######## pipeline_stall_controller ########
pipeline_stall_controller, the clock network:
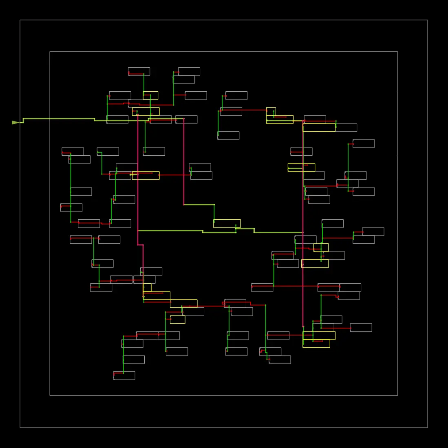

## config.mk

```make
export PLATFORM = sky130hd
export DESIGN_NAME = pipeline_stall_controller
export DESIGN_NICKNAME = d
export VERILOG_FILES = /design/src/rtl/pipeline_ctrl_pkg.sv /design/src/rtl/mem_wait_counter.sv /design/src/rtl/pipeline_stall_controller.sv
export SDC_FILE = /design/constraint.sdc
export NUM_CORES = 1
export LEC_CHECK = 0
export CAP_MARGIN = 20
export CORE_MARGIN = 10
export CORE_UTILIZATION = 24
export CTS_CLUSTER_DIAMETER = 40
export CTS_CLUSTER_SIZE = 40
export DETAILED_ROUTE_END_ITERATION = 10
export PLACE_DENSITY = 0.58
export SLEW_MARGIN = 20
export SYNTH_ARGS = -nofsm -noshare
export SYNTH_HDL_FRONTEND = slang
export SYNTH_SLANG_ARGS = --single-unit
```

## constraint.sdc

```tcl
create_clock -name clk -period 2.81 [get_ports clk]
set_input_delay 0.281 -clock clk [delete_from_list [all_inputs] [get_ports clk]]
set_output_delay 0.281 -clock clk [all_outputs]
set_load 0.02 [all_outputs]
```

## src/rtl/pipeline_ctrl_pkg.sv

```systemverilog
// rtl/pipeline_ctrl_pkg.sv - shared types and constants for the pipeline stall controller
// Purpose: FSM state encoding, memory wait-counter width, control-bundle bit indices.
// Ports: none (package).
package pipeline_ctrl_pkg;

  typedef enum logic [1:0] {
    RUN      = 2'd0,
    MEM_WAIT = 2'd1,
    MEM_DONE = 2'd2
  } ctl_state_e;

  localparam int MEM_CNT_W = 4;

  // Bit positions inside the per-cycle control bundle driven by the top.
  localparam int CTL_PC_FREEZE      = 0;
  localparam int CTL_IF_ID_FREEZE   = 1;
  localparam int CTL_IF_ID_FLUSH    = 2;
  localparam int CTL_ID_EXE_FREEZE  = 3;
  localparam int CTL_ID_EXE_FLUSH   = 4;
  localparam int CTL_EXE_MEM_FREEZE = 5;
  localparam int CTL_MEM_WB_FREEZE  = 6;
  localparam int CTL_MEM_START      = 7;
  localparam int CTL_MEM_DONE       = 8;
  localparam int CTL_W              = 9;

endpackage

```

## src/rtl/mem_wait_counter.sv

```systemverilog
// rtl/mem_wait_counter.sv - loadable down-counter timing data-memory wait states
// Purpose: holds the remaining MEM_WAIT cycles of a data-memory access.
// Ports:
//   clk, rst     clock and synchronous active-high reset (clears count)
//   load         load load_val this cycle (has priority over dec)
//   load_val     value to load
//   dec          decrement by one (saturates at zero)
//   cnt          current count
//   zero         count is zero
module mem_wait_counter
  import pipeline_ctrl_pkg::*;
(
  input  logic                 clk,
  input  logic                 rst,
  input  logic                 load,
  input  logic [MEM_CNT_W-1:0] load_val,
  input  logic                 dec,
  output logic [MEM_CNT_W-1:0] cnt,
  output logic                 zero
);

  logic [MEM_CNT_W-1:0] cnt_q;
  logic [MEM_CNT_W-1:0] cnt_d;

  always_comb begin
    cnt_d = cnt_q;
    if (load) begin
      cnt_d = load_val;
    end else if (dec && (cnt_q != '0)) begin
      cnt_d = cnt_q - 1'b1;
    end
  end

  always_ff @(posedge clk) begin
    if (rst) begin
      cnt_q <= '0;
    end else begin
      cnt_q <= cnt_d;
    end
  end

  assign cnt  = cnt_q;
  assign zero = (cnt_q == '0);

endmodule

```

## src/rtl/pipeline_stall_controller.sv

```systemverilog
// rtl/pipeline_stall_controller.sv - freeze/flush sequencer for the 5-stage pipeline
// Purpose: merges hazard stall, branch flush and multi-cycle data-memory waits into
//   per-stage pipeline-register freeze/flush controls; counts stall cycles and flushes.
// Ports:
//   clk, rst                      clock, synchronous active-high reset
//   hazard_detected               RAW stall request from ID
//   branch_taken                  branch resolved taken in EXE
//   mem_r_en, mem_w_en            MEM-stage data-memory read/write
//   pc_freeze .. mem_wb_freeze    per-register hold controls
//   if_id_flush, id_exe_flush     per-register bubble controls
//   mem_start, mem_done           memory access launch pulse / result-valid cycle
//   stall_cycles, flush_count     wrapping performance counters
module pipeline_stall_controller
  import pipeline_ctrl_pkg::*;
#(
  parameter int MEM_WAIT_CYCLES = 4,
  parameter int PERF_W          = 32
) (
  input  logic              clk,
  input  logic              rst,
  input  logic              hazard_detected,
  input  logic              branch_taken,
  input  logic              mem_r_en,
  input  logic              mem_w_en,
  output logic              pc_freeze,
  output logic              if_id_freeze,
  output logic              if_id_flush,
  output logic              id_exe_freeze,
  output logic              id_exe_flush,
  output logic              exe_mem_freeze,
  output logic              mem_wb_freeze,
  output logic              mem_start,
  output logic              mem_done,
  output logic [PERF_W-1:0] stall_cycles,
  output logic [PERF_W-1:0] flush_count
);

  // MEM_WAIT is entered after the start cycle and leaves one cycle after the
  // counter reads zero, so loading N-2 gives N frozen cycles in total.
  localparam logic [MEM_CNT_W-1:0] WAIT_LOAD =
    MEM_CNT_W'((MEM_WAIT_CYCLES > 1) ? (MEM_WAIT_CYCLES - 2) : 0);

  ctl_state_e        state_q, state_d;
  logic [PERF_W-1:0] stall_cycles_q, stall_cycles_d;
  logic [PERF_W-1:0] flush_count_q, flush_count_d;
  logic [CTL_W-1:0]  ctl;

  logic                 mem_access;
  logic                 mem_freeze;
  logic                 branch_apply;
  logic                 hazard_apply;
  logic                 any_freeze;
  logic                 cnt_load;
  logic                 cnt_dec;
  logic                 cnt_zero;
  logic [MEM_CNT_W-1:0] cnt_val;

  mem_wait_counter u_mem_wait_counter (
    .clk      (clk),
    .rst      (rst),
    .load     (cnt_load),
    .load_val (WAIT_LOAD),
    .dec      (cnt_dec),
    .cnt      (cnt_val),
    .zero     (cnt_zero)
  );

  always_comb begin
    ctl          = '0;
    state_d      = state_q;
    cnt_load     = 1'b0;
    cnt_dec      = 1'b0;
    mem_freeze   = 1'b0;
    branch_apply = 1'b0;
    hazard_apply = 1'b0;
    any_freeze   = 1'b0;
    mem_access   = mem_r_en | mem_w_en;

    if (rst) begin
      state_d = RUN;
    end else begin
      case (state_q)
        RUN: begin
          if (mem_access) begin
            mem_freeze         = 1'b1;
            ctl[CTL_MEM_START] = 1'b1;
            if (MEM_WAIT_CYCLES == 1) begin
              state_d = MEM_DONE;
            end else begin
              state_d  = MEM_WAIT;
              cnt_load = 1'b1;
            end
          end
        end
        MEM_WAIT: begin
          mem_freeze = 1'b1;
          if (cnt_zero) begin
            state_d = MEM_DONE;
          end else begin
            cnt_dec = 1'b1;
          end
        end
        MEM_DONE: begin
          // Same instruction still sits in MEM: mem_access must not retrigger.
          ctl[CTL_MEM_DONE] = 1'b1;
          state_d           = RUN;
        end
        default: state_d = RUN;
      endcase

      // Memory freeze beats branch flush beats hazard stall; a branch squashes
      // the stalled instruction so the hazard is dropped.
      branch_apply = !mem_freeze && branch_taken;
      hazard_apply = !mem_freeze && !branch_taken && hazard_detected;
    end

    ctl[CTL_PC_FREEZE]      = mem_freeze | hazard_apply;
    ctl[CTL_IF_ID_FREEZE]   = mem_freeze | hazard_apply;
    ctl[CTL_IF_ID_FLUSH]    = branch_apply;
    ctl[CTL_ID_EXE_FREEZE]  = mem_freeze;
    ctl[CTL_ID_EXE_FLUSH]   = branch_apply | hazard_apply;
    ctl[CTL_EXE_MEM_FREEZE] = mem_freeze;
    ctl[CTL_MEM_WB_FREEZE]  = mem_freeze;
    any_freeze              = mem_freeze | hazard_apply;

    stall_cycles_d = stall_cycles_q + {{(PERF_W-1){1'b0}}, any_freeze};
    flush_count_d  = flush_count_q + {{(PERF_W-1){1'b0}}, branch_apply};
  end

  always_ff @(posedge clk) begin
    if (rst) begin
      state_q        <= RUN;
      stall_cycles_q <= '0;
      flush_count_q  <= '0;
    end else begin
      state_q        <= state_d;
      stall_cycles_q <= stall_cycles_d;
      flush_count_q  <= flush_count_d;
    end
  end

  assign pc_freeze      = ctl[CTL_PC_FREEZE];
  assign if_id_freeze   = ctl[CTL_IF_ID_FREEZE];
  assign if_id_flush    = ctl[CTL_IF_ID_FLUSH];
  assign id_exe_freeze  = ctl[CTL_ID_EXE_FREEZE];
  assign id_exe_flush   = ctl[CTL_ID_EXE_FLUSH];
  assign exe_mem_freeze = ctl[CTL_EXE_MEM_FREEZE];
  assign mem_wb_freeze  = ctl[CTL_MEM_WB_FREEZE];
  assign mem_start      = ctl[CTL_MEM_START];
  assign mem_done       = ctl[CTL_MEM_DONE];
  assign stall_cycles   = stall_cycles_q;
  assign flush_count    = flush_count_q;

endmodule

```

######## pipeline_ctrl ########
===== config.mk =====
export PLATFORM = sky130hd
export DESIGN_NAME = pipeline_ctrl
export DESIGN_NICKNAME = d
export VERILOG_FILES = /design/src/rtl/pipeline_ctrl.sv
export SDC_FILE = /design/constraint.sdc
export NUM_CORES = 1
export LEC_CHECK = 0
export ABC_AREA = 1
export CAP_MARGIN = 20
export CORE_UTILIZATION = 30
export CTS_CLUSTER_SIZE = 20
export DETAILED_ROUTE_END_ITERATION = 10
export PLACE_DENSITY = 0.5
export SLEW_MARGIN = 25
export SYNTH_ARGS = -nofsm -noshare
export SYNTH_HDL_FRONTEND = slang
export SYNTH_SLANG_ARGS = --single-unit

===== constraint.sdc =====
create_clock -name clk -period 1.89 [get_ports clk]
set_clock_uncertainty 0.1 [all_clocks]
set_input_delay 0.567 -clock clk [delete_from_list [all_inputs] [get_ports clk]]
set_output_delay 0.567 -clock clk [all_outputs]
set_load 0.02 [all_outputs]

===== src/rtl/pipeline_ctrl.sv =====
// -----------------------------------------------------------------------------
// pipeline_ctrl
//
// Freeze/flush controller for a five-stage pipeline that shares one SRAM
// port. It arbitrates between three stall sources:
//   1. an SRAM access that has not completed (freezes the whole pipe),
//   2. a taken branch resolved in EXE (squashes IF/ID and ID/EXE),
//   3. a load-use / RAW hazard (one-cycle bubble into ID/EXE).
// Memory freeze outranks the branch flush, which outranks the hazard bubble.
// A memory access that waits MEM_TIMEOUT cycles in MEM_WAIT is abandoned
// and reported with a one-cycle mem_abort pulse.
//
// Parameters
//   MEM_TIMEOUT  max SRAM wait cycles before abort (1..255)
//   CNT_W        width of the saturating stall/flush performance counters
//
// Ports
//   clk           in   sole clock, all state on rising edge
//   rst           in   synchronous active-high reset
//   hazard        in   load-use / RAW hazard from hazard detection unit
//   branch_taken  in   taken branch resolved in EXE
//   mem_req       in   MEM stage holds a load or store
//   sram_ready    in   SRAM access completes this cycle
//   freeze_pc     out  hold PC register
//   freeze_if_id  out  hold IF/ID register
//   freeze_all    out  hold ID/EXE, EXE/MEM, MEM/WB and status register
//   flush_if_id   out  clear IF/ID to NOP
//   flush_id_exe  out  clear ID/EXE control bits
//   mem_abort     out  one-cycle pulse on SRAM timeout
//   stall_cnt     out  cycles with freeze_pc asserted (saturating)
//   flush_cnt     out  branch flushes performed (saturating)
// -----------------------------------------------------------------------------
module pipeline_ctrl #(
    parameter int unsigned MEM_TIMEOUT = 15,
    parameter int unsigned CNT_W       = 16
) (
    input  logic             clk,
    input  logic             rst,
    input  logic             hazard,
    input  logic             branch_taken,
    input  logic             mem_req,
    input  logic             sram_ready,
    output logic             freeze_pc,
    output logic             freeze_if_id,
    output logic             freeze_all,
    output logic             flush_if_id,
    output logic             flush_id_exe,
    output logic             mem_abort,
    output logic [CNT_W-1:0] stall_cnt,
    output logic [CNT_W-1:0] flush_cnt
);

    typedef enum logic [1:0] {
        RUN      = 2'd0,
        MEM_WAIT = 2'd1,
        ABORT    = 2'd2
    } state_t;

    localparam logic [7:0] TIMEOUT_VAL = 8'(MEM_TIMEOUT);

    state_t     state_q, state_d;
    logic [7:0] wait_cnt_q, wait_cnt_d;

    // Raw (pre-reset-gating) decode of the FSM.
    logic mem_freeze;
    logic abort_raw;

    // -------------------------------------------------------------------------
    // Memory-wait FSM: next state, wait counter and memory freeze request.
    // -------------------------------------------------------------------------
    always_comb begin
        state_d    = state_q;
        wait_cnt_d = wait_cnt_q;
        mem_freeze = 1'b0;
        abort_raw  = 1'b0;
        case (state_q)
            RUN: begin
                // sram_ready only matters when an access is actually pending;
                // ready in the same cycle as the request is a zero-wait access.
                if (mem_req && !sram_ready) begin
                    mem_freeze = 1'b1;
                    state_d    = MEM_WAIT;
                    wait_cnt_d = 8'd1;
                end else begin
                    wait_cnt_d = 8'd0;
                end
            end
            MEM_WAIT: begin
                if (sram_ready) begin
                    state_d    = RUN;
                    wait_cnt_d = 8'd0;
                end else begin
                    mem_freeze = 1'b1;
                    if (wait_cnt_q == TIMEOUT_VAL) begin
                        state_d    = ABORT;
                        wait_cnt_d = 8'd0;
                    end else begin
                        wait_cnt_d = wait_cnt_q + 8'd1;
                    end
                end
            end
            ABORT: begin
                // Single cycle: pipeline is released so the aborted
                // instruction can be retired/trapped, then back to RUN.
                abort_raw  = 1'b1;
                state_d    = RUN;
                wait_cnt_d = 8'd0;
            end
            default: begin
                state_d    = RUN;
                wait_cnt_d = 8'd0;
            end
        endcase
    end

    always_ff @(posedge clk) begin
        if (rst) begin
            state_q    <= RUN;
            wait_cnt_q <= 8'd0;
        end else begin
            state_q    <= state_d;
            wait_cnt_q <= wait_cnt_d;
        end
    end

    // -------------------------------------------------------------------------
    // Freeze / flush arbitration. Everything is forced low during reset so a
    // reset arriving mid-wait releases the pipeline in the same cycle.
    // -------------------------------------------------------------------------
    always_comb begin
        freeze_pc    = 1'b0;
        freeze_if_id = 1'b0;
        freeze_all   = 1'b0;
        flush_if_id  = 1'b0;
        flush_id_exe = 1'b0;
        mem_abort    = 1'b0;
        if (!rst) begin
            mem_abort = abort_raw;
            if (mem_freeze) begin
                // Whole pipe holds; a pending branch stays in EXE and is
                // flushed on the first unfrozen cycle instead.
                freeze_pc    = 1'b1;
                freeze_if_id = 1'b1;
                freeze_all   = 1'b1;
            end else if (branch_taken) begin
                // Wrong-path instructions in IF/ID and ID/EXE are squashed;
                // any hazard they raised is moot.
                flush_if_id  = 1'b1;
                flush_id_exe = 1'b1;
            end else if (hazard) begin
                // Bubble: hold the consumer in ID, inject NOP into EXE.
                freeze_pc    = 1'b1;
                freeze_if_id = 1'b1;
                flush_id_exe = 1'b1;
            end
        end
    end

    // -------------------------------------------------------------------------
    // Saturating performance counters: index 0 = stall, 1 = flush.
    // -------------------------------------------------------------------------
    logic [1:0] cnt_inc;
    assign cnt_inc[0] = freeze_pc;
    assign cnt_inc[1] = flush_if_id;

    localparam logic [CNT_W-1:0] CNT_ONE = {{(CNT_W-1){1'b0}}, 1'b1};

    genvar gi;
    generate
        for (gi = 0; gi < 2; gi++) begin : g_cnt
            logic [CNT_W-1:0] cnt_q, cnt_d;

            always_comb begin
                cnt_d = cnt_q;
                if (cnt_inc[gi] && (cnt_q != {CNT_W{1'b1}})) begin
                    cnt_d = cnt_q + CNT_ONE;
                end
            end

            always_ff @(posedge clk) begin
                if (rst) begin
                    cnt_q <= '0;
                end else begin
                    cnt_q <= cnt_d;
                end
            end
        end
    endgenerate

    assign stall_cnt = g_cnt[0].cnt_q;
    assign flush_cnt = g_cnt[1].cnt_q;

endmodule


######## interrupt_controller ########
### src/rtl/interrupt_controller_pkg.sv
// Purpose: shared types and constants for the interrupt controller and the PC selection logic.
// Latency: n/a (declarations only).
// Backpressure: n/a.
package interrupt_controller_pkg;

    // Controller sequencing: wait for a request, issue the pulse, run the handler.
    typedef enum logic [1:0] {
        ST_IDLE = 2'd0,
        ST_TAKE = 2'd1,
        ST_ISR  = 2'd2
    } ic_state_e;

    // Fixed handler entry address; the PC mux loads this when interupt is high.
    localparam int IRQ_VECTOR = 9;

    localparam int DEFAULT_NUM_SOURCES = 4;

endpackage

### src/rtl/irq_edge_detect.sv
// Purpose: registers the request lines and flags 0->1 transitions.
// Latency: rise_o is combinational from irq_i in the same cycle; history is one register stage.
// Backpressure: none; every cycle is sampled.
//
// Ports:
//   clk, reset  - clock and synchronous active-high reset
//   irq_i       - request lines, already synchronous to clk
//   rise_o      - one bit per line, high in the cycle the line goes 0->1
module irq_edge_detect #(
    parameter int NUM_SOURCES = 4
) (
    input  logic                   clk,
    input  logic                   reset,
    input  logic [NUM_SOURCES-1:0] irq_i,
    output logic [NUM_SOURCES-1:0] rise_o
);

    logic [NUM_SOURCES-1:0] irq_q;

    always_ff @(posedge clk) begin
        if (reset) begin
            irq_q <= '0;
        end else begin
            irq_q <= irq_i;
        end
    end

    assign rise_o = irq_i & ~irq_q;

endmodule

### src/rtl/interrupt_controller.sv
// Purpose: edge-triggered interrupt capture, fixed-priority arbitration, one-cycle take pulse, EPC/cause capture.
// Latency: irq edge in cycle N -> interupt high in N+2 -> epc/cause/in_isr valid from N+3.
// Backpressure: stall holds the request pending in IDLE; no new take until reti leaves the handler.
//
// Ports:
//   clk, reset           - clock and synchronous active-high reset
//   irq                  - request lines (rising-edge triggered)
//   mask_we, mask_wdata  - per-source enable mask write (1 = enabled), effective next cycle
//   gie_set, gie_clr     - EI / DI retired; clear wins when both are high
//   reti                 - return-from-interrupt retired
//   stall                - pipeline stall shared with the PC selection logic
//   squash_pc            - PC of the oldest in-flight instruction
//   interupt             - one-cycle pulse redirecting the PC to the vector
//   epc, cause, in_isr   - saved return PC, serviced source index, handler-active flag
module interrupt_controller
    import interrupt_controller_pkg::*;
#(
    parameter int NUM_SOURCES = DEFAULT_NUM_SOURCES,
    parameter int CAUSE_W     = (NUM_SOURCES > 1) ? $clog2(NUM_SOURCES) : 1,
    parameter int PC_W        = 32
) (
    input  logic                   clk,
    input  logic                   reset,
    input  logic [NUM_SOURCES-1:0] irq,
    input  logic                   mask_we,
    input  logic [NUM_SOURCES-1:0] mask_wdata,
    input  logic                   gie_set,
    input  logic                   gie_clr,
    input  logic                   reti,
    input  logic                   stall,
    input  logic [PC_W-1:0]        squash_pc,
    output logic                   interupt,
    output logic [PC_W-1:0]        epc,
    output logic [CAUSE_W-1:0]     cause,
    output logic                   in_isr
);

    logic [NUM_SOURCES-1:0] rise;
    logic [NUM_SOURCES-1:0] pending_q, pending_d;
    logic [NUM_SOURCES-1:0] mask_q, mask_d;
    logic                   gie_q, gie_d;
    logic [NUM_SOURCES-1:0] eligible;
    logic [NUM_SOURCES-1:0] win_oh;
    logic [CAUSE_W-1:0]     win_idx;
    logic                   take;

    ic_state_e              state_q;
    logic                   interupt_q;
    logic [PC_W-1:0]        epc_q;
    logic [CAUSE_W-1:0]     cause_q;
    logic                   in_isr_q;

    irq_edge_detect #(
        .NUM_SOURCES (NUM_SOURCES)
    ) u_edge (
        .clk    (clk),
        .reset  (reset),
        .irq_i  (irq),
        .rise_o (rise)
    );

    // Arbitration uses the registered mask, so a same-cycle mask write only
    // affects the following cycle's decision.
    assign eligible = pending_q & mask_q;

    // Fixed priority, lowest index wins: scan downwards so the last hit is the lowest.
    always_comb begin
        win_idx = '0;
        win_oh  = '0;
        for (int i = NUM_SOURCES - 1; i >= 0; i--) begin
            if (eligible[i]) begin
                win_idx   = CAUSE_W'(i);
                win_oh    = '0;
                win_oh[i] = 1'b1;
            end
        end
    end

    assign take = (state_q == ST_IDLE) && gie_q && (|eligible) && !stall;

    // Clear the serviced bit first, then OR in new edges so a fresh edge on the
    // winner in the same cycle is not lost. Edges on already-pending bits merge.
    always_comb begin
        pending_d = (pending_q & ~(take ? win_oh : '0)) | rise;
        mask_d    = mask_we ? mask_wdata : mask_q;
        gie_d     = gie_q;
        if (gie_set) gie_d = 1'b1;
        if (gie_clr) gie_d = 1'b0;
    end

    always_ff @(posedge clk) begin
        if (reset) begin
            pending_q <= '0;
            mask_q    <= '1;
            gie_q     <= 1'b0;
        end else begin
            pending_q <= pending_d;
            mask_q    <= mask_d;
            gie_q     <= gie_d;
        end
    end

    // Sequencer with registered outputs. epc is captured while the pulse is
    // high, i.e. the WB-stage PC of the instruction the pulse squashes.
    always_ff @(posedge clk) begin
        if (reset) begin
            state_q    <= ST_IDLE;
            interupt_q <= 1'b0;
            epc_q      <= '0;
            cause_q    <= '0;
            in_isr_q   <= 1'b0;
        end else begin
            case (state_q)
                ST_IDLE: begin
                    if (take) begin
                        state_q    <= ST_TAKE;
                        interupt_q <= 1'b1;
                        cause_q    <= win_idx;
                    end
                end
                ST_TAKE: begin
                    state_q    <= ST_ISR;
                    interupt_q <= 1'b0;
                    epc_q      <= squash_pc;
                    in_isr_q   <= 1'b1;
                end
                ST_ISR: begin
                    if (reti) begin
                        state_q  <= ST_IDLE;
                        in_isr_q <= 1'b0;
                    end
                end
                default: begin
                    state_q    <= ST_IDLE;
                    interupt_q <= 1'b0;
                    in_isr_q   <= 1'b0;
                end
            endcase
        end
    end

    assign interupt = interupt_q;
    assign epc      = epc_q;
    assign cause    = cause_q;
    assign in_isr   = in_isr_q;

endmodule
### config.mk
export PLATFORM = sky130hd
export DESIGN_NAME = interrupt_controller
export DESIGN_NICKNAME = d
export VERILOG_FILES = /design/src/rtl/interrupt_controller_pkg.sv /design/src/rtl/irq_edge_detect.sv /design/src/rtl/interrupt_controller.sv
export SDC_FILE = /design/constraint.sdc
export NUM_CORES = 1
export LEC_CHECK = 0
export CORE_ASPECT_RATIO = 0.7
export CORE_MARGIN = 8
export CORE_UTILIZATION = 60
export CTS_BUF_LIST = sky130_fd_sc_hd__clkbuf_16
export CTS_CLUSTER_SIZE = 16
export DETAILED_ROUTE_END_ITERATION = 8
export DONT_BUFFER_PORTS = 1
export PLACE_DENSITY = 0.88
export SKIP_LAST_GASP = 1
export SLEW_MARGIN = 20
export SYNTH_ARGS = -nofsm -noshare
export SYNTH_HDL_FRONTEND = slang
export SYNTH_SLANG_ARGS = --single-unit
export TNS_END_PERCENT = 50
### constraint.sdc
create_clock -name clk -period 1.8 [get_ports clk]
set_input_delay 0.36 -clock clk [delete_from_list [all_inputs] [get_ports clk]]
set_output_delay 0.36 -clock clk [all_outputs]
set_load 0.02 [all_outputs]
######## lock_sequencer ########
$ cat src/rtl/lock_sequencer.sv
// Password-lock sequencer: turns match/failure results into a timed unlock
// window, a timed alarm and a datapath clear handshake, and gates key strobes.
module lock_sequencer #(
  parameter int unsigned UNLOCK_CYCLES = 5,
  parameter int unsigned ALARM_CYCLES  = 10,
  parameter int unsigned FAIL_LIMIT    = 3
) (
  input  logic       clk,
  input  logic       reset,
  input  logic       keyboard_en_in,
  input  logic [3:0] keyboard_num_in,
  input  logic       lock_button,
  input  logic       match,
  input  logic [1:0] failure_times,
  output logic       keyboard_en_out,
  output logic [3:0] keyboard_num_out,
  output logic       unlock,
  output logic       alarm,
  output logic       datapath_clear,
  output logic [1:0] lock_state,
  output logic [7:0] remaining
);

  typedef enum logic [1:0] {
    LOCKED  = 2'd0,
    OPEN    = 2'd1,
    ALARM   = 2'd2,
    HOLDOFF = 2'd3
  } state_t;

  localparam logic [7:0] UNLOCK_LOAD = 8'(UNLOCK_CYCLES);
  localparam logic [7:0] ALARM_LOAD  = 8'(ALARM_CYCLES);
  localparam logic [1:0] FAIL_LIM    = 2'(FAIL_LIMIT);

  state_t     state;
  logic [7:0] timer;
  logic       match_q, button_q, fail_q;

  logic fail_hit, match_rise, button_rise, fail_rise;

  assign fail_hit    = (failure_times >= FAIL_LIM);
  assign match_rise  = match & ~match_q;
  assign button_rise = lock_button & ~button_q;
  assign fail_rise   = fail_hit & ~fail_q;

  assign keyboard_en_out  = keyboard_en_in & (state == LOCKED);
  assign keyboard_num_out = keyboard_num_in;
  assign lock_state       = state;
  assign remaining        = timer;

  // NOTE: all state here is updated with non-blocking assignments so every
  // branch sees the values from before this clock edge.
  always_ff @(posedge clk or posedge reset) begin
    if (reset) begin
      state          <= LOCKED;
      timer          <= 8'd0;
      unlock         <= 1'b0;
      alarm          <= 1'b0;
      datapath_clear <= 1'b0;
      // Previous values start high so a level held across reset is not an edge.
      match_q        <= 1'b1;
      button_q       <= 1'b1;
      fail_q         <= 1'b1;
    end else begin
      match_q  <= match;
      button_q <= lock_button;
      fail_q   <= fail_hit;

      unique case (state)
        LOCKED: begin
          if (fail_rise) begin
            state <= ALARM;
            timer <= ALARM_LOAD;
            alarm <= 1'b1;
          end else if (match_rise) begin
            state  <= OPEN;
            timer  <= UNLOCK_LOAD;
            unlock <= 1'b1;
          end
        end
        OPEN: begin
          if (timer == 8'd1 || button_rise) begin
            state  <= LOCKED;
            timer  <= 8'd0;
            unlock <= 1'b0;
          end else begin
            timer <= timer - 8'd1;
          end
        end
        ALARM: begin
          if (timer == 8'd1) begin
            state          <= HOLDOFF;
            timer          <= 8'd0;
            alarm          <= 1'b0;
            datapath_clear <= 1'b1;
          end else begin
            timer <= timer - 8'd1;
          end
        end
        HOLDOFF: begin
          // Wait for the datapath to report a cleared failure count.
          if (!fail_hit && !match) begin
            state          <= LOCKED;
            datapath_clear <= 1'b0;
          end
        end
        default: state <= LOCKED;
      endcase
    end
  end

endmodule

$ cat config.mk
export PLATFORM = sky130hd
export DESIGN_NAME = lock_sequencer
export DESIGN_NICKNAME = d
export VERILOG_FILES = /design/src/rtl/lock_sequencer.sv
export SDC_FILE = /design/constraint.sdc
export NUM_CORES = 1
export LEC_CHECK = 0
export ABC_CLOCK_PERIOD_IN_PS = 1800
export CAP_MARGIN = 5
export CORE_MARGIN = 5
export CORE_UTILIZATION = 30
export DETAILED_ROUTE_END_ITERATION = 10
export GPL_ROUTABILITY_DRIVEN = 1
export PLACE_DENSITY = 0.52
export SLEW_MARGIN = 0
export SYNTH_ARGS = -nofsm -noshare
export SYNTH_HDL_FRONTEND = slang
export SYNTH_SLANG_ARGS = --single-unit
$ cat constraint.sdc
create_clock -name clk -period 1.8 [get_ports clk]
set_clock_uncertainty 0.15 [all_clocks]
set_input_delay 0.18 -clock clk [delete_from_list [all_inputs] [get_ports clk]]
set_output_delay 0.18 -clock clk [all_outputs]
set_load 0.03 [all_outputs]
lock_sequencer, clock network drawn from the DEF:
(8 px per um)
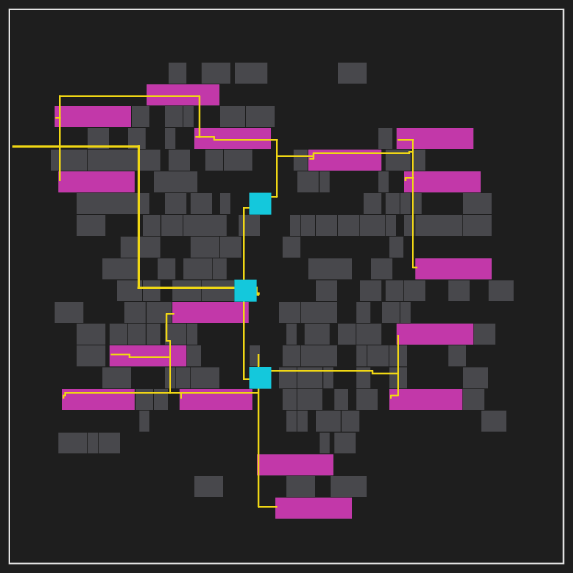
Cyan stands for clock-net drivers, count 3. Yellow stands for clock wires, length 259 um. Magenta stands for flip-flops, count 16.
There are 4 routed clock nets.

lock_sequencer, local utilization:
(4 px per um) 7 x 7 tiles, from black (low) to pale yellow (high), 0 to 100% covered.
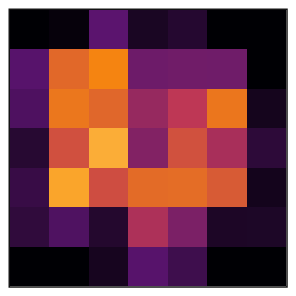
The emptiest ninth of the die: bottom right. The mean over all tiles is 30%. The densest ninth of the die: middle. The fullest tile reaches 82%. 4.1% of the tiles are over 75% full.

==> impl_metrics.tcl, lock_sequencer <==
# implementation run metrics
set metrics [dict create \
    clk_pin_slew_worst_paths_ps 110 \
    edf_count 0 \
    p_int_w 0.00133 \
    grt_pass1_wl_um 4680 \
    drive_gt1_frac 0.297 \
    r2r_cells 4 \
    seq_area_um2 414 \
    simple_gate_share 0.222 \
    final_core_util 0.438 \
    ant_nets 0 \
    drv_slew 0 \
    dp_cells 189 \
    largest_reg_flops 8 \
    p_sw_w 0.00112 \
    pwr-share-comb 0.673 \
    core-area_um2 3360 \
    final_cell_mix "buf_4 (18), clkdlybuf4s50_1 (14), nand2_1 (8), inv_1 (8), dfrtp_2 (8)" \
    routed-wl-met2_um 1290 \
    p_sw_frac 0.457 \
    synth_top_area_share 0.311 \
    die_w_um 69.1 \
    logic_gates 80 \
    nets 167 \
    clkCellAreaFrac 0.0178 \
    fin_area_um2 1470 \
    status "finished clean" \
    ys_seq_frac 0.386 \
]
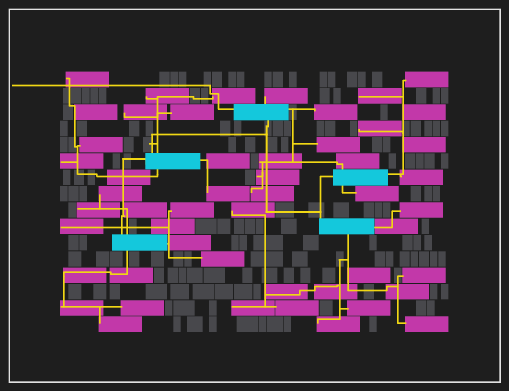
interrupt_controller: clock network drawn from the DEF
(6 px per um)
Magenta stands for flip-flops, count 51. Yellow stands for clock wires, length 478 um. Cyan stands for clock-net drivers, count 5.
There are 6 routed clock nets.

==> impl_metrics.tcl, interrupt_controller <==
# implementation run metrics
set metrics [dict create \
    comb_area_frac 0.367 \
    clockBufferDepth 2 \
    clkCellAreaFrac 0.0702 \
    final_core_util 0.695 \
    area_delta_synth_final_pct 8.59 \
    finalNonFillerCells 246 \
    synthDominantAreaCellType "dfxtp_1" \
    seq_power_w 0.00120 \
    die_w_um 81.6 \
    clk_latency_ps 280 \
    grtUsageTotal 0.150 \
    xor_share 0 \
    finalClockPeriodUsage 0.787 \
    max_freq_ghz 0.706 \
    status "finished clean" \
    end_kind "register" \
    cp-start-kind "register" \
    yosys-top-cells-area "dfxtp_1 (57%), nand2_1 (14%), a21oi_1 (11%), clkbuf_1 (2.1%), nand2b_1 (1.7%)" \
    drive_gt1_frac 0.0667 \
    powerComb_w 0.0000749 \
    synthTopLogicFamily "simple AND/OR/NAND/NOR gates" \
    h-tree-depth 2 \
    gr-total-overflow 0 \
]
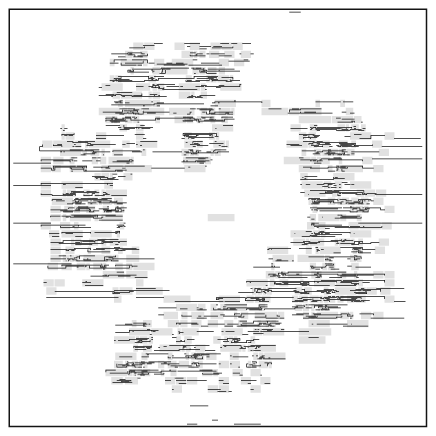
pipeline_stall_controller: the metal 1 layer
(3 px per um) Cells faint in the background.
438 nets have wire on it. The longest straight run is 29.9 um.

Notes on 'the clock network' of pipeline_stall_controller above:
clk latency of the worst-skew pair: 340 ps
Sink Count: 70
CLK BUF: 12
clock skew: 6.13 ps
CTS Buf Count: 9

==> impl_metrics.tcl, pipeline_stall_controller <==
# implementation run metrics
set metrics [dict create \
    status "finished clean" \
    wl_per_cell_um 13.8 \
    p_sw_w 0.000517 \
    maxPowerGroup "the clock network" \
    critical_path_arrival_ps 2790 \
    finalNonFillerCells 660 \
    use_met2 0.146 \
    setup_slack_ps 276 \
    pre_cts_ws_ps -79.5 \
    layout.nonclk_buf_frac 0.193 \
    rsz0062_at_grt "false" \
    crit_family "simple AND/OR/NAND/NOR gates" \
    area_delta_synth_final_pct 40.8 \
    gr-total-overflow 0 \
    grt_start_max_net_pins 48 \
    seq_power_w 0.00101 \
    critPathKind "input pin to register" \
    antenna_found_initial 0 \
]
pipeline_ctrl, clock network drawn from the DEF:
(6 px per um)
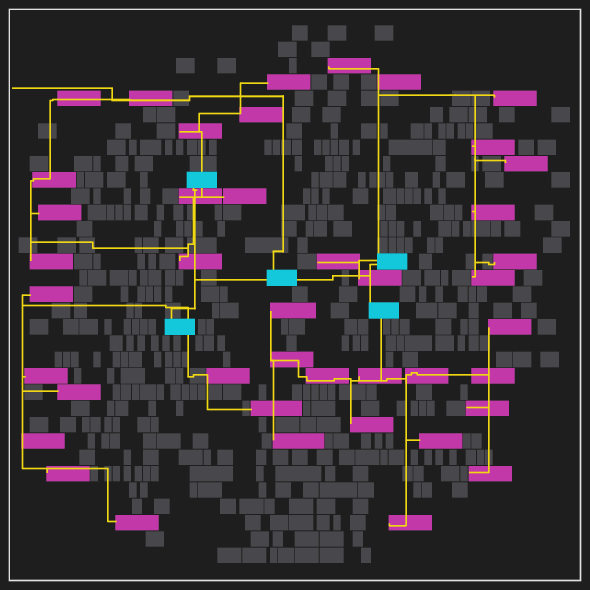
Cyan stands for clock-net drivers, count 5. Yellow stands for clock wires, length 660 um. Magenta stands for flip-flops, count 42.
There are 6 routed clock nets.

==> impl_metrics.tcl, pipeline_ctrl <==
# implementation run metrics
set metrics [dict create \
    fp-row-count 33 \
    fillers 864 \
    nNonClkInverters 32 \
    clkCellAreaFrac 0.0264 \
    wl_met1_um 3090 \
    crit_required_ps 1220 \
    end_kind "output pin" \
    fa_ha_area_frac 0.0145 \
    nets 475 \
    power_frac_seq 0.514 \
    reg2reg_from "state_q[1]" \
    dp_hpwl_um 4760 \
    ios 44 \
    comb_area_frac 0.447 \
    max_freq_ghz 0.536 \
    p_sw_w 0.000475 \
    use_met3 0.0314 \
    gr-total-overflow 0 \
    peakVddDrop_mv 0.236 \
    synth_area_um2 2590 \
    die_height_um 95.0 \
    status "finished clean" \
    p_sw_frac 0.270 \
    cts_hold_buf 0 \
    holdPathEnd "stall_cnt[1]" \
]

######## pipe_stage_skid ########
pipe_stage_skid, placement by cell class:
(2 px per um) Fill, decap, tap and diode cells in gray.
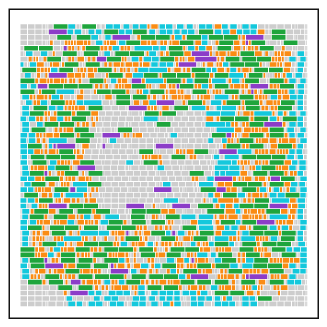

### config.mk
export PLATFORM = sky130hd
export DESIGN_NAME = pipe_stage_skid
export DESIGN_NICKNAME = d
export VERILOG_FILES = /design/src/rtl/pipe_stage_skid.sv
export SDC_FILE = /design/constraint.sdc
export NUM_CORES = 1
export LEC_CHECK = 0
export ABC_AREA = 0
export CAP_MARGIN = 0
export CORE_MARGIN = 5
export CORE_UTILIZATION = 49
export DETAILED_ROUTE_END_ITERATION = 10
export GPL_ROUTABILITY_DRIVEN = 1
export PLACE_DENSITY = 0.85
export REMOVE_ABC_BUFFERS = 1
export SYNTH_ARGS = -nofsm -noshare
export SYNTH_HDL_FRONTEND = slang
export SYNTH_SLANG_ARGS = --single-unit
### constraint.sdc
create_clock -name clk -period 1.8 [get_ports clk]
set_clock_uncertainty 0.15 [all_clocks]
set_input_delay 0.45 -clock clk [delete_from_list [all_inputs] [get_ports clk]]
set_output_delay 0.45 -clock clk [all_outputs]
set_load 0.01 [all_outputs]
### src/rtl/pipe_stage_skid.sv
// Generic pipeline stage register with valid/ready handshake, stall and synchronous flush.
// SKID=1 adds a second entry so in_ready can come from a flop without losing throughput.
module pipe_stage_skid #(
    parameter int unsigned        DATA_W = 128,
    parameter int unsigned        SKID   = 1,
    parameter logic [DATA_W-1:0]  BUBBLE = '0
) (
    input  logic              clk,
    input  logic              rst,
    input  logic              flush,
    input  logic              in_valid,
    output logic              in_ready,
    input  logic [DATA_W-1:0] in_data,
    output logic              out_valid,
    input  logic              out_ready,
    output logic [DATA_W-1:0] out_data,
    output logic [1:0]        occupancy
);

    // State encoding equals the number of held entries.
    typedef enum logic [1:0] {
        StEmpty = 2'd0,
        StOne   = 2'd1,
        StTwo   = 2'd2
    } state_e;

    if (SKID != 0) begin : g_skid
        state_e              state_q, state_d;
        logic [DATA_W-1:0]   main_q, main_d;
        logic [DATA_W-1:0]   skid_q, skid_d;
        logic                in_ready_q;
        logic                accept, emit;

        assign accept    = in_valid & in_ready_q;
        assign emit      = (state_q != StEmpty) & out_ready;
        assign in_ready  = in_ready_q;
        assign out_valid = (state_q != StEmpty);
        assign out_data  = main_q;
        assign occupancy = state_q;

        always_comb begin
            state_d = state_q;
            main_d  = main_q;
            skid_d  = skid_q;
            unique case (state_q)
                StEmpty: begin
                    if (accept) begin
                        state_d = StOne;
                        main_d  = in_data;
                    end
                end
                StOne: begin
                    if (accept && emit) begin
                        main_d = in_data;
                    end else if (accept) begin
                        state_d = StTwo;
                        skid_d  = in_data;
                    end else if (emit) begin
                        state_d = StEmpty;
                    end
                end
                StTwo: begin
                    if (emit) begin
                        state_d = StOne;
                        main_d  = skid_q;
                    end
                end
                default: state_d = StEmpty;
            endcase
            // Flush drops everything, including a payload accepted this cycle.
            if (flush) begin
                state_d = StEmpty;
                main_d  = BUBBLE;
            end
        end

        always_ff @(posedge clk) begin
            if (rst) begin
                state_q    <= StEmpty;
                main_q     <= BUBBLE;
                skid_q     <= '0;
                in_ready_q <= 1'b1;
            end else begin
                state_q    <= state_d;
                main_q     <= main_d;
                skid_q     <= skid_d;
                in_ready_q <= (state_d != StTwo);
            end
        end
    end else begin : g_single
        logic [DATA_W-1:0] data_q;
        logic              valid_q;
        logic              accept, emit;

        assign in_ready  = ~valid_q | out_ready;
        assign accept    = in_valid & in_ready;
        assign emit      = valid_q & out_ready;
        assign out_valid = valid_q;
        assign out_data  = data_q;
        assign occupancy = {1'b0, valid_q};

        always_ff @(posedge clk) begin
            if (rst || flush) begin
                valid_q <= 1'b0;
                data_q  <= BUBBLE;
            end else if (accept) begin
                valid_q <= 1'b1;
                data_q  <= in_data;
            end else if (emit) begin
                valid_q <= 1'b0;
            end
        end
    end

endmodule
######## spi_flash_arbiter ########
==> config.mk <==
export PLATFORM = sky130hd
export DESIGN_NAME = spi_flash_arbiter
export DESIGN_NICKNAME = d
export VERILOG_FILES = /design/src/rtl/spi_flash_arbiter.sv
export SDC_FILE = /design/constraint.sdc
export NUM_CORES = 1
export LEC_CHECK = 0
export ABC_AREA = 0
export CORE_ASPECT_RATIO = 1.75
export CORE_MARGIN = 5
export CORE_UTILIZATION = 44
export CTS_CLUSTER_SIZE = 25
export DETAILED_ROUTE_END_ITERATION = 12
export HOLD_SLACK_MARGIN = 0.03
export PLACE_DENSITY = 0.72
export SETUP_SLACK_MARGIN = 0.1
export SLEW_MARGIN = 40
export SYNTH_ARGS = -nofsm -noshare
export SYNTH_HDL_FRONTEND = slang
export SYNTH_SLANG_ARGS = --single-unit
export TNS_END_PERCENT = 30
==> constraint.sdc <==
create_clock -name MCLK -period 2.52 [get_ports MCLK]
set_clock_uncertainty 0.2 [all_clocks]
set_input_delay 0.504 -clock MCLK [delete_from_list [all_inputs] [get_ports MCLK]]
set_output_delay 0.504 -clock MCLK [all_outputs]
set_load 0.005 [all_outputs]
==> src/rtl/spi_flash_arbiter.sv <==
`default_nettype none
// ============================================================================
// Module      : spi_flash_arbiter
// Description : Two-port fixed-priority arbiter and SPI mode-0 READ sequencer
//               for a W25Q32 flash. Define FLASH_FASTREAD_EN for 0x0B with
//               eight dummy clocks instead of 0x03.
// Revision    : 1.0 - initial release
// ============================================================================
module spi_flash_arbiter #(
    parameter int HALFDIV = 2,
    parameter int LEN_W   = 12,
    parameter int TCSH    = 4
) (
    input  logic             MCLK,
    input  logic             nRESET,
    input  logic             REQ0,
    input  logic [23:0]      ADDR0,
    input  logic [LEN_W-1:0] LEN0,
    output logic             GNT0,
    input  logic             REQ1,
    input  logic [23:0]      ADDR1,
    input  logic [LEN_W-1:0] LEN1,
    output logic             GNT1,
    output logic [7:0]       RDATA,
    output logic             RVALID,
    output logic             RSEL,
    output logic             DONE,
    output logic             BUSY,
    output logic             nCS,
    output logic             MOSI,
    input  logic             MISO,
    output logic             SCLK
);

    localparam int c_div_w = (HALFDIV > 1) ? $clog2(HALFDIV) : 1;
    localparam int c_csh_w = (TCSH > 1) ? $clog2(TCSH) : 1;
`ifdef FLASH_FASTREAD_EN
    localparam logic [7:0] c_opcode = 8'h0B;
`else
    localparam logic [7:0] c_opcode = 8'h03;
`endif

    typedef enum logic [2:0] {
        S_IDLE  = 3'd0,
        S_CMD   = 3'd1,
        S_ADDR  = 3'd2,
`ifdef FLASH_FASTREAD_EN
        S_DUMMY = 3'd3,
`endif
        S_DATA  = 3'd4,
        S_DESEL = 3'd5
    } state_t;

    state_t             state_q, state_d;
    logic [c_div_w-1:0] div_q, div_d;
    logic [c_csh_w-1:0] csh_q, csh_d;
    logic [4:0]         bit_q, bit_d;
    logic [LEN_W-1:0]   byte_q, byte_d;
    logic [31:0]        tx_q, tx_d;
    logic [6:0]         rx_q, rx_d;
    logic [7:0]         rdata_q, rdata_d;
    logic               sclk_q, sclk_d;
    logic               ncs_q, ncs_d;
    logic               rvalid_q, rvalid_d;
    logic               rsel_q, rsel_d;
    logic               done_q, done_d;
    logic               busy_q, busy_d;
    logic               gnt0_q, gnt0_d;
    logic               gnt1_q, gnt1_d;
    logic               w_tick;

    always_comb begin
        state_d  = state_q;
        div_d    = div_q;
        csh_d    = csh_q;
        bit_d    = bit_q;
        byte_d   = byte_q;
        tx_d     = tx_q;
        rx_d     = rx_q;
        rdata_d  = rdata_q;
        sclk_d   = sclk_q;
        ncs_d    = ncs_q;
        rvalid_d = 1'b0;
        rsel_d   = rsel_q;
        done_d   = 1'b0;
        busy_d   = busy_q;
        gnt0_d   = 1'b0;
        gnt1_d   = 1'b0;
        w_tick   = (div_q == c_div_w'(HALFDIV - 1));

        case (state_q)
            S_IDLE: begin
                if (REQ0 || REQ1) begin
                    gnt0_d  = REQ0;
                    gnt1_d  = !REQ0;
                    rsel_d  = !REQ0;
                    tx_d    = {c_opcode, (REQ0 ? ADDR0 : ADDR1)};
                    byte_d  = REQ0 ? LEN0 : LEN1;
                    bit_d   = 5'd7;
                    div_d   = '0;
                    sclk_d  = 1'b0;
                    ncs_d   = 1'b0;
                    busy_d  = 1'b1;
                    state_d = S_CMD;
                end
            end
            S_CMD, S_ADDR,
`ifdef FLASH_FASTREAD_EN
            S_DUMMY,
`endif
            S_DATA: begin
                div_d = w_tick ? '0 : div_q + 1'b1;
                if (w_tick && !sclk_q) begin
                    sclk_d = 1'b1;
                    if (state_q == S_DATA) begin
                        rx_d = {rx_q[5:0], MISO};
                        if (bit_q == 5'd0) begin
                            rdata_d  = {rx_q, MISO};
                            rvalid_d = 1'b1;
                        end
                    end
                end else if (w_tick) begin
                    // Falling edge: shift out next bit; zeros fill in after the address
                    sclk_d = 1'b0;
                    tx_d   = {tx_q[30:0], 1'b0};
                    bit_d  = bit_q - 5'd1;
                    if (bit_q == 5'd0) begin
                        bit_d = 5'd7;
                        case (state_q)
                            S_CMD: begin
                                state_d = S_ADDR;
                                bit_d   = 5'd23;
                            end
`ifdef FLASH_FASTREAD_EN
                            S_ADDR:  state_d = S_DUMMY;
                            S_DUMMY: state_d = S_DATA;
`else
                            S_ADDR:  state_d = S_DATA;
`endif
                            default: begin
                                if (byte_q == '0) begin
                                    state_d = S_DESEL;
                                    ncs_d   = 1'b1;
                                    csh_d   = c_csh_w'(TCSH - 1);
                                end else begin
                                    byte_d = byte_q - 1'b1;
                                end
                            end
                        endcase
                    end
                end
            end
            S_DESEL: begin
                if (csh_q == '0) begin
                    done_d  = 1'b1;
                    busy_d  = 1'b0;
                    state_d = S_IDLE;
                end else begin
                    csh_d = csh_q - 1'b1;
                end
            end
            default: begin
                state_d = S_IDLE;
                ncs_d   = 1'b1;
                sclk_d  = 1'b0;
                busy_d  = 1'b0;
            end
        endcase
    end

    always_ff @(posedge MCLK) begin
        if (!nRESET) begin
            state_q  <= S_IDLE;
            div_q    <= '0;
            csh_q    <= '0;
            bit_q    <= '0;
            byte_q   <= '0;
            tx_q     <= '0;
            rx_q     <= '0;
            rdata_q  <= '0;
            sclk_q   <= 1'b0;
            ncs_q    <= 1'b1;
            rvalid_q <= 1'b0;
            rsel_q   <= 1'b0;
            done_q   <= 1'b0;
            busy_q   <= 1'b0;
            gnt0_q   <= 1'b0;
            gnt1_q   <= 1'b0;
        end else begin
            state_q  <= state_d;
            div_q    <= div_d;
            csh_q    <= csh_d;
            bit_q    <= bit_d;
            byte_q   <= byte_d;
            tx_q     <= tx_d;
            rx_q     <= rx_d;
            rdata_q  <= rdata_d;
            sclk_q   <= sclk_d;
            ncs_q    <= ncs_d;
            rvalid_q <= rvalid_d;
            rsel_q   <= rsel_d;
            done_q   <= done_d;
            busy_q   <= busy_d;
            gnt0_q   <= gnt0_d;
            gnt1_q   <= gnt1_d;
        end
    end

    assign GNT0   = gnt0_q;
    assign GNT1   = gnt1_q;
    assign RDATA  = rdata_q;
    assign RVALID = rvalid_q;
    assign RSEL   = rsel_q;
    assign DONE   = done_q;
    assign BUSY   = busy_q;
    assign nCS    = ncs_q;
    assign MOSI   = tx_q[31];
    assign SCLK   = sclk_q;

endmodule
`default_nettype wire

spi_flash_arbiter, the clock network:
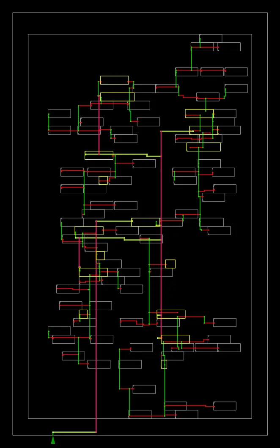
clk latency of the worst-skew pair: 340 ps
CLK BUF: 9

spi_flash_arbiter, placement by cell class:
(4 px per um) Fill, decap, tap and diode cells in gray.
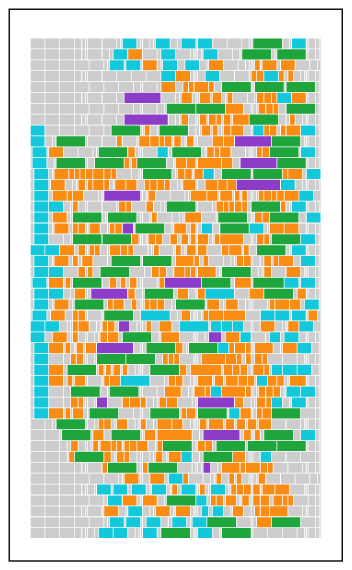
Purple stands for clock drivers and dummy loads, cells 16, share of their area 6.0%. Orange stands for remaining logic cells, cells 376, share of their area 44%. Cyan stands for remaining buffers and delay cells, cells 116, share of their area 21%. Green stands for registers, cells 78, share of their area 29%.

==> impl_metrics.tcl, spi_flash_arbiter <==
# implementation run metrics
set metrics [dict create \
    status "finished clean" \
    power.leakage_nw 2.20 \
    comb_area_frac 0.419 \
    min_path_type "register to register" \
    seq_cell_count 78 \
    rsz0062_at_grt "true" \
    io_buffer_count 93 \
    initCoreUtil 0.450 \
    yosysMostFrequentCell "dfxtp_1" \
    slew_headroom 0.565 \
    r2r_slack_ps 220 \
    p_total_w 0.00366 \
    firstDrtPassIters 4 \
    ant_nets 0 \
    use_met3 0.0341 \
    drv_slew 0 \
    crit_cells 5 \
    yosys-top-cells-area "dfxtp_1 (38%), mux2i_1 (10%), nand2_1 (7.0%), a21oi_1 (6.9%), o211ai_1 (4.8%)" \
    chipArea_um2 11400 \
]
pipe_stage_skid, local utilization:
(2 px per um) 15 x 15 tiles, from black (low) to pale yellow (high), 0 to 100% covered.
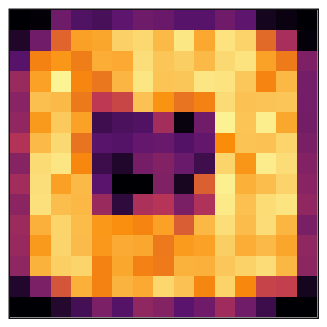
4.4% of the tiles are nearly empty. The emptiest ninth of the die: middle. The fullest tile reaches 97%. The mean over all tiles is 60%. 48% of the tiles are over 75% full.

Notes on 'placement by cell class' of pipe_stage_skid above:
Green stands for registers, cells 259, share of their area 36%. Orange stands for remaining logic cells, cells 787, share of their area 31%. Purple stands for clock drivers and dummy loads, cells 49, share of their area 6.0%. Cyan stands for remaining buffers and delay cells, cells 344, share of their area 26%.

==> impl_metrics.tcl, pipe_stage_skid <==
# implementation run metrics
set metrics [dict create \
    r2r_cells 8 \
    cts_sinks 259 \
    status "finished with violations" \
    setup_slack_ps -51.7 \
    max_freq_ghz 0.540 \
    vias_per_cell 5.59 \
    yosys-top-cells-area "dfxtp_1 (51%), mux2i_1 (13%), a21oi_1 (13%), nand2_1 (9.6%), o21ai_1 (5.5%)" \
    p_int_w 0.00992 \
    min_path_type "input pin to register" \
    clkCellAreaFrac 0.0591 \
    diodes 0 \
    crit_fanout 7 \
    violations "setup timing" \
    p_sw_frac 0.241 \
    seq_cell_count 259 \
    setup_violations 35 \
    synth_top_area_share 0.512 \
    ys_seq_frac 0.512 \
    clockBufferDepth 3 \
]

######## mem_access_unit ########
==> src/rtl/mem_access_unit.sv <==
`default_nettype none
// ============================================================================
// Module   : mem_access_unit
// Purpose  : RV32I memory stage. Performs loads and stores over a
//            request/ready data bus that may insert any number of wait
//            states. While an access is outstanding it stalls the upstream
//            pipeline. It delivers registered, sign- or zero-extended
//            write-back data to the WB stage.
// Ports    : clk, rst            - clock, synchronous active-high reset
//            in_*                - execute-stage results and control
//            mem_stall           - hold upstream while an access is pending
//            dmem_*              - data-memory bus (req/ready handshake)
//            wb_*                - registered write-back outputs (1-cycle)
//            bus_err             - 1-cycle pulse on timeout/misalign abort
// Config   : MEM_MISALIGN_TRAP_EN - when defined, misaligned half/word
//            accesses are rejected with bus_err instead of being issued.
// Revision : 1.0 - initial release
// ============================================================================
module mem_access_unit #(
  parameter int TIMEOUT_CYCLES = 255  // 1..255 ACCESS cycles before abort
) (
  input  logic        clk,
  input  logic        rst,
  input  logic        in_valid,
  input  logic [31:0] in_addr,
  input  logic [31:0] in_store_data,
  input  logic [4:0]  in_rd,
  input  logic [2:0]  in_funct3,
  input  logic        in_regwrite,
  input  logic        in_memread,
  input  logic        in_memwrite,
  input  logic        in_memtoreg,
  output logic        mem_stall,
  output logic        dmem_req,
  output logic        dmem_we,
  output logic [31:0] dmem_addr,
  output logic [31:0] dmem_wdata,
  output logic [3:0]  dmem_wstrb,
  input  logic        dmem_ready,
  input  logic [31:0] dmem_rdata,
  output logic        wb_valid,
  output logic        wb_regwrite,
  output logic [4:0]  wb_rd,
  output logic [31:0] wb_wdata,
  output logic        bus_err
);

  localparam logic [0:0] IDLE   = 1'b0;
  localparam logic [0:0] ACCESS = 1'b1;

  localparam logic [1:0] SZ_BYTE = 2'd0;
  localparam logic [1:0] SZ_HALF = 2'd1;
  localparam logic [1:0] SZ_WORD = 2'd2;

  localparam logic [7:0] TIMEOUT_LIMIT = 8'(TIMEOUT_CYCLES);

  // FSM and latched request
  logic [0:0]  state_q,  state_d;
  logic [31:0] addr_q,   addr_d;
  logic [1:0]  lane_q,   lane_d;
  logic [1:0]  size_q,   size_d;
  logic        uns_q,    uns_d;
  logic        we_q,     we_d;
  logic [31:0] wdata_q,  wdata_d;
  logic [3:0]  wstrb_q,  wstrb_d;
  logic [4:0]  rd_q,     rd_d;
  logic [7:0]  cnt_q,    cnt_d;

  // Write-back registers
  logic        wb_valid_q,    wb_valid_d;
  logic        wb_regwrite_q, wb_regwrite_d;
  logic [4:0]  wb_rd_q,       wb_rd_d;
  logic [31:0] wb_wdata_q,    wb_wdata_d;
  logic        bus_err_q,     bus_err_d;

  // Request decode
  logic        w_memop;
  logic [1:0]  w_size;
  logic [31:0] w_st_data;
  logic [3:0]  w_st_strb;
  logic [7:0]  w_cnt_inc;
  logic [7:0]  w_ld_byte;
  logic [15:0] w_ld_half;
  logic [31:0] w_ld_data;

  // Memtoreg is implied by memread in this stage; kept on the port for
  // pipeline-register symmetry only.
  logic        w_unused_memtoreg;
  assign w_unused_memtoreg = in_memtoreg;

  assign w_memop   = in_memread | in_memwrite;
  assign w_cnt_inc = cnt_q + 8'd1;

  // Size from funct3; the reserved encodings fall back to a word access.
  always_comb begin
    case (in_funct3)
      3'b000, 3'b100: w_size = SZ_BYTE;
      3'b001, 3'b101: w_size = SZ_HALF;
      default:        w_size = SZ_WORD;
    endcase
  end

  // Store lane replication and byte strobes
  always_comb begin
    case (w_size)
      SZ_BYTE: begin
        w_st_data = {4{in_store_data[7:0]}};
        w_st_strb = 4'b0001 << in_addr[1:0];
      end
      SZ_HALF: begin
        w_st_data = {2{in_store_data[15:0]}};
        w_st_strb = 4'b0011 << {in_addr[1], 1'b0};
      end
      default: begin
        w_st_data = in_store_data;
        w_st_strb = 4'b1111;
      end
    endcase
  end

  // Load lane extraction and extension
  always_comb begin
    case (lane_q)
      2'd0:    w_ld_byte = dmem_rdata[7:0];
      2'd1:    w_ld_byte = dmem_rdata[15:8];
      2'd2:    w_ld_byte = dmem_rdata[23:16];
      default: w_ld_byte = dmem_rdata[31:24];
    endcase
    w_ld_half = lane_q[1] ? dmem_rdata[31:16] : dmem_rdata[15:0];
    case (size_q)
      SZ_BYTE: w_ld_data = uns_q ? {24'd0, w_ld_byte}
                                 : {{24{w_ld_byte[7]}}, w_ld_byte};
      SZ_HALF: w_ld_data = uns_q ? {16'd0, w_ld_half}
                                 : {{16{w_ld_half[15]}}, w_ld_half};
      default: w_ld_data = dmem_rdata;
    endcase
  end

`ifdef MEM_MISALIGN_TRAP_EN
  logic w_misaligned;
  assign w_misaligned = ((w_size == SZ_HALF) && in_addr[0]) ||
                        ((w_size == SZ_WORD) && (in_addr[1:0] != 2'b00));
`endif

  // Next-state logic
  always_comb begin
    state_d       = state_q;
    addr_d        = addr_q;
    lane_d        = lane_q;
    size_d        = size_q;
    uns_d         = uns_q;
    we_d          = we_q;
    wdata_d       = wdata_q;
    wstrb_d       = wstrb_q;
    rd_d          = rd_q;
    cnt_d         = cnt_q;
    wb_valid_d    = 1'b0;
    wb_regwrite_d = 1'b0;
    wb_rd_d       = 5'd0;
    wb_wdata_d    = 32'd0;
    bus_err_d     = 1'b0;

    case (state_q)
      IDLE: begin
        if (in_valid) begin
          if (w_memop) begin
`ifdef MEM_MISALIGN_TRAP_EN
            if (w_misaligned) begin
              // Rejected without touching the bus; retire with an error.
              bus_err_d  = 1'b1;
              wb_valid_d = 1'b1;
              wb_rd_d    = in_rd;
            end else begin
`endif
              state_d = ACCESS;
              addr_d  = {in_addr[31:2], 2'b00};
              lane_d  = in_addr[1:0];
              size_d  = w_size;
              uns_d   = in_funct3[2];
              we_d    = in_memwrite;
              wdata_d = w_st_data;
              wstrb_d = w_st_strb;
              rd_d    = in_rd;
              cnt_d   = 8'd0;
`ifdef MEM_MISALIGN_TRAP_EN
            end
`endif
          end else begin
            wb_valid_d    = 1'b1;
            wb_regwrite_d = in_regwrite;
            wb_rd_d       = in_rd;
            wb_wdata_d    = in_addr;
          end
        end
      end
      default: begin
        // Completion has priority over a simultaneous timeout.
        if (dmem_ready) begin
          state_d       = IDLE;
          wb_valid_d    = 1'b1;
          wb_rd_d       = rd_q;
          wb_regwrite_d = ~we_q;
          wb_wdata_d    = we_q ? 32'd0 : w_ld_data;
        end else if (w_cnt_inc == TIMEOUT_LIMIT) begin
          state_d    = IDLE;
          cnt_d      = w_cnt_inc;
          bus_err_d  = 1'b1;
          wb_valid_d = 1'b1;
          wb_rd_d    = rd_q;
        end else begin
          cnt_d = w_cnt_inc;
        end
      end
    endcase
  end

  always_ff @(posedge clk) begin
    if (rst) begin
      state_q       <= IDLE;
      addr_q        <= 32'd0;
      lane_q        <= 2'd0;
      size_q        <= SZ_BYTE;
      uns_q         <= 1'b0;
      we_q          <= 1'b0;
      wdata_q       <= 32'd0;
      wstrb_q       <= 4'd0;
      rd_q          <= 5'd0;
      cnt_q         <= 8'd0;
      wb_valid_q    <= 1'b0;
      wb_regwrite_q <= 1'b0;
      wb_rd_q       <= 5'd0;
      wb_wdata_q    <= 32'd0;
      bus_err_q     <= 1'b0;
    end else begin
      state_q       <= state_d;
      addr_q        <= addr_d;
      lane_q        <= lane_d;
      size_q        <= size_d;
      uns_q         <= uns_d;
      we_q          <= we_d;
      wdata_q       <= wdata_d;
      wstrb_q       <= wstrb_d;
      rd_q          <= rd_d;
      cnt_q         <= cnt_d;
      wb_valid_q    <= wb_valid_d;
      wb_regwrite_q <= wb_regwrite_d;
      wb_rd_q       <= wb_rd_d;
      wb_wdata_q    <= wb_wdata_d;
      bus_err_q     <= bus_err_d;
    end
  end

  // Bus signals come straight from state, so they stay stable until ready.
  assign mem_stall   = (state_q == ACCESS);
  assign dmem_req    = (state_q == ACCESS);
  assign dmem_we     = (state_q == ACCESS) & we_q;
  assign dmem_wstrb  = (state_q == ACCESS) ? wstrb_q : 4'd0;
  assign dmem_addr   = addr_q;
  assign dmem_wdata  = wdata_q;

  assign wb_valid    = wb_valid_q;
  assign wb_regwrite = wb_regwrite_q;
  assign wb_rd       = wb_rd_q;
  assign wb_wdata    = wb_wdata_q;
  assign bus_err     = bus_err_q;

endmodule
`default_nettype wire
==> config.mk <==
export PLATFORM = sky130hd
export DESIGN_NAME = mem_access_unit
export DESIGN_NICKNAME = d
export VERILOG_FILES = /design/src/rtl/mem_access_unit.sv
export SDC_FILE = /design/constraint.sdc
export NUM_CORES = 1
export LEC_CHECK = 0
export CORE_MARGIN = 2
export CORE_UTILIZATION = 47
export DETAILED_ROUTE_END_ITERATION = 16
export PLACE_DENSITY_LB_ADDON = 0.15
export SETUP_SLACK_MARGIN = 0.1
export SLEW_MARGIN = 10
export SYNTH_ARGS = -nofsm -noshare
export SYNTH_HDL_FRONTEND = slang
export SYNTH_SLANG_ARGS = --single-unit
==> constraint.sdc <==
create_clock -name clk -period 2.9 [get_ports clk]
set_input_delay 0.29 -clock clk [delete_from_list [all_inputs] [get_ports clk]]
set_output_delay 0.29 -clock clk [all_outputs]
set_load 0.05 [all_outputs]
######## comb_filter_iq ########
File: src/rtl/comb_filter_iq_pkg.sv
// Shared definitions for the I/Q comb filter: mode codes and FSM states.
package comb_filter_iq_pkg;

  localparam logic [1:0] MODE_BYPASS   = 2'b00;
  localparam logic [1:0] MODE_FEEDBACK = 2'b01;
  localparam logic [1:0] MODE_FEEDFWD  = 2'b10;

  typedef enum logic {
    ST_CLEAR = 1'b0,
    ST_RUN   = 1'b1
  } state_t;

  // Modes that read and write the delay history (mode 11 behaves as bypass)
  function automatic logic uses_history(input logic [1:0] m);
    return (m == MODE_FEEDBACK) || (m == MODE_FEEDFWD);
  endfunction

endpackage

File: src/rtl/comb_filter_iq_sat.sv
// Combinational signed saturator: narrows IN_W to OUT_W bits and flags clipping.
module comb_sat
  import comb_filter_iq_pkg::*;
#(
  parameter int IN_W  = 21,
  parameter int OUT_W = 20
) (
  input  logic signed [IN_W-1:0]  din,
  output logic signed [OUT_W-1:0] dout,
  output logic                    clip
);

  localparam logic signed [OUT_W-1:0] MAX_VAL = {1'b0, {(OUT_W-1){1'b1}}};
  localparam logic signed [OUT_W-1:0] MIN_VAL = {1'b1, {(OUT_W-1){1'b0}}};

  // Bits from the MSB down to the output sign position must all agree
  logic [IN_W-OUT_W:0] head;
  assign head = din[IN_W-1:OUT_W-1];

  // Clip to the rail matching the input sign when the value does not fit
  always_comb begin
    clip = !((&head) || (~|head));
    dout = din[OUT_W-1:0];
    if (clip) begin
      dout = din[IN_W-1] ? MIN_VAL : MAX_VAL;
    end
  end

endmodule

File: src/rtl/comb_filter_iq.sv
// I/Q comb filter: bypass, feedback comb or feedforward comb with a 2**DELAY_LOG2
// sample history per channel. History is flushed after reset and on mode change.
module comb_filter_iq
  import comb_filter_iq_pkg::*;
#(
  parameter int BIT_WIDTH  = 16,
  parameter int DELAY_LOG2 = 3,
  parameter int FB_SHIFT   = 3,
  parameter int GUARD      = 4
) (
  input  logic                        clock,
  input  logic                        reset,
  input  logic                        enable,
  input  logic                        strobe_in,
  input  logic [1:0]                  mode,
  input  logic signed [BIT_WIDTH-1:0] i_in,
  input  logic signed [BIT_WIDTH-1:0] q_in,
  output logic signed [BIT_WIDTH-1:0] i_out,
  output logic signed [BIT_WIDTH-1:0] q_out,
  output logic                        strobe_out,
  output logic                        sat_flag,
  output logic                        busy
);

  localparam int W     = BIT_WIDTH + GUARD;
  localparam int DEPTH = 1 << DELAY_LOG2;
  localparam int PTR_W = DELAY_LOG2;

  // Reject parameter sets that make the feedback gain or the history meaningless
  generate
    if (FB_SHIFT < 1 || FB_SHIFT > BIT_WIDTH - 1) begin : g_bad_fb_shift
      $error("comb_filter_iq: FB_SHIFT must lie in 1..BIT_WIDTH-1");
    end
    if (DELAY_LOG2 < 1) begin : g_bad_delay
      $error("comb_filter_iq: DELAY_LOG2 must be at least 1");
    end
  endgenerate

  state_t             state_reg;
  logic [PTR_W-1:0]   clr_ptr_reg;
  logic [PTR_W-1:0]   wr_ptr_reg;
  logic [1:0]         mode_reg;
  logic               mode_seen_reg;

  logic                        accept;
  logic                        hist_we;
  logic                        hist_clr;
  logic [PTR_W-1:0]            hist_addr;
  logic signed [BIT_WIDTH-1:0] x_ch [2];
  logic signed [BIT_WIDTH-1:0] y_ch [2];
  logic [1:0]                  clip_ch;

  assign x_ch[0] = i_in;
  assign x_ch[1] = q_in;

  // A sample is consumed only in RUN, enabled, and with the mode unchanged
  assign accept = enable && strobe_in && (state_reg == ST_RUN) && (mode == mode_reg);

  // History write port: zero fill while clearing, sample store while running
  always_comb begin
    hist_we   = 1'b0;
    hist_clr  = 1'b0;
    hist_addr = wr_ptr_reg;
    if (enable && state_reg == ST_CLEAR) begin
      hist_we   = 1'b1;
      hist_clr  = 1'b1;
      hist_addr = clr_ptr_reg;
    end else if (accept && uses_history(mode_reg)) begin
      hist_we   = 1'b1;
    end
  end

  // Identical datapath for I (gi=0) and Q (gi=1), sharing one pointer
  genvar gi;
  generate
    for (gi = 0; gi < 2; gi++) begin : g_chan
      logic [W-1:0]          hist_mem [DEPTH];
      logic signed [W-1:0]   x_ext;
      logic signed [W-1:0]   h_val;
      logic signed [W-1:0]   h_shr;
      logic signed [W:0]     pre;
      logic signed [W-1:0]   s_w;
      logic signed [W-1:0]   wr_data;
      logic                  clip_w;
      logic                  clip_o;

      assign x_ext = {{GUARD{x_ch[gi][BIT_WIDTH-1]}}, x_ch[gi]};
      // Asynchronous read: the value stored D samples ago sits at the write slot,
      // and back-to-back strobes need it in the same cycle as the write
      assign h_val = hist_mem[wr_ptr_reg];
      assign h_shr = h_val >>> FB_SHIFT;

      // Select the comb function at W+1 bits so the sum or difference cannot wrap
      always_comb begin
        case (mode_reg)
          MODE_FEEDBACK: pre = {x_ext[W-1], x_ext} + {h_shr[W-1], h_shr};
          MODE_FEEDFWD:  pre = {x_ext[W-1], x_ext} - {h_val[W-1], h_val};
          default:       pre = {x_ext[W-1], x_ext};
        endcase
      end

      comb_sat #(.IN_W(W + 1), .OUT_W(W)) u_sat_int (
        .din  (pre),
        .dout (s_w),
        .clip (clip_w)
      );

      comb_sat #(.IN_W(W), .OUT_W(BIT_WIDTH)) u_sat_out (
        .din  (s_w),
        .dout (y_ch[gi]),
        .clip (clip_o)
      );

      assign clip_ch[gi] = clip_w | clip_o;

      // Feedback recirculates the saturated result; feedforward keeps the raw input
      always_comb begin
        if (hist_clr) begin
          wr_data = '0;
        end else if (mode_reg == MODE_FEEDBACK) begin
          wr_data = s_w;
        end else begin
          wr_data = x_ext;
        end
      end

      // History RAM write, no reset so it maps onto memory primitives
      always_ff @(posedge clock) begin
        if (hist_we) begin
          hist_mem[hist_addr] <= wr_data;
        end
      end
    end
  endgenerate

  // Control FSM with registered outputs: flush sequencing, mode tracking, sample issue
  always_ff @(posedge clock or posedge reset) begin
    if (reset) begin
      state_reg     <= ST_CLEAR;
      clr_ptr_reg   <= '0;
      wr_ptr_reg    <= '0;
      mode_reg      <= MODE_BYPASS;
      mode_seen_reg <= 1'b0;
      i_out         <= '0;
      q_out         <= '0;
      strobe_out    <= 1'b0;
      sat_flag      <= 1'b0;
      busy          <= 1'b1;
    end else begin
      strobe_out <= 1'b0;
      if (enable) begin
        case (state_reg)
          ST_CLEAR: begin
            if (mode_seen_reg && mode != mode_reg) begin
              // Mode moved during the flush: adopt it and start over
              mode_reg    <= mode;
              clr_ptr_reg <= '0;
            end else begin
              // First clock after reset adopts the mode without restarting
              mode_reg      <= mode;
              mode_seen_reg <= 1'b1;
              if (clr_ptr_reg == PTR_W'(DEPTH - 1)) begin
                state_reg   <= ST_RUN;
                clr_ptr_reg <= '0;
                wr_ptr_reg  <= '0;
                busy        <= 1'b0;
              end else begin
                clr_ptr_reg <= clr_ptr_reg + PTR_W'(1);
              end
            end
          end
          ST_RUN: begin
            if (mode != mode_reg) begin
              mode_reg    <= mode;
              state_reg   <= ST_CLEAR;
              clr_ptr_reg <= '0;
              busy        <= 1'b1;
            end else if (strobe_in) begin
              i_out      <= y_ch[0];
              q_out      <= y_ch[1];
              sat_flag   <= |clip_ch;
              strobe_out <= 1'b1;
              wr_ptr_reg <= wr_ptr_reg + PTR_W'(1);
            end
          end
          default: begin
            state_reg <= ST_CLEAR;
          end
        endcase
      end
    end
  end

endmodule

File: config.mk
export PLATFORM = sky130hd
export DESIGN_NAME = comb_filter_iq
export DESIGN_NICKNAME = d
export VERILOG_FILES = /design/src/rtl/comb_filter_iq_pkg.sv /design/src/rtl/comb_filter_iq_sat.sv /design/src/rtl/comb_filter_iq.sv
export SDC_FILE = /design/constraint.sdc
export NUM_CORES = 1
export LEC_CHECK = 0
export ABC_AREA = 1
export ABC_CLOCK_PERIOD_IN_PS = 6400
export CAP_MARGIN = 20
export CORE_ASPECT_RATIO = 1.25
export CORE_UTILIZATION = 64
export CTS_BUF_LIST = sky130_fd_sc_hd__clkbuf_4
export DETAILED_ROUTE_END_ITERATION = 8
export HOLD_SLACK_MARGIN = 0.06
export PLACE_DENSITY = 0.83
export SLEW_MARGIN = 0
export SYNTH_ARGS = -nofsm -noshare
export SYNTH_HDL_FRONTEND = slang
export SYNTH_SLANG_ARGS = --single-unit
File: constraint.sdc
create_clock -name clock -period 6.4 [get_ports clock]
set_input_delay 1.28 -clock clock [delete_from_list [all_inputs] [get_ports clock]]
set_output_delay 1.28 -clock clock [all_outputs]
set_load 0.02 [all_outputs]
######## im_loader_flat ########
--- src/rtl/im_loader_if.sv ---
// Byte-stream loader bus: stream handshake in, instruction-memory write port
// and status out. master drives the stream, slave is the loader.
`timescale 1ns/1ps

interface im_loader_if;
    logic        start;
    logic        in_valid;
    logic [7:0]  in_byte;
    logic        in_ready;
    logic        im_WE;
    logic [31:0] im_DATA;
    logic [31:0] im_ADDR;
    logic        core_RESET;
    logic        busy;
    logic        done;
    logic [1:0]  error;

    modport master (
        output start, in_valid, in_byte,
        input  in_ready, im_WE, im_DATA, im_ADDR, core_RESET, busy, done, error
    );

    modport slave (
        input  start, in_valid, in_byte,
        output in_ready, im_WE, im_DATA, im_ADDR, core_RESET, busy, done, error
    );
endinterface

--- src/rtl/im_loader.sv ---
// Loads a length-prefixed, XOR-checksummed byte stream into instruction memory
// one 32-bit word at a time, and holds the core in reset until a verified load.
`timescale 1ns/1ps

module im_loader #(
    parameter int MAX_WORDS = 1024
) (
    input logic        clk,
    input logic        rst_n,
    im_loader_if.slave bus
);

    typedef enum logic [2:0] {
        IDLE, HDR0, HDR1, DATA, WRITE, CSUM, DONE, ERR
    } state_t;

    localparam logic [1:0]  ERR_NONE = 2'b00;
    localparam logic [1:0]  ERR_LEN  = 2'b01;
    localparam logic [1:0]  ERR_CSUM = 2'b10;
    localparam logic [16:0] MAX_N    = 17'(MAX_WORDS);

    state_t      state, state_nx;
    logic [15:0] n;
    logic [15:0] idx;
    logic [1:0]  byte_cnt;
    logic [7:0]  acc;
    logic [23:0] word;
    logic [31:0] wr_data;
    logic [31:0] wr_addr;
    logic        done_q;
    logic [1:0]  err_q;

    logic        xfer;
    logic [16:0] hdr_n;
    logic        hdr_bad;
    logic        last_word;
    logic        csum_ok;

    assign xfer      = bus.in_valid && bus.in_ready;
    assign hdr_n     = {1'b0, bus.in_byte, n[7:0]};
    assign hdr_bad   = (hdr_n == 17'd0) || (hdr_n > MAX_N);
    assign last_word = (17'(idx) + 17'd1) == {1'b0, n};
    assign csum_ok   = bus.in_byte == acc;

    assign bus.im_DATA = wr_data;
    assign bus.im_ADDR = wr_addr;
    assign bus.done    = done_q;
    assign bus.error   = err_q;

    // NOTE: sequential state uses non-blocking assignments only, so every
    // flop samples pre-edge values regardless of process ordering.
    always_ff @(posedge clk or negedge rst_n) begin
        if (!rst_n) state <= IDLE;
        else        state <= state_nx;
    end

    // NOTE: every output of a combinational block gets a default first, so
    // no path leaves it unassigned and no latch is inferred.
    always_comb begin
        state_nx = state;
        case (state)
            IDLE, DONE, ERR: if (bus.start) state_nx = HDR0;
            HDR0:            if (xfer) state_nx = HDR1;
            HDR1:            if (xfer) state_nx = hdr_bad ? ERR : DATA;
            DATA:            if (xfer && byte_cnt == 2'd3) state_nx = WRITE;
            WRITE:           state_nx = last_word ? CSUM : DATA;
            CSUM:            if (xfer) state_nx = csum_ok ? DONE : ERR;
            default:         state_nx = IDLE;
        endcase
    end

    // Status outputs are decoded from state, so reset forces them at once.
    always_comb begin
        bus.in_ready   = 1'b0;
        bus.busy       = 1'b0;
        bus.im_WE      = 1'b0;
        bus.core_RESET = 1'b1;
        case (state)
            HDR0, HDR1, DATA, CSUM: begin
                bus.in_ready = 1'b1;
                bus.busy     = 1'b1;
            end
            WRITE: begin
                bus.busy  = 1'b1;
                bus.im_WE = 1'b1;
            end
            DONE:    bus.core_RESET = 1'b0;
            default: ;
        endcase
    end

    always_ff @(posedge clk or negedge rst_n) begin
        if (!rst_n) begin
            n        <= '0;
            idx      <= '0;
            byte_cnt <= '0;
            acc      <= '0;
            word     <= '0;
            wr_data  <= '0;
            wr_addr  <= '0;
            done_q   <= 1'b0;
            err_q    <= ERR_NONE;
        end else begin
            case (state)
                IDLE, DONE, ERR: begin
                    if (bus.start) begin
                        idx      <= '0;
                        byte_cnt <= '0;
                        acc      <= '0;
                        done_q   <= 1'b0;
                        err_q    <= ERR_NONE;
                    end
                end
                HDR0: if (xfer) n[7:0] <= bus.in_byte;
                HDR1: begin
                    if (xfer) begin
                        n[15:8] <= bus.in_byte;
                        if (hdr_bad) err_q <= ERR_LEN;
                    end
                end
                DATA: begin
                    if (xfer) begin
                        acc      <= acc ^ bus.in_byte;
                        byte_cnt <= byte_cnt + 2'd1;
                        // The last byte goes straight into the write register so
                        // the word is presented in the very next cycle.
                        unique case (byte_cnt)
                            2'd0: word[7:0]   <= bus.in_byte;
                            2'd1: word[15:8]  <= bus.in_byte;
                            2'd2: word[23:16] <= bus.in_byte;
                            2'd3: begin
                                wr_data <= {bus.in_byte, word};
                                wr_addr <= {16'd0, idx};
                            end
                        endcase
                    end
                end
                WRITE: idx <= idx + 16'd1;
                CSUM: begin
                    if (xfer) begin
                        if (csum_ok) done_q <= 1'b1;
                        else         err_q  <= ERR_CSUM;
                    end
                end
                default: ;
            endcase
        end
    end

endmodule
--- src/flat_wrapper.sv ---
// flat-port wrapper written by rule: the top's interface ports become plain ports
module im_loader_flat 
#(
    parameter int MAX_WORDS = 1024
)
  (clk, rst_n, bus_start, bus_in_valid, bus_in_byte, bus_in_ready, bus_im_WE, bus_im_DATA, bus_im_ADDR, bus_core_RESET, bus_busy, bus_done, bus_error);
  im_loader_if bus_i ();
  input logic clk;
  input logic rst_n;
  input wire logic [$bits(bus_i.start)-1:0] bus_start;
  input wire logic [$bits(bus_i.in_valid)-1:0] bus_in_valid;
  input wire logic [$bits(bus_i.in_byte)-1:0] bus_in_byte;
  output wire logic [$bits(bus_i.in_ready)-1:0] bus_in_ready;
  output wire logic [$bits(bus_i.im_WE)-1:0] bus_im_WE;
  output wire logic [$bits(bus_i.im_DATA)-1:0] bus_im_DATA;
  output wire logic [$bits(bus_i.im_ADDR)-1:0] bus_im_ADDR;
  output wire logic [$bits(bus_i.core_RESET)-1:0] bus_core_RESET;
  output wire logic [$bits(bus_i.busy)-1:0] bus_busy;
  output wire logic [$bits(bus_i.done)-1:0] bus_done;
  output wire logic [$bits(bus_i.error)-1:0] bus_error;
  assign bus_i.start = bus_start;
  assign bus_i.in_valid = bus_in_valid;
  assign bus_i.in_byte = bus_in_byte;
  assign bus_in_ready = bus_i.in_ready;
  assign bus_im_WE = bus_i.im_WE;
  assign bus_im_DATA = bus_i.im_DATA;
  assign bus_im_ADDR = bus_i.im_ADDR;
  assign bus_core_RESET = bus_i.core_RESET;
  assign bus_busy = bus_i.busy;
  assign bus_done = bus_i.done;
  assign bus_error = bus_i.error;
  im_loader #(.MAX_WORDS(MAX_WORDS)) u_core (.clk(clk), .rst_n(rst_n), .bus(bus_i));
endmodule
--- config.mk ---
export PLATFORM = sky130hd
export DESIGN_NAME = im_loader_flat
export DESIGN_NICKNAME = d
export VERILOG_FILES = /design/src/rtl/im_loader_if.sv /design/src/rtl/im_loader.sv /design/src/flat_wrapper.sv
export SDC_FILE = /design/constraint.sdc
export NUM_CORES = 1
export LEC_CHECK = 0
export CORE_ASPECT_RATIO = 0.9
export CORE_UTILIZATION = 59
export CTS_CLUSTER_SIZE = 10
export DETAILED_ROUTE_END_ITERATION = 10
export HOLD_SLACK_MARGIN = 0.1
export PLACE_DENSITY_LB_ADDON = 0.3
export SLEW_MARGIN = 20
export SYNTH_ARGS = -nofsm -noshare
export SYNTH_HDL_FRONTEND = slang
export SYNTH_SLANG_ARGS = --single-unit
--- constraint.sdc ---
create_clock -name clk -period 4.3 [get_ports clk]
set_clock_uncertainty 0.05 [all_clocks]
set_input_delay 0.86 -clock clk [delete_from_list [all_inputs] [get_ports clk]]
set_output_delay 0.86 -clock clk [all_outputs]
set_load 0.01 [all_outputs]
######## uart_cmd_sequencer ########
### src/rtl/uart_cmd_pkg.sv
// Shared types and constants for the framed UART command sequencer.
package uart_cmd_pkg;

    typedef enum logic [3:0] {
        IDLE,
        GET_CMD,
        GET_ADDR,
        GET_DATA,
        GET_CHK,
        EXEC,
        TX0,
        WAIT0,
        TX1,
        WAIT1,
        RESPOND
    } state_t;

    localparam logic [7:0] CMD_WR  = 8'h01;
    localparam logic [7:0] CMD_RD  = 8'h02;
    localparam logic [7:0] RSP_ACK = 8'hAA;
    localparam logic [7:0] RSP_NAK = 8'hEE;

    // Response handed from the command FSM to the byte sequencer.
    typedef struct packed {
        logic       two;
        logic [7:0] b0;
        logic [7:0] b1;
    } resp_t;

    function automatic logic frame_chk_ok(input logic [7:0] cmd, input logic [7:0] addr,
                                          input logic [7:0] data, input logic [7:0] chk);
        return (cmd ^ addr ^ data) == chk;
    endfunction

endpackage

### src/rtl/uart_resp_tx.sv
// Sends a loaded 1- or 2-byte response over the uart_top TX handshake and
// pulses done once the last byte has fully gone out.
module uart_resp_tx
    import uart_cmd_pkg::*;
(
    input  logic       clk_50mhz,
    input  logic       reset_n,
    input  logic       load,
    input  resp_t      resp,
    input  logic       tx_active,
    input  logic       tx_done,
    output logic       tx_dv,
    output logic [7:0] tx_byte,
    output logic       done
);

    state_t state, state_nxt;
    resp_t  rsp_q;

    always_ff @(posedge clk_50mhz or negedge reset_n) begin
        if (!reset_n) begin
            state <= IDLE;
            rsp_q <= '0;
        end else begin
            state <= state_nxt;
            if (load) rsp_q <= resp;
        end
    end

    always_comb begin
        state_nxt = state;
        case (state)
            IDLE:    if (load) state_nxt = TX0;
            TX0:     if (!tx_active) state_nxt = WAIT0;
            WAIT0:   if (tx_done) state_nxt = rsp_q.two ? TX1 : IDLE;
            TX1:     if (!tx_active) state_nxt = WAIT1;
            WAIT1:   if (tx_done) state_nxt = IDLE;
            default: state_nxt = IDLE;
        endcase
    end

    always_comb begin
        tx_dv   = 1'b0;
        tx_byte = '0;
        done    = 1'b0;
        case (state)
            TX0: begin
                tx_dv   = !tx_active;
                tx_byte = rsp_q.b0;
            end
            TX1: begin
                tx_dv   = !tx_active;
                tx_byte = rsp_q.b1;
            end
            WAIT0:   done = tx_done && !rsp_q.two;
            WAIT1:   done = tx_done;
            default: ;
        endcase
    end

endmodule

### src/rtl/uart_cmd_sequencer.sv
// Framed command controller: SOF CMD ADDR DATA CHK -> register access -> ACK/NAK response.
// Optional inter-byte timeout: define UART_CMD_TIMEOUT_EN.
module uart_cmd_sequencer
    import uart_cmd_pkg::*;
#(
    parameter int         CLK_FREQ_HZ = 25_000_000,
    parameter int         TIMEOUT_US  = 1000,
    parameter logic [7:0] SOF_BYTE    = 8'h55
) (
    input  logic       i_clk,
    input  logic       i_rst_n,
    input  logic       i_rx_dv,
    input  logic [7:0] i_rx_byte,
    output logic       o_tx_dv,
    output logic [7:0] o_tx_byte,
    input  logic       i_tx_active,
    input  logic       i_tx_done,
    output logic       o_reg_wr,
    output logic [7:0] o_reg_addr,
    output logic [7:0] o_reg_wdata,
    input  logic [7:0] i_reg_rdata,
    output logic       o_busy,
    output logic       o_frame_err
);

    localparam int TO_CYCLES = CLK_FREQ_HZ / 1_000_000 * TIMEOUT_US;

    state_t     state, state_nxt;
    logic [7:0] cmd_q, chk_q;
    logic       in_frame, is_wr, is_rd, exec_err, rx_drop, timeout;
    logic       rsp_load, rsp_done;
    resp_t      rsp;

    assign in_frame = state inside {GET_CMD, GET_ADDR, GET_DATA, GET_CHK};
    assign is_wr    = (cmd_q == CMD_WR);
    assign is_rd    = (cmd_q == CMD_RD);
    assign exec_err = !frame_chk_ok(cmd_q, o_reg_addr, o_reg_wdata, chk_q) || !(is_wr || is_rd);
    // Bytes arriving while a frame is executing or responding are lost.
    assign rx_drop  = i_rx_dv && (state inside {EXEC, RESPOND});

`ifdef UART_CMD_TIMEOUT_EN
    localparam int             TO_W   = $clog2(TO_CYCLES + 1);
    localparam logic [TO_W-1:0] TO_MAX = TO_W'(TO_CYCLES);

    logic [TO_W-1:0] to_cnt;

    always_ff @(posedge i_clk or negedge i_rst_n) begin
        if (!i_rst_n)                 to_cnt <= '0;
        else if (!in_frame || i_rx_dv) to_cnt <= '0;
        else if (to_cnt != TO_MAX)     to_cnt <= to_cnt + 1'b1;
    end

    assign timeout = in_frame && !i_rx_dv && (to_cnt == TO_MAX);
`else
    logic unused_to_cfg;
    assign unused_to_cfg = (TO_CYCLES != 0);
    assign timeout       = 1'b0;
`endif

    always_ff @(posedge i_clk or negedge i_rst_n) begin
        if (!i_rst_n) state <= IDLE;
        else          state <= state_nxt;
    end

    always_ff @(posedge i_clk or negedge i_rst_n) begin
        if (!i_rst_n) begin
            cmd_q       <= '0;
            chk_q       <= '0;
            o_reg_addr  <= '0;
            o_reg_wdata <= '0;
        end else if (i_rx_dv) begin
            case (state)
                GET_CMD:  cmd_q       <= i_rx_byte;
                GET_ADDR: o_reg_addr  <= i_rx_byte;
                GET_DATA: o_reg_wdata <= i_rx_byte;
                GET_CHK:  chk_q       <= i_rx_byte;
                default:  ;
            endcase
        end
    end

    always_comb begin
        state_nxt = state;
        case (state)
            IDLE:     if (i_rx_dv && i_rx_byte == SOF_BYTE) state_nxt = GET_CMD;
            GET_CMD:  if (i_rx_dv) state_nxt = GET_ADDR; else if (timeout) state_nxt = IDLE;
            GET_ADDR: if (i_rx_dv) state_nxt = GET_DATA; else if (timeout) state_nxt = IDLE;
            GET_DATA: if (i_rx_dv) state_nxt = GET_CHK;  else if (timeout) state_nxt = IDLE;
            GET_CHK:  if (i_rx_dv) state_nxt = EXEC;     else if (timeout) state_nxt = IDLE;
            EXEC:     state_nxt = RESPOND;
            RESPOND:  if (rsp_done) state_nxt = IDLE;
            default:  state_nxt = IDLE;
        endcase
    end

    always_comb begin
        o_busy      = (state != IDLE);
        o_reg_wr    = (state == EXEC) && !exec_err && is_wr;
        o_frame_err = ((state == EXEC) && exec_err) || rx_drop || timeout;
        rsp_load    = (state == EXEC);
        rsp         = '0;
        rsp.two     = !exec_err && is_rd;
        rsp.b0      = exec_err ? RSP_NAK : RSP_ACK;
        rsp.b1      = i_reg_rdata;
    end

    uart_resp_tx u_resp_tx (
        .clk_50mhz (i_clk),
        .reset_n   (i_rst_n),
        .load      (rsp_load),
        .resp      (rsp),
        .tx_active (i_tx_active),
        .tx_done   (i_tx_done),
        .tx_dv     (o_tx_dv),
        .tx_byte   (o_tx_byte),
        .done      (rsp_done)
    );

endmodule
### config.mk
export PLATFORM = sky130hd
export DESIGN_NAME = uart_cmd_sequencer
export DESIGN_NICKNAME = d
export VERILOG_FILES = /design/src/rtl/uart_cmd_pkg.sv /design/src/rtl/uart_resp_tx.sv /design/src/rtl/uart_cmd_sequencer.sv
export SDC_FILE = /design/constraint.sdc
export NUM_CORES = 1
export LEC_CHECK = 0
export CAP_MARGIN = 15
export CORE_UTILIZATION = 50
export DETAILED_ROUTE_END_ITERATION = 12
export PLACE_DENSITY = 0.88
export SLEW_MARGIN = 20
export SYNTH_ARGS = -nofsm -noshare
export SYNTH_HDL_FRONTEND = slang
export SYNTH_SLANG_ARGS = --single-unit
### constraint.sdc
create_clock -name i_clk -period 4.9 [get_ports i_clk]
set_input_delay 0.49 -clock i_clk [delete_from_list [all_inputs] [get_ports i_clk]]
set_output_delay 0.49 -clock i_clk [all_outputs]
set_load 0.03 [all_outputs]
comb_filter_iq, local utilization:
(1.5 px per um) 16 x 20 tiles, from black (low) to pale yellow (high), 0 to 100% covered.
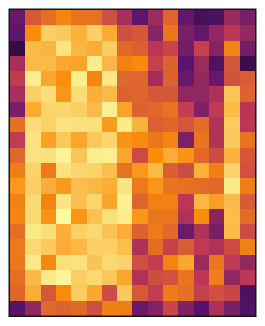
The emptiest ninth of the die: top right. The mean over all tiles is 68%. The fullest tile reaches 99%. 42% of the tiles are over 75% full.

comb_filter_iq, clock network drawn from the DEF:
(3 px per um)
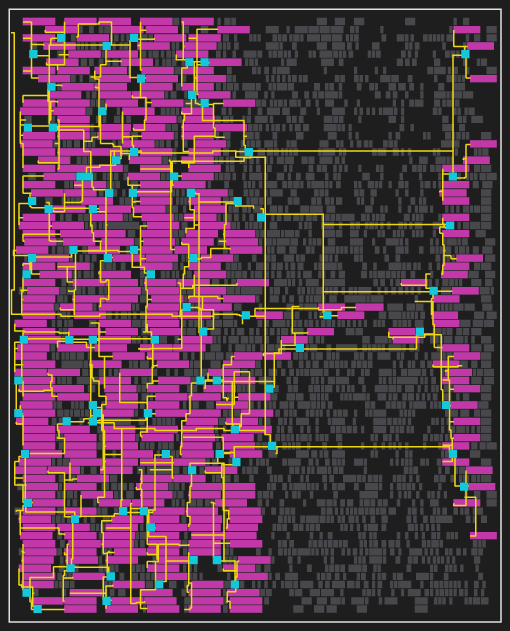
Cyan stands for clock-net drivers, count 82. Yellow stands for clock wires, length 4,170 um. Magenta stands for flip-flops, count 365.
There are 83 routed clock nets. Position of the flops: widely spread.

==> impl_metrics.tcl, comb_filter_iq <==
# implementation run metrics
set metrics [dict create \
    powerClk_w 0.00185 \
    synth.cells.most_frequent "nand2_1 (415), o21ai_0 (322), edfxtp_1 (320), nor2_1 (295), inv_1 (280)" \
    die_height_um 204 \
    edf_count 320 \
    setup_violations 0 \
    met3_length_um 6380 \
    use_met3 0.0635 \
    comb_area_frac 0.371 \
    die_w_um 163 \
    finClkSkew_ps 71.9 \
    p_total_w 0.00785 \
    p_sw_w 0.00308 \
    synthArstFlopShare 0.123 \
    final_cell_mix "nand2_1 (415), o21ai_0 (322), edfxtp_1 (320), nor2_1 (295), inv_1 (278)" \
    yosys-top-cells-area "edfxtp_1 (46%), o21ai_0 (7.7%), nand2_1 (7.5%), nor2_1 (5.3%), dfrtp_1 (5.3%)" \
    regMostFlops "g_chan.hist_mem" \
    slew_headroom 0.376 \
    status "finished clean" \
    syn_nets 2519 \
    diodes 2 \
    gp_congestion 1.02 \
    finalWirelength_um 57500 \
    lay_top_count "nand2_1" \
    setup_slack_ps 781 \
    worst_pin_slew_ps 936 \
]
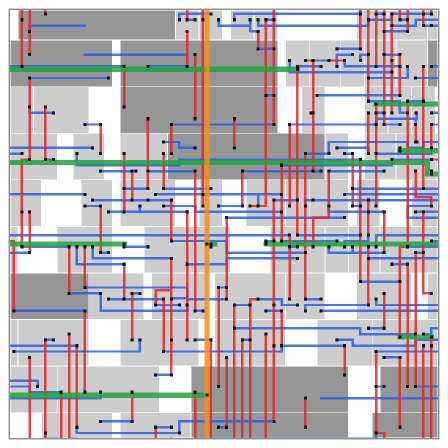
uart_cmd_sequencer: layout detail
Region (23, 23) to (48, 48) um. Cells in gray, sequential cells in the stronger gray; small squares are vias.
Orange stands for M4. Red stands for M2. Green stands for M3. Blue stands for M1.
Sequential cells in the window: 8. 58 logic cells have their middle in the window. Most frequent: nand2_1 (11), dfrtp_1 (8), mux2_2 (6). Netlist names of flops here include cmd_q (4), u_resp_tx.rsp_q (4).

==> impl_metrics.tcl, uart_cmd_sequencer <==
# implementation run metrics
set metrics [dict create \
    max_cap_violations 0 \
    xor_share 0.0946 \
    met3_length_um 235 \
    critical_path_arrival_ps 2570 \
    layout.nonclk_buf_frac 0.159 \
    dp_cells 312 \
    violations "DRC" \
    clk_pin_slew_worst_paths_ps 80 \
    use_met2 0.305 \
    cpPeakStageDelay_ps 720 \
    ys_chip_area_um2 2410 \
    status "finished with violations" \
    setup_slack_ps 1840 \
    final_core_util 0.667 \
    finalNonFillerCells 318 \
    gr-total-overflow 0 \
    synthArstFlopShare 1.00 \
    route.detailed.drc 2 \
    wl_per_cell_um 14.8 \
    drive_gt1_frac 0.135 \
    peakVddDrop_mv 0.362 \
    slew_headroom 0.522 \
    synth_area_um2 2410 \
    nets 288 \
    fin_setup_tns_ps 0 \
    hold_violations 0 \
    ant_nets 0 \
]
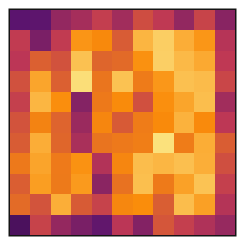
mem_access_unit: local utilization
(2 px per um) 11 x 11 tiles, from black (low) to pale yellow (high), 0 to 100% covered.
33% of the tiles are over 75% full. The mean over all tiles is 64%. The emptiest ninth of the die: top left. The fullest tile reaches 93%.

==> impl_metrics.tcl, mem_access_unit <==
# implementation run metrics
set metrics [dict create \
    pwr-share-comb 0.205 \
    lay_top_count "clkdlybuf4s50_1" \
    path_cells "and2_1 > clkdlybuf4s50_1" \
    r2r-end "wb_wdata[20]" \
    clk_latency_ps 410 \
    crit_cells 2 \
    yosysMostFrequentCell "nand2_1" \
    cp-endpoint "dmem_we" \
    wl_per_cell_um 17.7 \
    grt_start_max_net_pins 66 \
    grtUsageMet1 0.324 \
    core-area_um2 11500 \
    p_sw_frac 0.294 \
    gr-total-overflow 0 \
    setup_violations 0 \
    rsz0062_at_grt "false" \
    crit_required_ps 2610 \
    simple_gate_share 0.217 \
    warning_count 28 \
    p_int_w 0.00351 \
    drt_iter0_drc 369 \
    fa_ha_area_frac 0.00453 \
    nonClockBufferCount 233 \
    status "finished clean" \
    num-clock-buffers 18 \
    fin_area_um2 8310 \
    compound_area_frac 0.207 \
    die_w_um 112 \
]
im_loader_flat, placement by cell class:
(4 px per um) Fill, decap, tap and diode cells in gray.
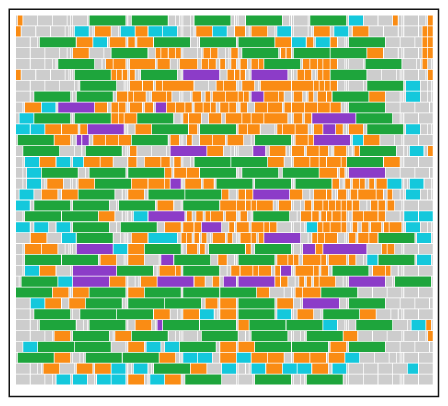
Cyan stands for remaining buffers and delay cells, cells 71, share of their area 10%. Purple stands for clock drivers and dummy loads, cells 32, share of their area 8.5%. Green stands for registers, cells 120, share of their area 43%. Orange stands for remaining logic cells, cells 364, share of their area 38%.

==> impl_metrics.tcl, im_loader_flat <==
# implementation run metrics
set metrics [dict create \
    status "finished clean" \
    fa_ha_area_frac 0.0128 \
    ys_types 57 \
    finalNonFillerCells 713 \
    edf_count 0 \
    routed-wl-met2_um 6280 \
    syn_avg_cell_area_um2 11.4 \
    yosysCellCount 514 \
    use_met3 0.0684 \
    nets 592 \
    gp_congestion 0.900 \
    critPathKind "register to output pin" \
    powerClk_w 0.00141 \
    powerComb_w 0.00161 \
    slew_headroom 0.391 \
    mux_share 0.174 \
    synth.cells.most_frequent "dfrtp_1 (120), mux2_2 (80), nand2_1 (38), nor2_1 (37), o21ai_0 (35)" \
    met3_length_um 685 \
    simple_gate_share 0.110 \
    cts_sinks 120 \
]

==> notes/layouts.md <==
Pictures saved along the way, in no particular order.

The clock network.
(a)
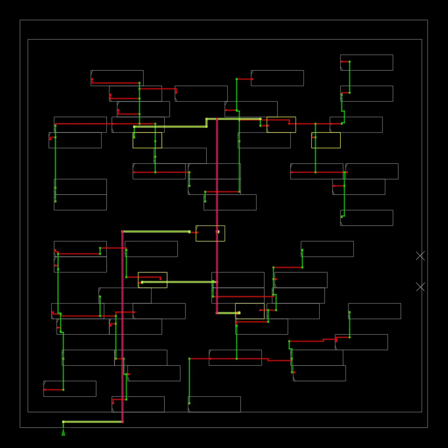
(b)
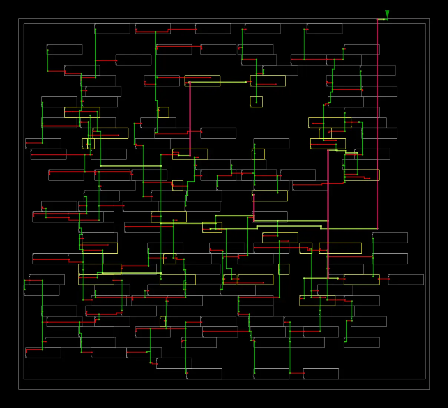
(c)
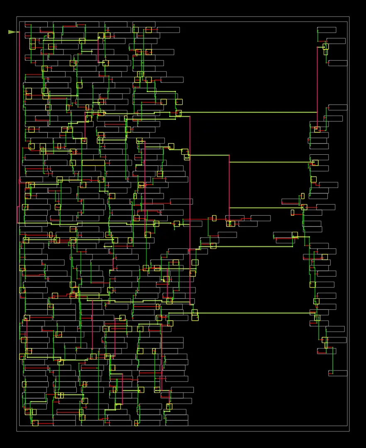
(d)
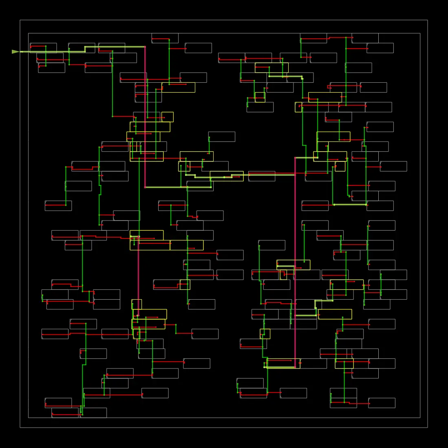
- (b) = im_loader_flat
- (a) = uart_cmd_sequencer
- (d) = mem_access_unit
- (c) = comb_filter_iq


######## fetch_unit_flat ########
fetch_unit_flat, the clock network:
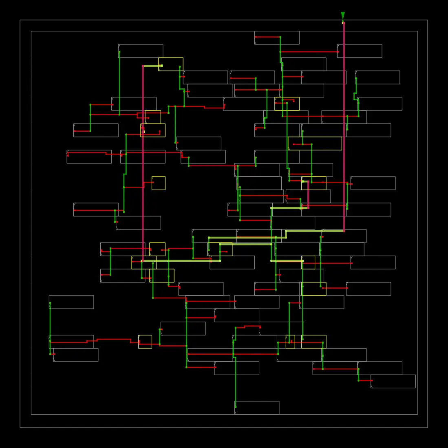

**config.mk**
```make
export PLATFORM = sky130hd
export DESIGN_NAME = fetch_unit_flat
export DESIGN_NICKNAME = d
export VERILOG_FILES = /design/src/rtl/fetch_unit_pkg.sv /design/src/rtl/fetch_unit_if.sv /design/src/rtl/fetch_unit.sv /design/src/flat_wrapper.sv
export SDC_FILE = /design/constraint.sdc
export NUM_CORES = 1
export LEC_CHECK = 0
export CAP_MARGIN = 20
export CORE_MARGIN = 2
export CORE_UTILIZATION = 52
export DETAILED_ROUTE_END_ITERATION = 6
export HOLD_SLACK_MARGIN = 0.12
export PLACE_DENSITY = 0.85
export SETUP_SLACK_MARGIN = 0.3
export SYNTH_ARGS = -nofsm -noshare
export SYNTH_HDL_FRONTEND = slang
export SYNTH_SLANG_ARGS = --single-unit
```
**constraint.sdc**
```tcl
create_clock -name clk -period 6.1 [get_ports clk]
set_input_delay 0.915 -clock clk [delete_from_list [all_inputs] [get_ports clk]]
set_output_delay 0.915 -clock clk [all_outputs]
set_load 0.01 [all_outputs]
```
**src/rtl/fetch_unit_pkg.sv**
```systemverilog
// Shared types and widths for the NAND CPU fetch stage.
// Imported by the fetch unit and by its output interface.
package fetch_unit_pkg;

    localparam int unsigned INST_W = 16;
    localparam int unsigned ADDR_W = 16;

    typedef enum logic [1:0] {
        StReq,
        StWait,
        StFull,
        StHalted
    } fetch_state_e;

endpackage

```
**src/rtl/fetch_unit_if.sv**
```systemverilog
// Fetch-to-decoder handshake.
// Carries the buffered instruction and its PC on a valid/ready pair.
interface fetch_output_ifc
    import fetch_unit_pkg::*;
();

    logic              inst_valid;
    logic              inst_ready;
    logic [INST_W-1:0] inst_data;
    logic [ADDR_W-1:0] inst_pc;

    modport fetch_unit (
        output inst_valid,
        output inst_data,
        output inst_pc,
        input  inst_ready
    );

    modport decoder (
        input  inst_valid,
        input  inst_data,
        input  inst_pc,
        output inst_ready
    );

endinterface

```
**src/rtl/fetch_unit.sv**
```systemverilog
// Instruction fetch stage.
// Holds the PC, issues one imem request at a time, buffers one instruction and handles redirect/halt.
module fetch_unit
    import fetch_unit_pkg::*;
#(
    parameter logic [ADDR_W-1:0] RESET_PC = 16'h0000
) (
    input  logic              clk,
    input  logic              rst,

    output logic              imem_req_valid,
    input  logic              imem_req_ready,
    output logic [ADDR_W-1:0] imem_req_addr,
    input  logic              imem_rsp_valid,
    input  logic [INST_W-1:0] imem_rsp_data,

    fetch_output_ifc.fetch_unit fetch_out,

    input  logic              br_valid,
    input  logic              br_ps,
    input  logic [ADDR_W-1:0] br_target,
    input  logic              halt,
    output logic              halted
);

    fetch_state_e      state_q, state_d;
    logic [ADDR_W-1:0] pc_q, pc_d;
    logic [ADDR_W-1:0] buf_pc_q, buf_pc_d;
    logic              squash_q, squash_d;
    logic              halt_pend_q, halt_pend_d;
    logic [INST_W-1:0] inst_data_q, inst_data_d;
    logic [ADDR_W-1:0] inst_pc_q, inst_pc_d;

    logic              halting;
    logic              redirect;
    logic              req_fire;

    always_ff @(posedge clk or posedge rst) begin
        if (rst) begin
            state_q     <= StReq;
            pc_q        <= RESET_PC;
            buf_pc_q    <= '0;
            squash_q    <= 1'b0;
            halt_pend_q <= 1'b0;
            inst_data_q <= '0;
            inst_pc_q   <= '0;
        end else begin
            state_q     <= state_d;
            pc_q        <= pc_d;
            buf_pc_q    <= buf_pc_d;
            squash_q    <= squash_d;
            halt_pend_q <= halt_pend_d;
            inst_data_q <= inst_data_d;
            inst_pc_q   <= inst_pc_d;
        end
    end

    always_comb begin
        state_d     = state_q;
        pc_d        = pc_q;
        buf_pc_d    = buf_pc_q;
        squash_d    = squash_q;
        inst_data_d = inst_data_q;
        inst_pc_d   = inst_pc_q;

        halt_pend_d = halt_pend_q | halt;
        halting     = halt_pend_d;
        // Halt outranks redirect, including in the cycle halt first appears.
        redirect    = br_valid & br_ps & ~halting;
        req_fire    = imem_req_valid & imem_req_ready;

        unique case (state_q)
            StReq: begin
                if (req_fire) begin
                    buf_pc_d = pc_q;
                    pc_d     = redirect ? br_target : pc_q + ADDR_W'(1);
                    squash_d = redirect;
                    state_d  = StWait;
                end else if (halting) begin
                    state_d = StHalted;
                end else if (redirect) begin
                    pc_d = br_target;
                end
            end

            StWait: begin
                if (imem_rsp_valid) begin
                    squash_d = 1'b0;
                    if (halting) begin
                        state_d = StHalted;
                    end else if (squash_q || redirect) begin
                        state_d = StReq;
                    end else begin
                        inst_data_d = imem_rsp_data;
                        inst_pc_d   = buf_pc_q;
                        state_d     = StFull;
                    end
                    if (redirect) begin
                        pc_d = br_target;
                    end
                end else if (redirect) begin
                    pc_d     = br_target;
                    squash_d = 1'b1;
                end
            end

            StFull: begin
                if (halting) begin
                    if (fetch_out.inst_ready) begin
                        state_d = StHalted;
                    end
                end else if (redirect) begin
                    // Buffered instruction is dropped even if accepted this cycle.
                    pc_d    = br_target;
                    state_d = StReq;
                end else if (fetch_out.inst_ready) begin
                    state_d = StReq;
                end
            end

            StHalted: begin
                state_d = StHalted;
            end

            default: begin
                state_d = StReq;
            end
        endcase
    end

    assign imem_req_valid       = (state_q == StReq) & ~halt_pend_q & ~rst;
    assign imem_req_addr        = pc_q;
    assign fetch_out.inst_valid = (state_q == StFull);
    assign fetch_out.inst_data  = inst_data_q;
    assign fetch_out.inst_pc    = inst_pc_q;
    assign halted               = (state_q == StHalted);

endmodule
```
**src/flat_wrapper.sv**
```systemverilog
// flat-port wrapper written by rule: the top's interface ports become plain ports
module fetch_unit_flat import fetch_unit_pkg::*;
#(
    parameter logic [ADDR_W-1:0] RESET_PC = 16'h0000
)
  (clk, rst, imem_req_valid, imem_req_ready, imem_req_addr, imem_rsp_valid, imem_rsp_data, br_valid, br_ps, br_target, halt, halted, fetch_out_inst_valid, fetch_out_inst_data, fetch_out_inst_pc, fetch_out_inst_ready);
  fetch_output_ifc fetch_out_i ();
  input  logic clk;
  input  logic rst;
  output logic imem_req_valid;
  input  logic imem_req_ready;
  output logic [ADDR_W-1:0] imem_req_addr;
  input  logic imem_rsp_valid;
  input  logic [INST_W-1:0] imem_rsp_data;
  input  logic br_valid;
  input  logic br_ps;
  input  logic [ADDR_W-1:0] br_target;
  input  logic halt;
  output logic halted;
  output wire logic [$bits(fetch_out_i.inst_valid)-1:0] fetch_out_inst_valid;
  output wire logic [$bits(fetch_out_i.inst_data)-1:0] fetch_out_inst_data;
  output wire logic [$bits(fetch_out_i.inst_pc)-1:0] fetch_out_inst_pc;
  input wire logic [$bits(fetch_out_i.inst_ready)-1:0] fetch_out_inst_ready;
  assign fetch_out_inst_valid = fetch_out_i.inst_valid;
  assign fetch_out_inst_data = fetch_out_i.inst_data;
  assign fetch_out_inst_pc = fetch_out_i.inst_pc;
  assign fetch_out_i.inst_ready = fetch_out_inst_ready;
  fetch_unit #(.RESET_PC(RESET_PC)) u_core (.clk(clk), .rst(rst), .imem_req_valid(imem_req_valid), .imem_req_ready(imem_req_ready), .imem_req_addr(imem_req_addr), .imem_rsp_valid(imem_rsp_valid), .imem_rsp_data(imem_rsp_data), .fetch_out(fetch_out_i), .br_valid(br_valid), .br_ps(br_ps), .br_target(br_target), .halt(halt), .halted(halted));
endmodule
```
######## ufm_read_sequencer_flat ########
### src/rtl/ufm_read_sequencer_if.sv
// Avalon-MM CSR/data master signals of the flash read sequencer plus its
// valid/ready output stream.
interface ufm_read_sequencer_if #(
  parameter int unsigned ADDR_W = 17
);
  logic              avmm_csr_addr;
  logic              avmm_csr_read;
  logic              avmm_csr_write;
  logic [31:0]       avmm_csr_writedata;
  logic [31:0]       avmm_csr_readdata;

  logic [ADDR_W-1:0] avmm_data_addr;
  logic              avmm_data_read;
  logic [1:0]        avmm_data_burstcount;
  logic              avmm_data_write;
  logic [31:0]       avmm_data_writedata;
  logic              avmm_data_waitrequest;
  logic [31:0]       avmm_data_readdata;
  logic              avmm_data_readdatavalid;

  logic              out_valid;
  logic [31:0]       out_data;
  logic              out_ready;

  modport master (
    output avmm_csr_addr, avmm_csr_read, avmm_csr_write, avmm_csr_writedata,
    input  avmm_csr_readdata,
    output avmm_data_addr, avmm_data_read, avmm_data_burstcount, avmm_data_write,
    output avmm_data_writedata,
    input  avmm_data_waitrequest, avmm_data_readdata, avmm_data_readdatavalid,
    output out_valid, out_data,
    input  out_ready
  );

  modport slave (
    input  avmm_csr_addr, avmm_csr_read, avmm_csr_write, avmm_csr_writedata,
    output avmm_csr_readdata,
    input  avmm_data_addr, avmm_data_read, avmm_data_burstcount, avmm_data_write,
    input  avmm_data_writedata,
    output avmm_data_waitrequest, avmm_data_readdata, avmm_data_readdatavalid,
    input  out_valid, out_data,
    output out_ready
  );
endinterface

### src/rtl/ufm_read_sequencer.sv
// Polls the user-flash CSR until idle, then issues burst reads over a word range
// and buffers the returned words in a small FIFO drained by a valid/ready stream.
module ufm_read_sequencer #(
  parameter int unsigned ADDR_W     = 17,
  parameter int unsigned BURST_LEN  = 2,
  parameter int unsigned FIFO_DEPTH = 4,
  parameter int unsigned POLL_LIMIT = 255
) (
  input  logic                 clock,
  input  logic                 reset_n,
  input  logic                 start,
  input  logic [ADDR_W-1:0]    start_addr,
  input  logic [ADDR_W:0]      word_count,
  output logic                 busy,
  output logic                 done,
  output logic                 error,
  ufm_read_sequencer_if.master bus
);
  localparam int unsigned PtrW  = (FIFO_DEPTH > 1) ? $clog2(FIFO_DEPTH) : 1;
  localparam int unsigned CntW  = $clog2(FIFO_DEPTH + 1);
  localparam int unsigned PollW = (POLL_LIMIT > 1) ? $clog2(POLL_LIMIT) : 1;

  typedef enum logic [2:0] {StIdle, StPoll, StCheck, StReq, StWait, StDone} state_e;

  state_e            state_q, state_d;
  logic [ADDR_W-1:0] addr_q, addr_d;
  logic [ADDR_W:0]   remaining_q, remaining_d;
  logic [PollW-1:0]  poll_cnt_q, poll_cnt_d;
  logic [1:0]        beats_q, beats_d;
  logic              error_q, error_d;

  logic [31:0]       mem_q [FIFO_DEPTH];
  logic [PtrW-1:0]   wr_ptr_q, wr_ptr_d, rd_ptr_q, rd_ptr_d;
  logic [CntW-1:0]   count_q, count_d;

  logic [1:0]        blen;
  logic [CntW-1:0]   free;
  logic              csr_read, data_read, push, pop;
  logic              unused_csr;

  assign unused_csr = ^bus.avmm_csr_readdata[31:2];

  // remaining_q is frozen between request and last beat, so blen stays valid through WAIT.
  always_comb begin
    blen = (remaining_q >= (ADDR_W+1)'(BURST_LEN)) ? 2'(BURST_LEN) : remaining_q[1:0];
    free = CntW'(FIFO_DEPTH) - count_q;
  end

  always_comb begin
    state_d     = state_q;
    addr_d      = addr_q;
    remaining_d = remaining_q;
    poll_cnt_d  = poll_cnt_q;
    beats_d     = beats_q;
    error_d     = error_q;
    csr_read    = 1'b0;
    data_read   = 1'b0;
    unique case (state_q)
      StIdle: begin
        if (start) begin
          addr_d      = start_addr;
          remaining_d = word_count;
          poll_cnt_d  = '0;
          error_d     = 1'b0;
          state_d     = (word_count == '0) ? StDone : StPoll;
        end
      end
      StPoll: begin
        csr_read = 1'b1;
        state_d  = StCheck;
      end
      StCheck: begin
        if (bus.avmm_csr_readdata[1:0] == 2'b00) begin
          state_d = StReq;
        end else if (poll_cnt_q == PollW'(POLL_LIMIT - 1)) begin
          error_d = 1'b1;
          state_d = StDone;
        end else begin
          poll_cnt_d = poll_cnt_q + PollW'(1);
          state_d    = StPoll;
        end
      end
      StReq: begin
        // Space is reserved up front so returning beats never need back-pressure.
        if (free >= CntW'(blen)) begin
          data_read = 1'b1;
          if (!bus.avmm_data_waitrequest) begin
            beats_d = blen;
            state_d = StWait;
          end
        end
      end
      StWait: begin
        if (bus.avmm_data_readdatavalid) begin
          beats_d = beats_q - 2'd1;
          if (beats_q == 2'd1) begin
            remaining_d = remaining_q - (ADDR_W+1)'(blen);
            addr_d      = addr_q + ADDR_W'(blen);
            state_d     = (remaining_q == (ADDR_W+1)'(blen)) ? StDone : StReq;
          end
        end
      end
      StDone: state_d = StIdle;
      default: state_d = StIdle;
    endcase
  end

  always_comb begin
    push     = (state_q == StWait) && bus.avmm_data_readdatavalid;
    pop      = (count_q != '0) && bus.out_ready;
    wr_ptr_d = push ? wr_ptr_q + PtrW'(1) : wr_ptr_q;
    rd_ptr_d = pop ? rd_ptr_q + PtrW'(1) : rd_ptr_q;
    count_d  = count_q;
    case ({push, pop})
      2'b10:   count_d = count_q + CntW'(1);
      2'b01:   count_d = count_q - CntW'(1);
      default: count_d = count_q;
    endcase
  end

  always_ff @(posedge clock or negedge reset_n) begin
    if (!reset_n) begin
      state_q     <= StIdle;
      addr_q      <= '0;
      remaining_q <= '0;
      poll_cnt_q  <= '0;
      beats_q     <= '0;
      error_q     <= 1'b0;
      wr_ptr_q    <= '0;
      rd_ptr_q    <= '0;
      count_q     <= '0;
    end else begin
      state_q     <= state_d;
      addr_q      <= addr_d;
      remaining_q <= remaining_d;
      poll_cnt_q  <= poll_cnt_d;
      beats_q     <= beats_d;
      error_q     <= error_d;
      wr_ptr_q    <= wr_ptr_d;
      rd_ptr_q    <= rd_ptr_d;
      count_q     <= count_d;
    end
  end

  always_ff @(posedge clock) begin
    if (push) begin
      mem_q[wr_ptr_q] <= bus.avmm_data_readdata;
    end
  end

  always_comb begin
    busy                     = (state_q != StIdle);
    done                     = (state_q == StDone);
    error                    = error_q;
    bus.avmm_csr_addr        = 1'b0;
    bus.avmm_csr_read        = csr_read;
    bus.avmm_csr_write       = 1'b0;
    bus.avmm_csr_writedata   = '0;
    bus.avmm_data_addr       = addr_q;
    bus.avmm_data_read       = data_read;
    bus.avmm_data_burstcount = data_read ? blen : 2'b00;
    bus.avmm_data_write      = 1'b0;
    bus.avmm_data_writedata  = '0;
    bus.out_valid            = (count_q != '0);
    bus.out_data             = (count_q != '0) ? mem_q[rd_ptr_q] : '0;
  end
endmodule

### src/flat_wrapper.sv
// flat-port wrapper written by rule: the top's interface ports become plain ports
module ufm_read_sequencer_flat 
#(
  parameter int unsigned ADDR_W     = 17,
  parameter int unsigned BURST_LEN  = 2,
  parameter int unsigned FIFO_DEPTH = 4,
  parameter int unsigned POLL_LIMIT = 255
)
  (clock, reset_n, start, start_addr, word_count, busy, done, error, bus_avmm_csr_addr, bus_avmm_csr_read, bus_avmm_csr_write, bus_avmm_csr_writedata, bus_avmm_csr_readdata, bus_avmm_data_addr, bus_avmm_data_read, bus_avmm_data_burstcount, bus_avmm_data_write, bus_avmm_data_writedata, bus_avmm_data_waitrequest, bus_avmm_data_readdata, bus_avmm_data_readdatavalid, bus_out_valid, bus_out_data, bus_out_ready);
  ufm_read_sequencer_if #(.ADDR_W(ADDR_W)) bus_i ();
  input  logic clock;
  input  logic reset_n;
  input  logic start;
  input  logic [ADDR_W-1:0] start_addr;
  input  logic [ADDR_W:0] word_count;
  output logic busy;
  output logic done;
  output logic error;
  output wire logic [$bits(bus_i.avmm_csr_addr)-1:0] bus_avmm_csr_addr;
  output wire logic [$bits(bus_i.avmm_csr_read)-1:0] bus_avmm_csr_read;
  output wire logic [$bits(bus_i.avmm_csr_write)-1:0] bus_avmm_csr_write;
  output wire logic [$bits(bus_i.avmm_csr_writedata)-1:0] bus_avmm_csr_writedata;
  input wire logic [$bits(bus_i.avmm_csr_readdata)-1:0] bus_avmm_csr_readdata;
  output wire logic [$bits(bus_i.avmm_data_addr)-1:0] bus_avmm_data_addr;
  output wire logic [$bits(bus_i.avmm_data_read)-1:0] bus_avmm_data_read;
  output wire logic [$bits(bus_i.avmm_data_burstcount)-1:0] bus_avmm_data_burstcount;
  output wire logic [$bits(bus_i.avmm_data_write)-1:0] bus_avmm_data_write;
  output wire logic [$bits(bus_i.avmm_data_writedata)-1:0] bus_avmm_data_writedata;
  input wire logic [$bits(bus_i.avmm_data_waitrequest)-1:0] bus_avmm_data_waitrequest;
  input wire logic [$bits(bus_i.avmm_data_readdata)-1:0] bus_avmm_data_readdata;
  input wire logic [$bits(bus_i.avmm_data_readdatavalid)-1:0] bus_avmm_data_readdatavalid;
  output wire logic [$bits(bus_i.out_valid)-1:0] bus_out_valid;
  output wire logic [$bits(bus_i.out_data)-1:0] bus_out_data;
  input wire logic [$bits(bus_i.out_ready)-1:0] bus_out_ready;
  assign bus_avmm_csr_addr = bus_i.avmm_csr_addr;
  assign bus_avmm_csr_read = bus_i.avmm_csr_read;
  assign bus_avmm_csr_write = bus_i.avmm_csr_write;
  assign bus_avmm_csr_writedata = bus_i.avmm_csr_writedata;
  assign bus_i.avmm_csr_readdata = bus_avmm_csr_readdata;
  assign bus_avmm_data_addr = bus_i.avmm_data_addr;
  assign bus_avmm_data_read = bus_i.avmm_data_read;
  assign bus_avmm_data_burstcount = bus_i.avmm_data_burstcount;
  assign bus_avmm_data_write = bus_i.avmm_data_write;
  assign bus_avmm_data_writedata = bus_i.avmm_data_writedata;
  assign bus_i.avmm_data_waitrequest = bus_avmm_data_waitrequest;
  assign bus_i.avmm_data_readdata = bus_avmm_data_readdata;
  assign bus_i.avmm_data_readdatavalid = bus_avmm_data_readdatavalid;
  assign bus_out_valid = bus_i.out_valid;
  assign bus_out_data = bus_i.out_data;
  assign bus_i.out_ready = bus_out_ready;
  ufm_read_sequencer #(.ADDR_W(ADDR_W), .BURST_LEN(BURST_LEN), .FIFO_DEPTH(FIFO_DEPTH), .POLL_LIMIT(POLL_LIMIT)) u_core (.clock(clock), .reset_n(reset_n), .start(start), .start_addr(start_addr), .word_count(word_count), .busy(busy), .done(done), .error(error), .bus(bus_i));
endmodule
### config.mk
export PLATFORM = sky130hd
export DESIGN_NAME = ufm_read_sequencer_flat
export DESIGN_NICKNAME = d
export VERILOG_FILES = /design/src/rtl/ufm_read_sequencer_if.sv /design/src/rtl/ufm_read_sequencer.sv /design/src/flat_wrapper.sv
export SDC_FILE = /design/constraint.sdc
export NUM_CORES = 1
export LEC_CHECK = 0
export CORE_MARGIN = 4
export CORE_UTILIZATION = 45
export DETAILED_ROUTE_END_ITERATION = 12
export PLACE_DENSITY_LB_ADDON = 0.15
export SYNTH_ARGS = -nofsm -noshare
export SYNTH_HDL_FRONTEND = slang
export SYNTH_SLANG_ARGS = --single-unit
### constraint.sdc
create_clock -name clock -period 3.4 [get_ports clock]
set_input_delay 0.34 -clock clock [delete_from_list [all_inputs] [get_ports clock]]
set_output_delay 0.34 -clock clock [all_outputs]
set_load 0.02 [all_outputs]
fetch_unit_flat, local utilization:
(3 px per um) 8 x 8 tiles, from black (low) to pale yellow (high), 0 to 100% covered.
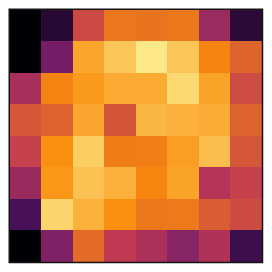
38% of the tiles are over 75% full. 4.7% of the tiles are nearly empty. The fullest tile reaches 95%. The mean over all tiles is 62%. The emptiest ninth of the die: top left.

## Picture notes: 'the clock network' of fetch_unit_flat
Sink Count: 68
clock skew: 15.2 ps
number of sequential cells: 68

==> impl_metrics.tcl, fetch_unit_flat <==
# implementation run metrics
set metrics [dict create \
    synthArstFlopShare 1.00 \
    crit_fanout 4 \
    fillers 461 \
    rsz0062_at_grt "false" \
    finalNonFillerCells 491 \
    clk_pin_slew_worst_paths_ps 80 \
    p_sw_w 0.000389 \
    reg2reg_from "u_core.state_q[0]" \
    dp_cells 475 \
    clk_latency_ps 350 \
    power_frac_clock 0.319 \
    crit_family "buffers and inverters" \
    gr-total-overflow 0 \
    r2r_cells 7 \
    core-area_um2 6280 \
    synthCells 323 \
    status "finished clean" \
    syn_nets 370 \
    ios 91 \
    power.leakage_nw 1.98 \
    fin_setup_tns_ps 0 \
    drv_slew 0 \
    seq_power_w 0.000489 \
    vias_per_cell 5.74 \
]
ufm_read_sequencer_flat, placement by cell class:
(2 px per um) Fill, decap, tap and diode cells in gray.
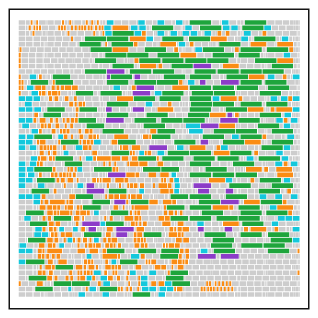
Cyan stands for remaining buffers and delay cells, cells 152, share of their area 14%. Orange stands for remaining logic cells, cells 479, share of their area 31%. Green stands for registers, cells 184, share of their area 49%. Purple stands for clock drivers and dummy loads, cells 32, share of their area 5.6%.

==> impl_metrics.tcl, ufm_read_sequencer_flat <==
# implementation run metrics
set metrics [dict create \
    status "finished clean" \
    clk_pin_slew_worst_paths_ps 80 \
    r2r-end "u_core.bus.avmm_data_addr[16]" \
    mux_share 0.0851 \
    layout.nonclk_buf_frac 0.135 \
    vias_per_cell 5.18 \
    fp-row-count 51 \
    max_cap_violations 0 \
    powerDensity_nw_per_um2 782 \
    startpoint "u_core.remaining_q[11]" \
    final_core_util 0.563 \
    synth_area_um2 8950 \
    cts_made_buffers 17 \
    powerClk_w 0.00195 \
    die_w_um 149 \
    wl_met1_um 8120 \
    nNonClkInverters 19 \
    r2r_slack_ps 310 \
    synthDominantAreaCellType "edfxtp_1" \
    pre_cts_ws_ps 127 \
    seq_share 0.477 \
    lay_top_count "edfxtp_1" \
    use_met2 0.295 \
    grt-busiest-layer "met2" \
    initCoreUtil 0.458 \
    nonClockBufferCount 152 \
    critical_path_arrival_ps 3450 \
    ant_nets 0 \
]


==> notes/layouts.md <==
Pictures saved along the way, in no particular order.

Placement by cell class.
Plate I
(4 px per um) Fill, decap, tap and diode cells in gray.
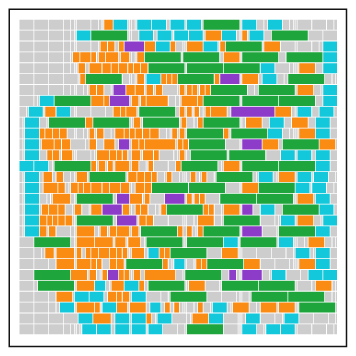
Plate II
(6 px per um) Fill, decap, tap and diode cells in gray.
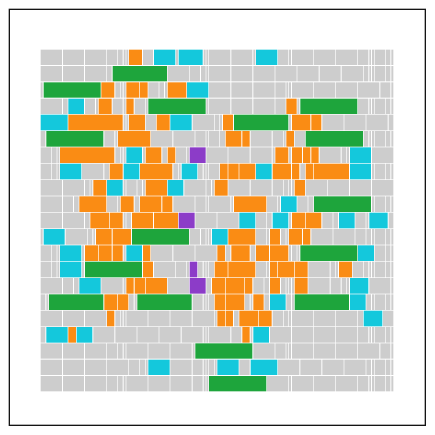
Plate III
(3 px per um) Fill, decap, tap and diode cells in gray.
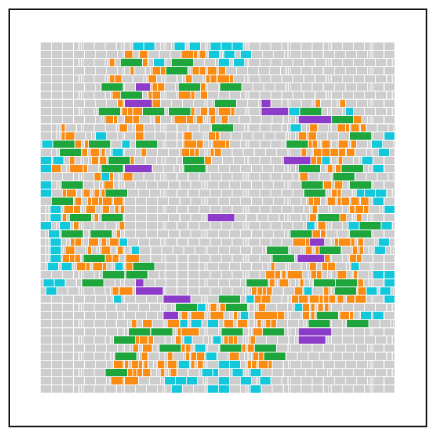
Plate IV
(4 px per um) Fill, decap, tap and diode cells in gray.
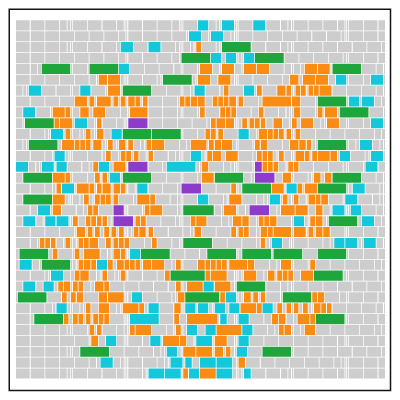
Plate V
(4 px per um) Fill, decap, tap and diode cells in gray.
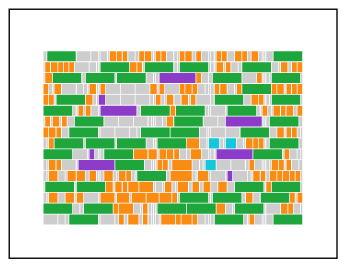
Plate VI
(2 px per um) Fill, decap, tap and diode cells in gray.
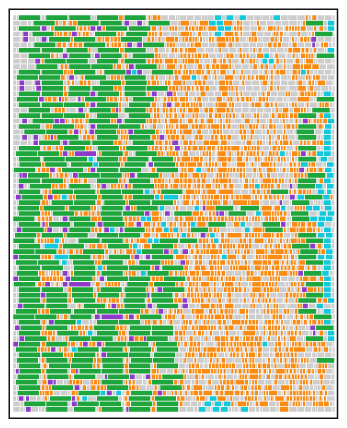
| from | picture |
|---|---|
| interrupt_controller | Plate V |
| comb_filter_iq | Plate VI |
| fetch_unit_flat | Plate I |
| pipeline_stall_controller | Plate III |
| pipeline_ctrl | Plate IV |
| lock_sequencer | Plate II |
Of these, fewest cells: Plate II
Of these, fewest sequential cells: Plate II


==> gallery <==
The clock network.
picture 1
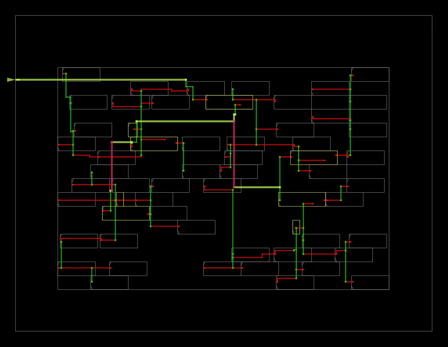
picture 2
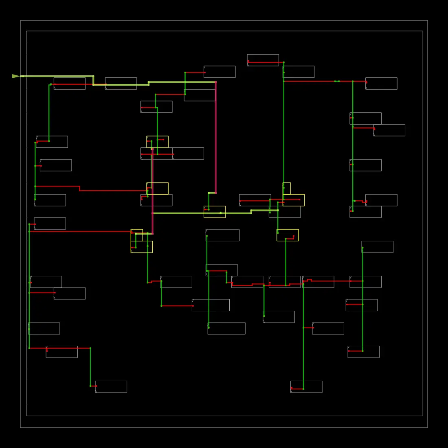
picture 3
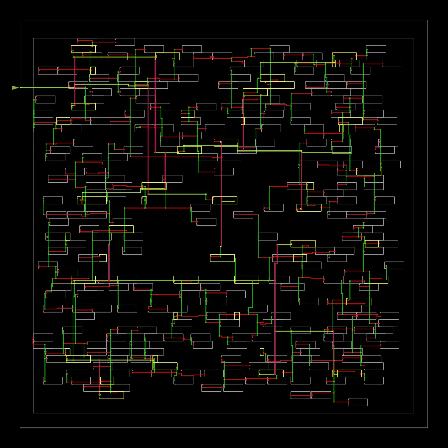
picture 4
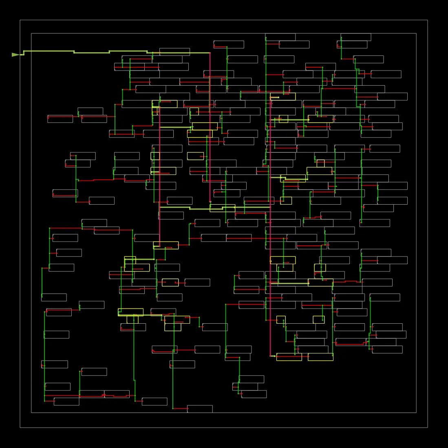
picture 5
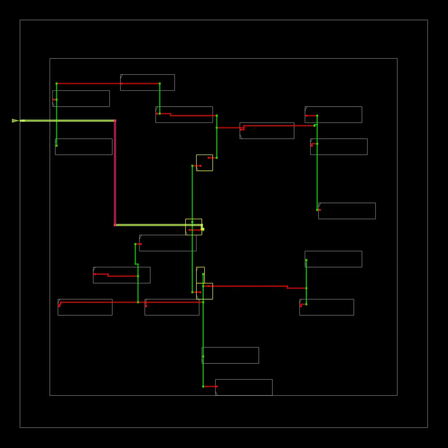
The one with the most sequential cells is picture 3.
The one with the fewest sequential cells is picture 5.
picture 2 -> pipeline_ctrl
picture 1 -> interrupt_controller
picture 5 -> lock_sequencer
picture 4 -> ufm_read_sequencer_flat
picture 3 -> pipe_stage_skid

Power is estimated from default activity; no workload was simulated.
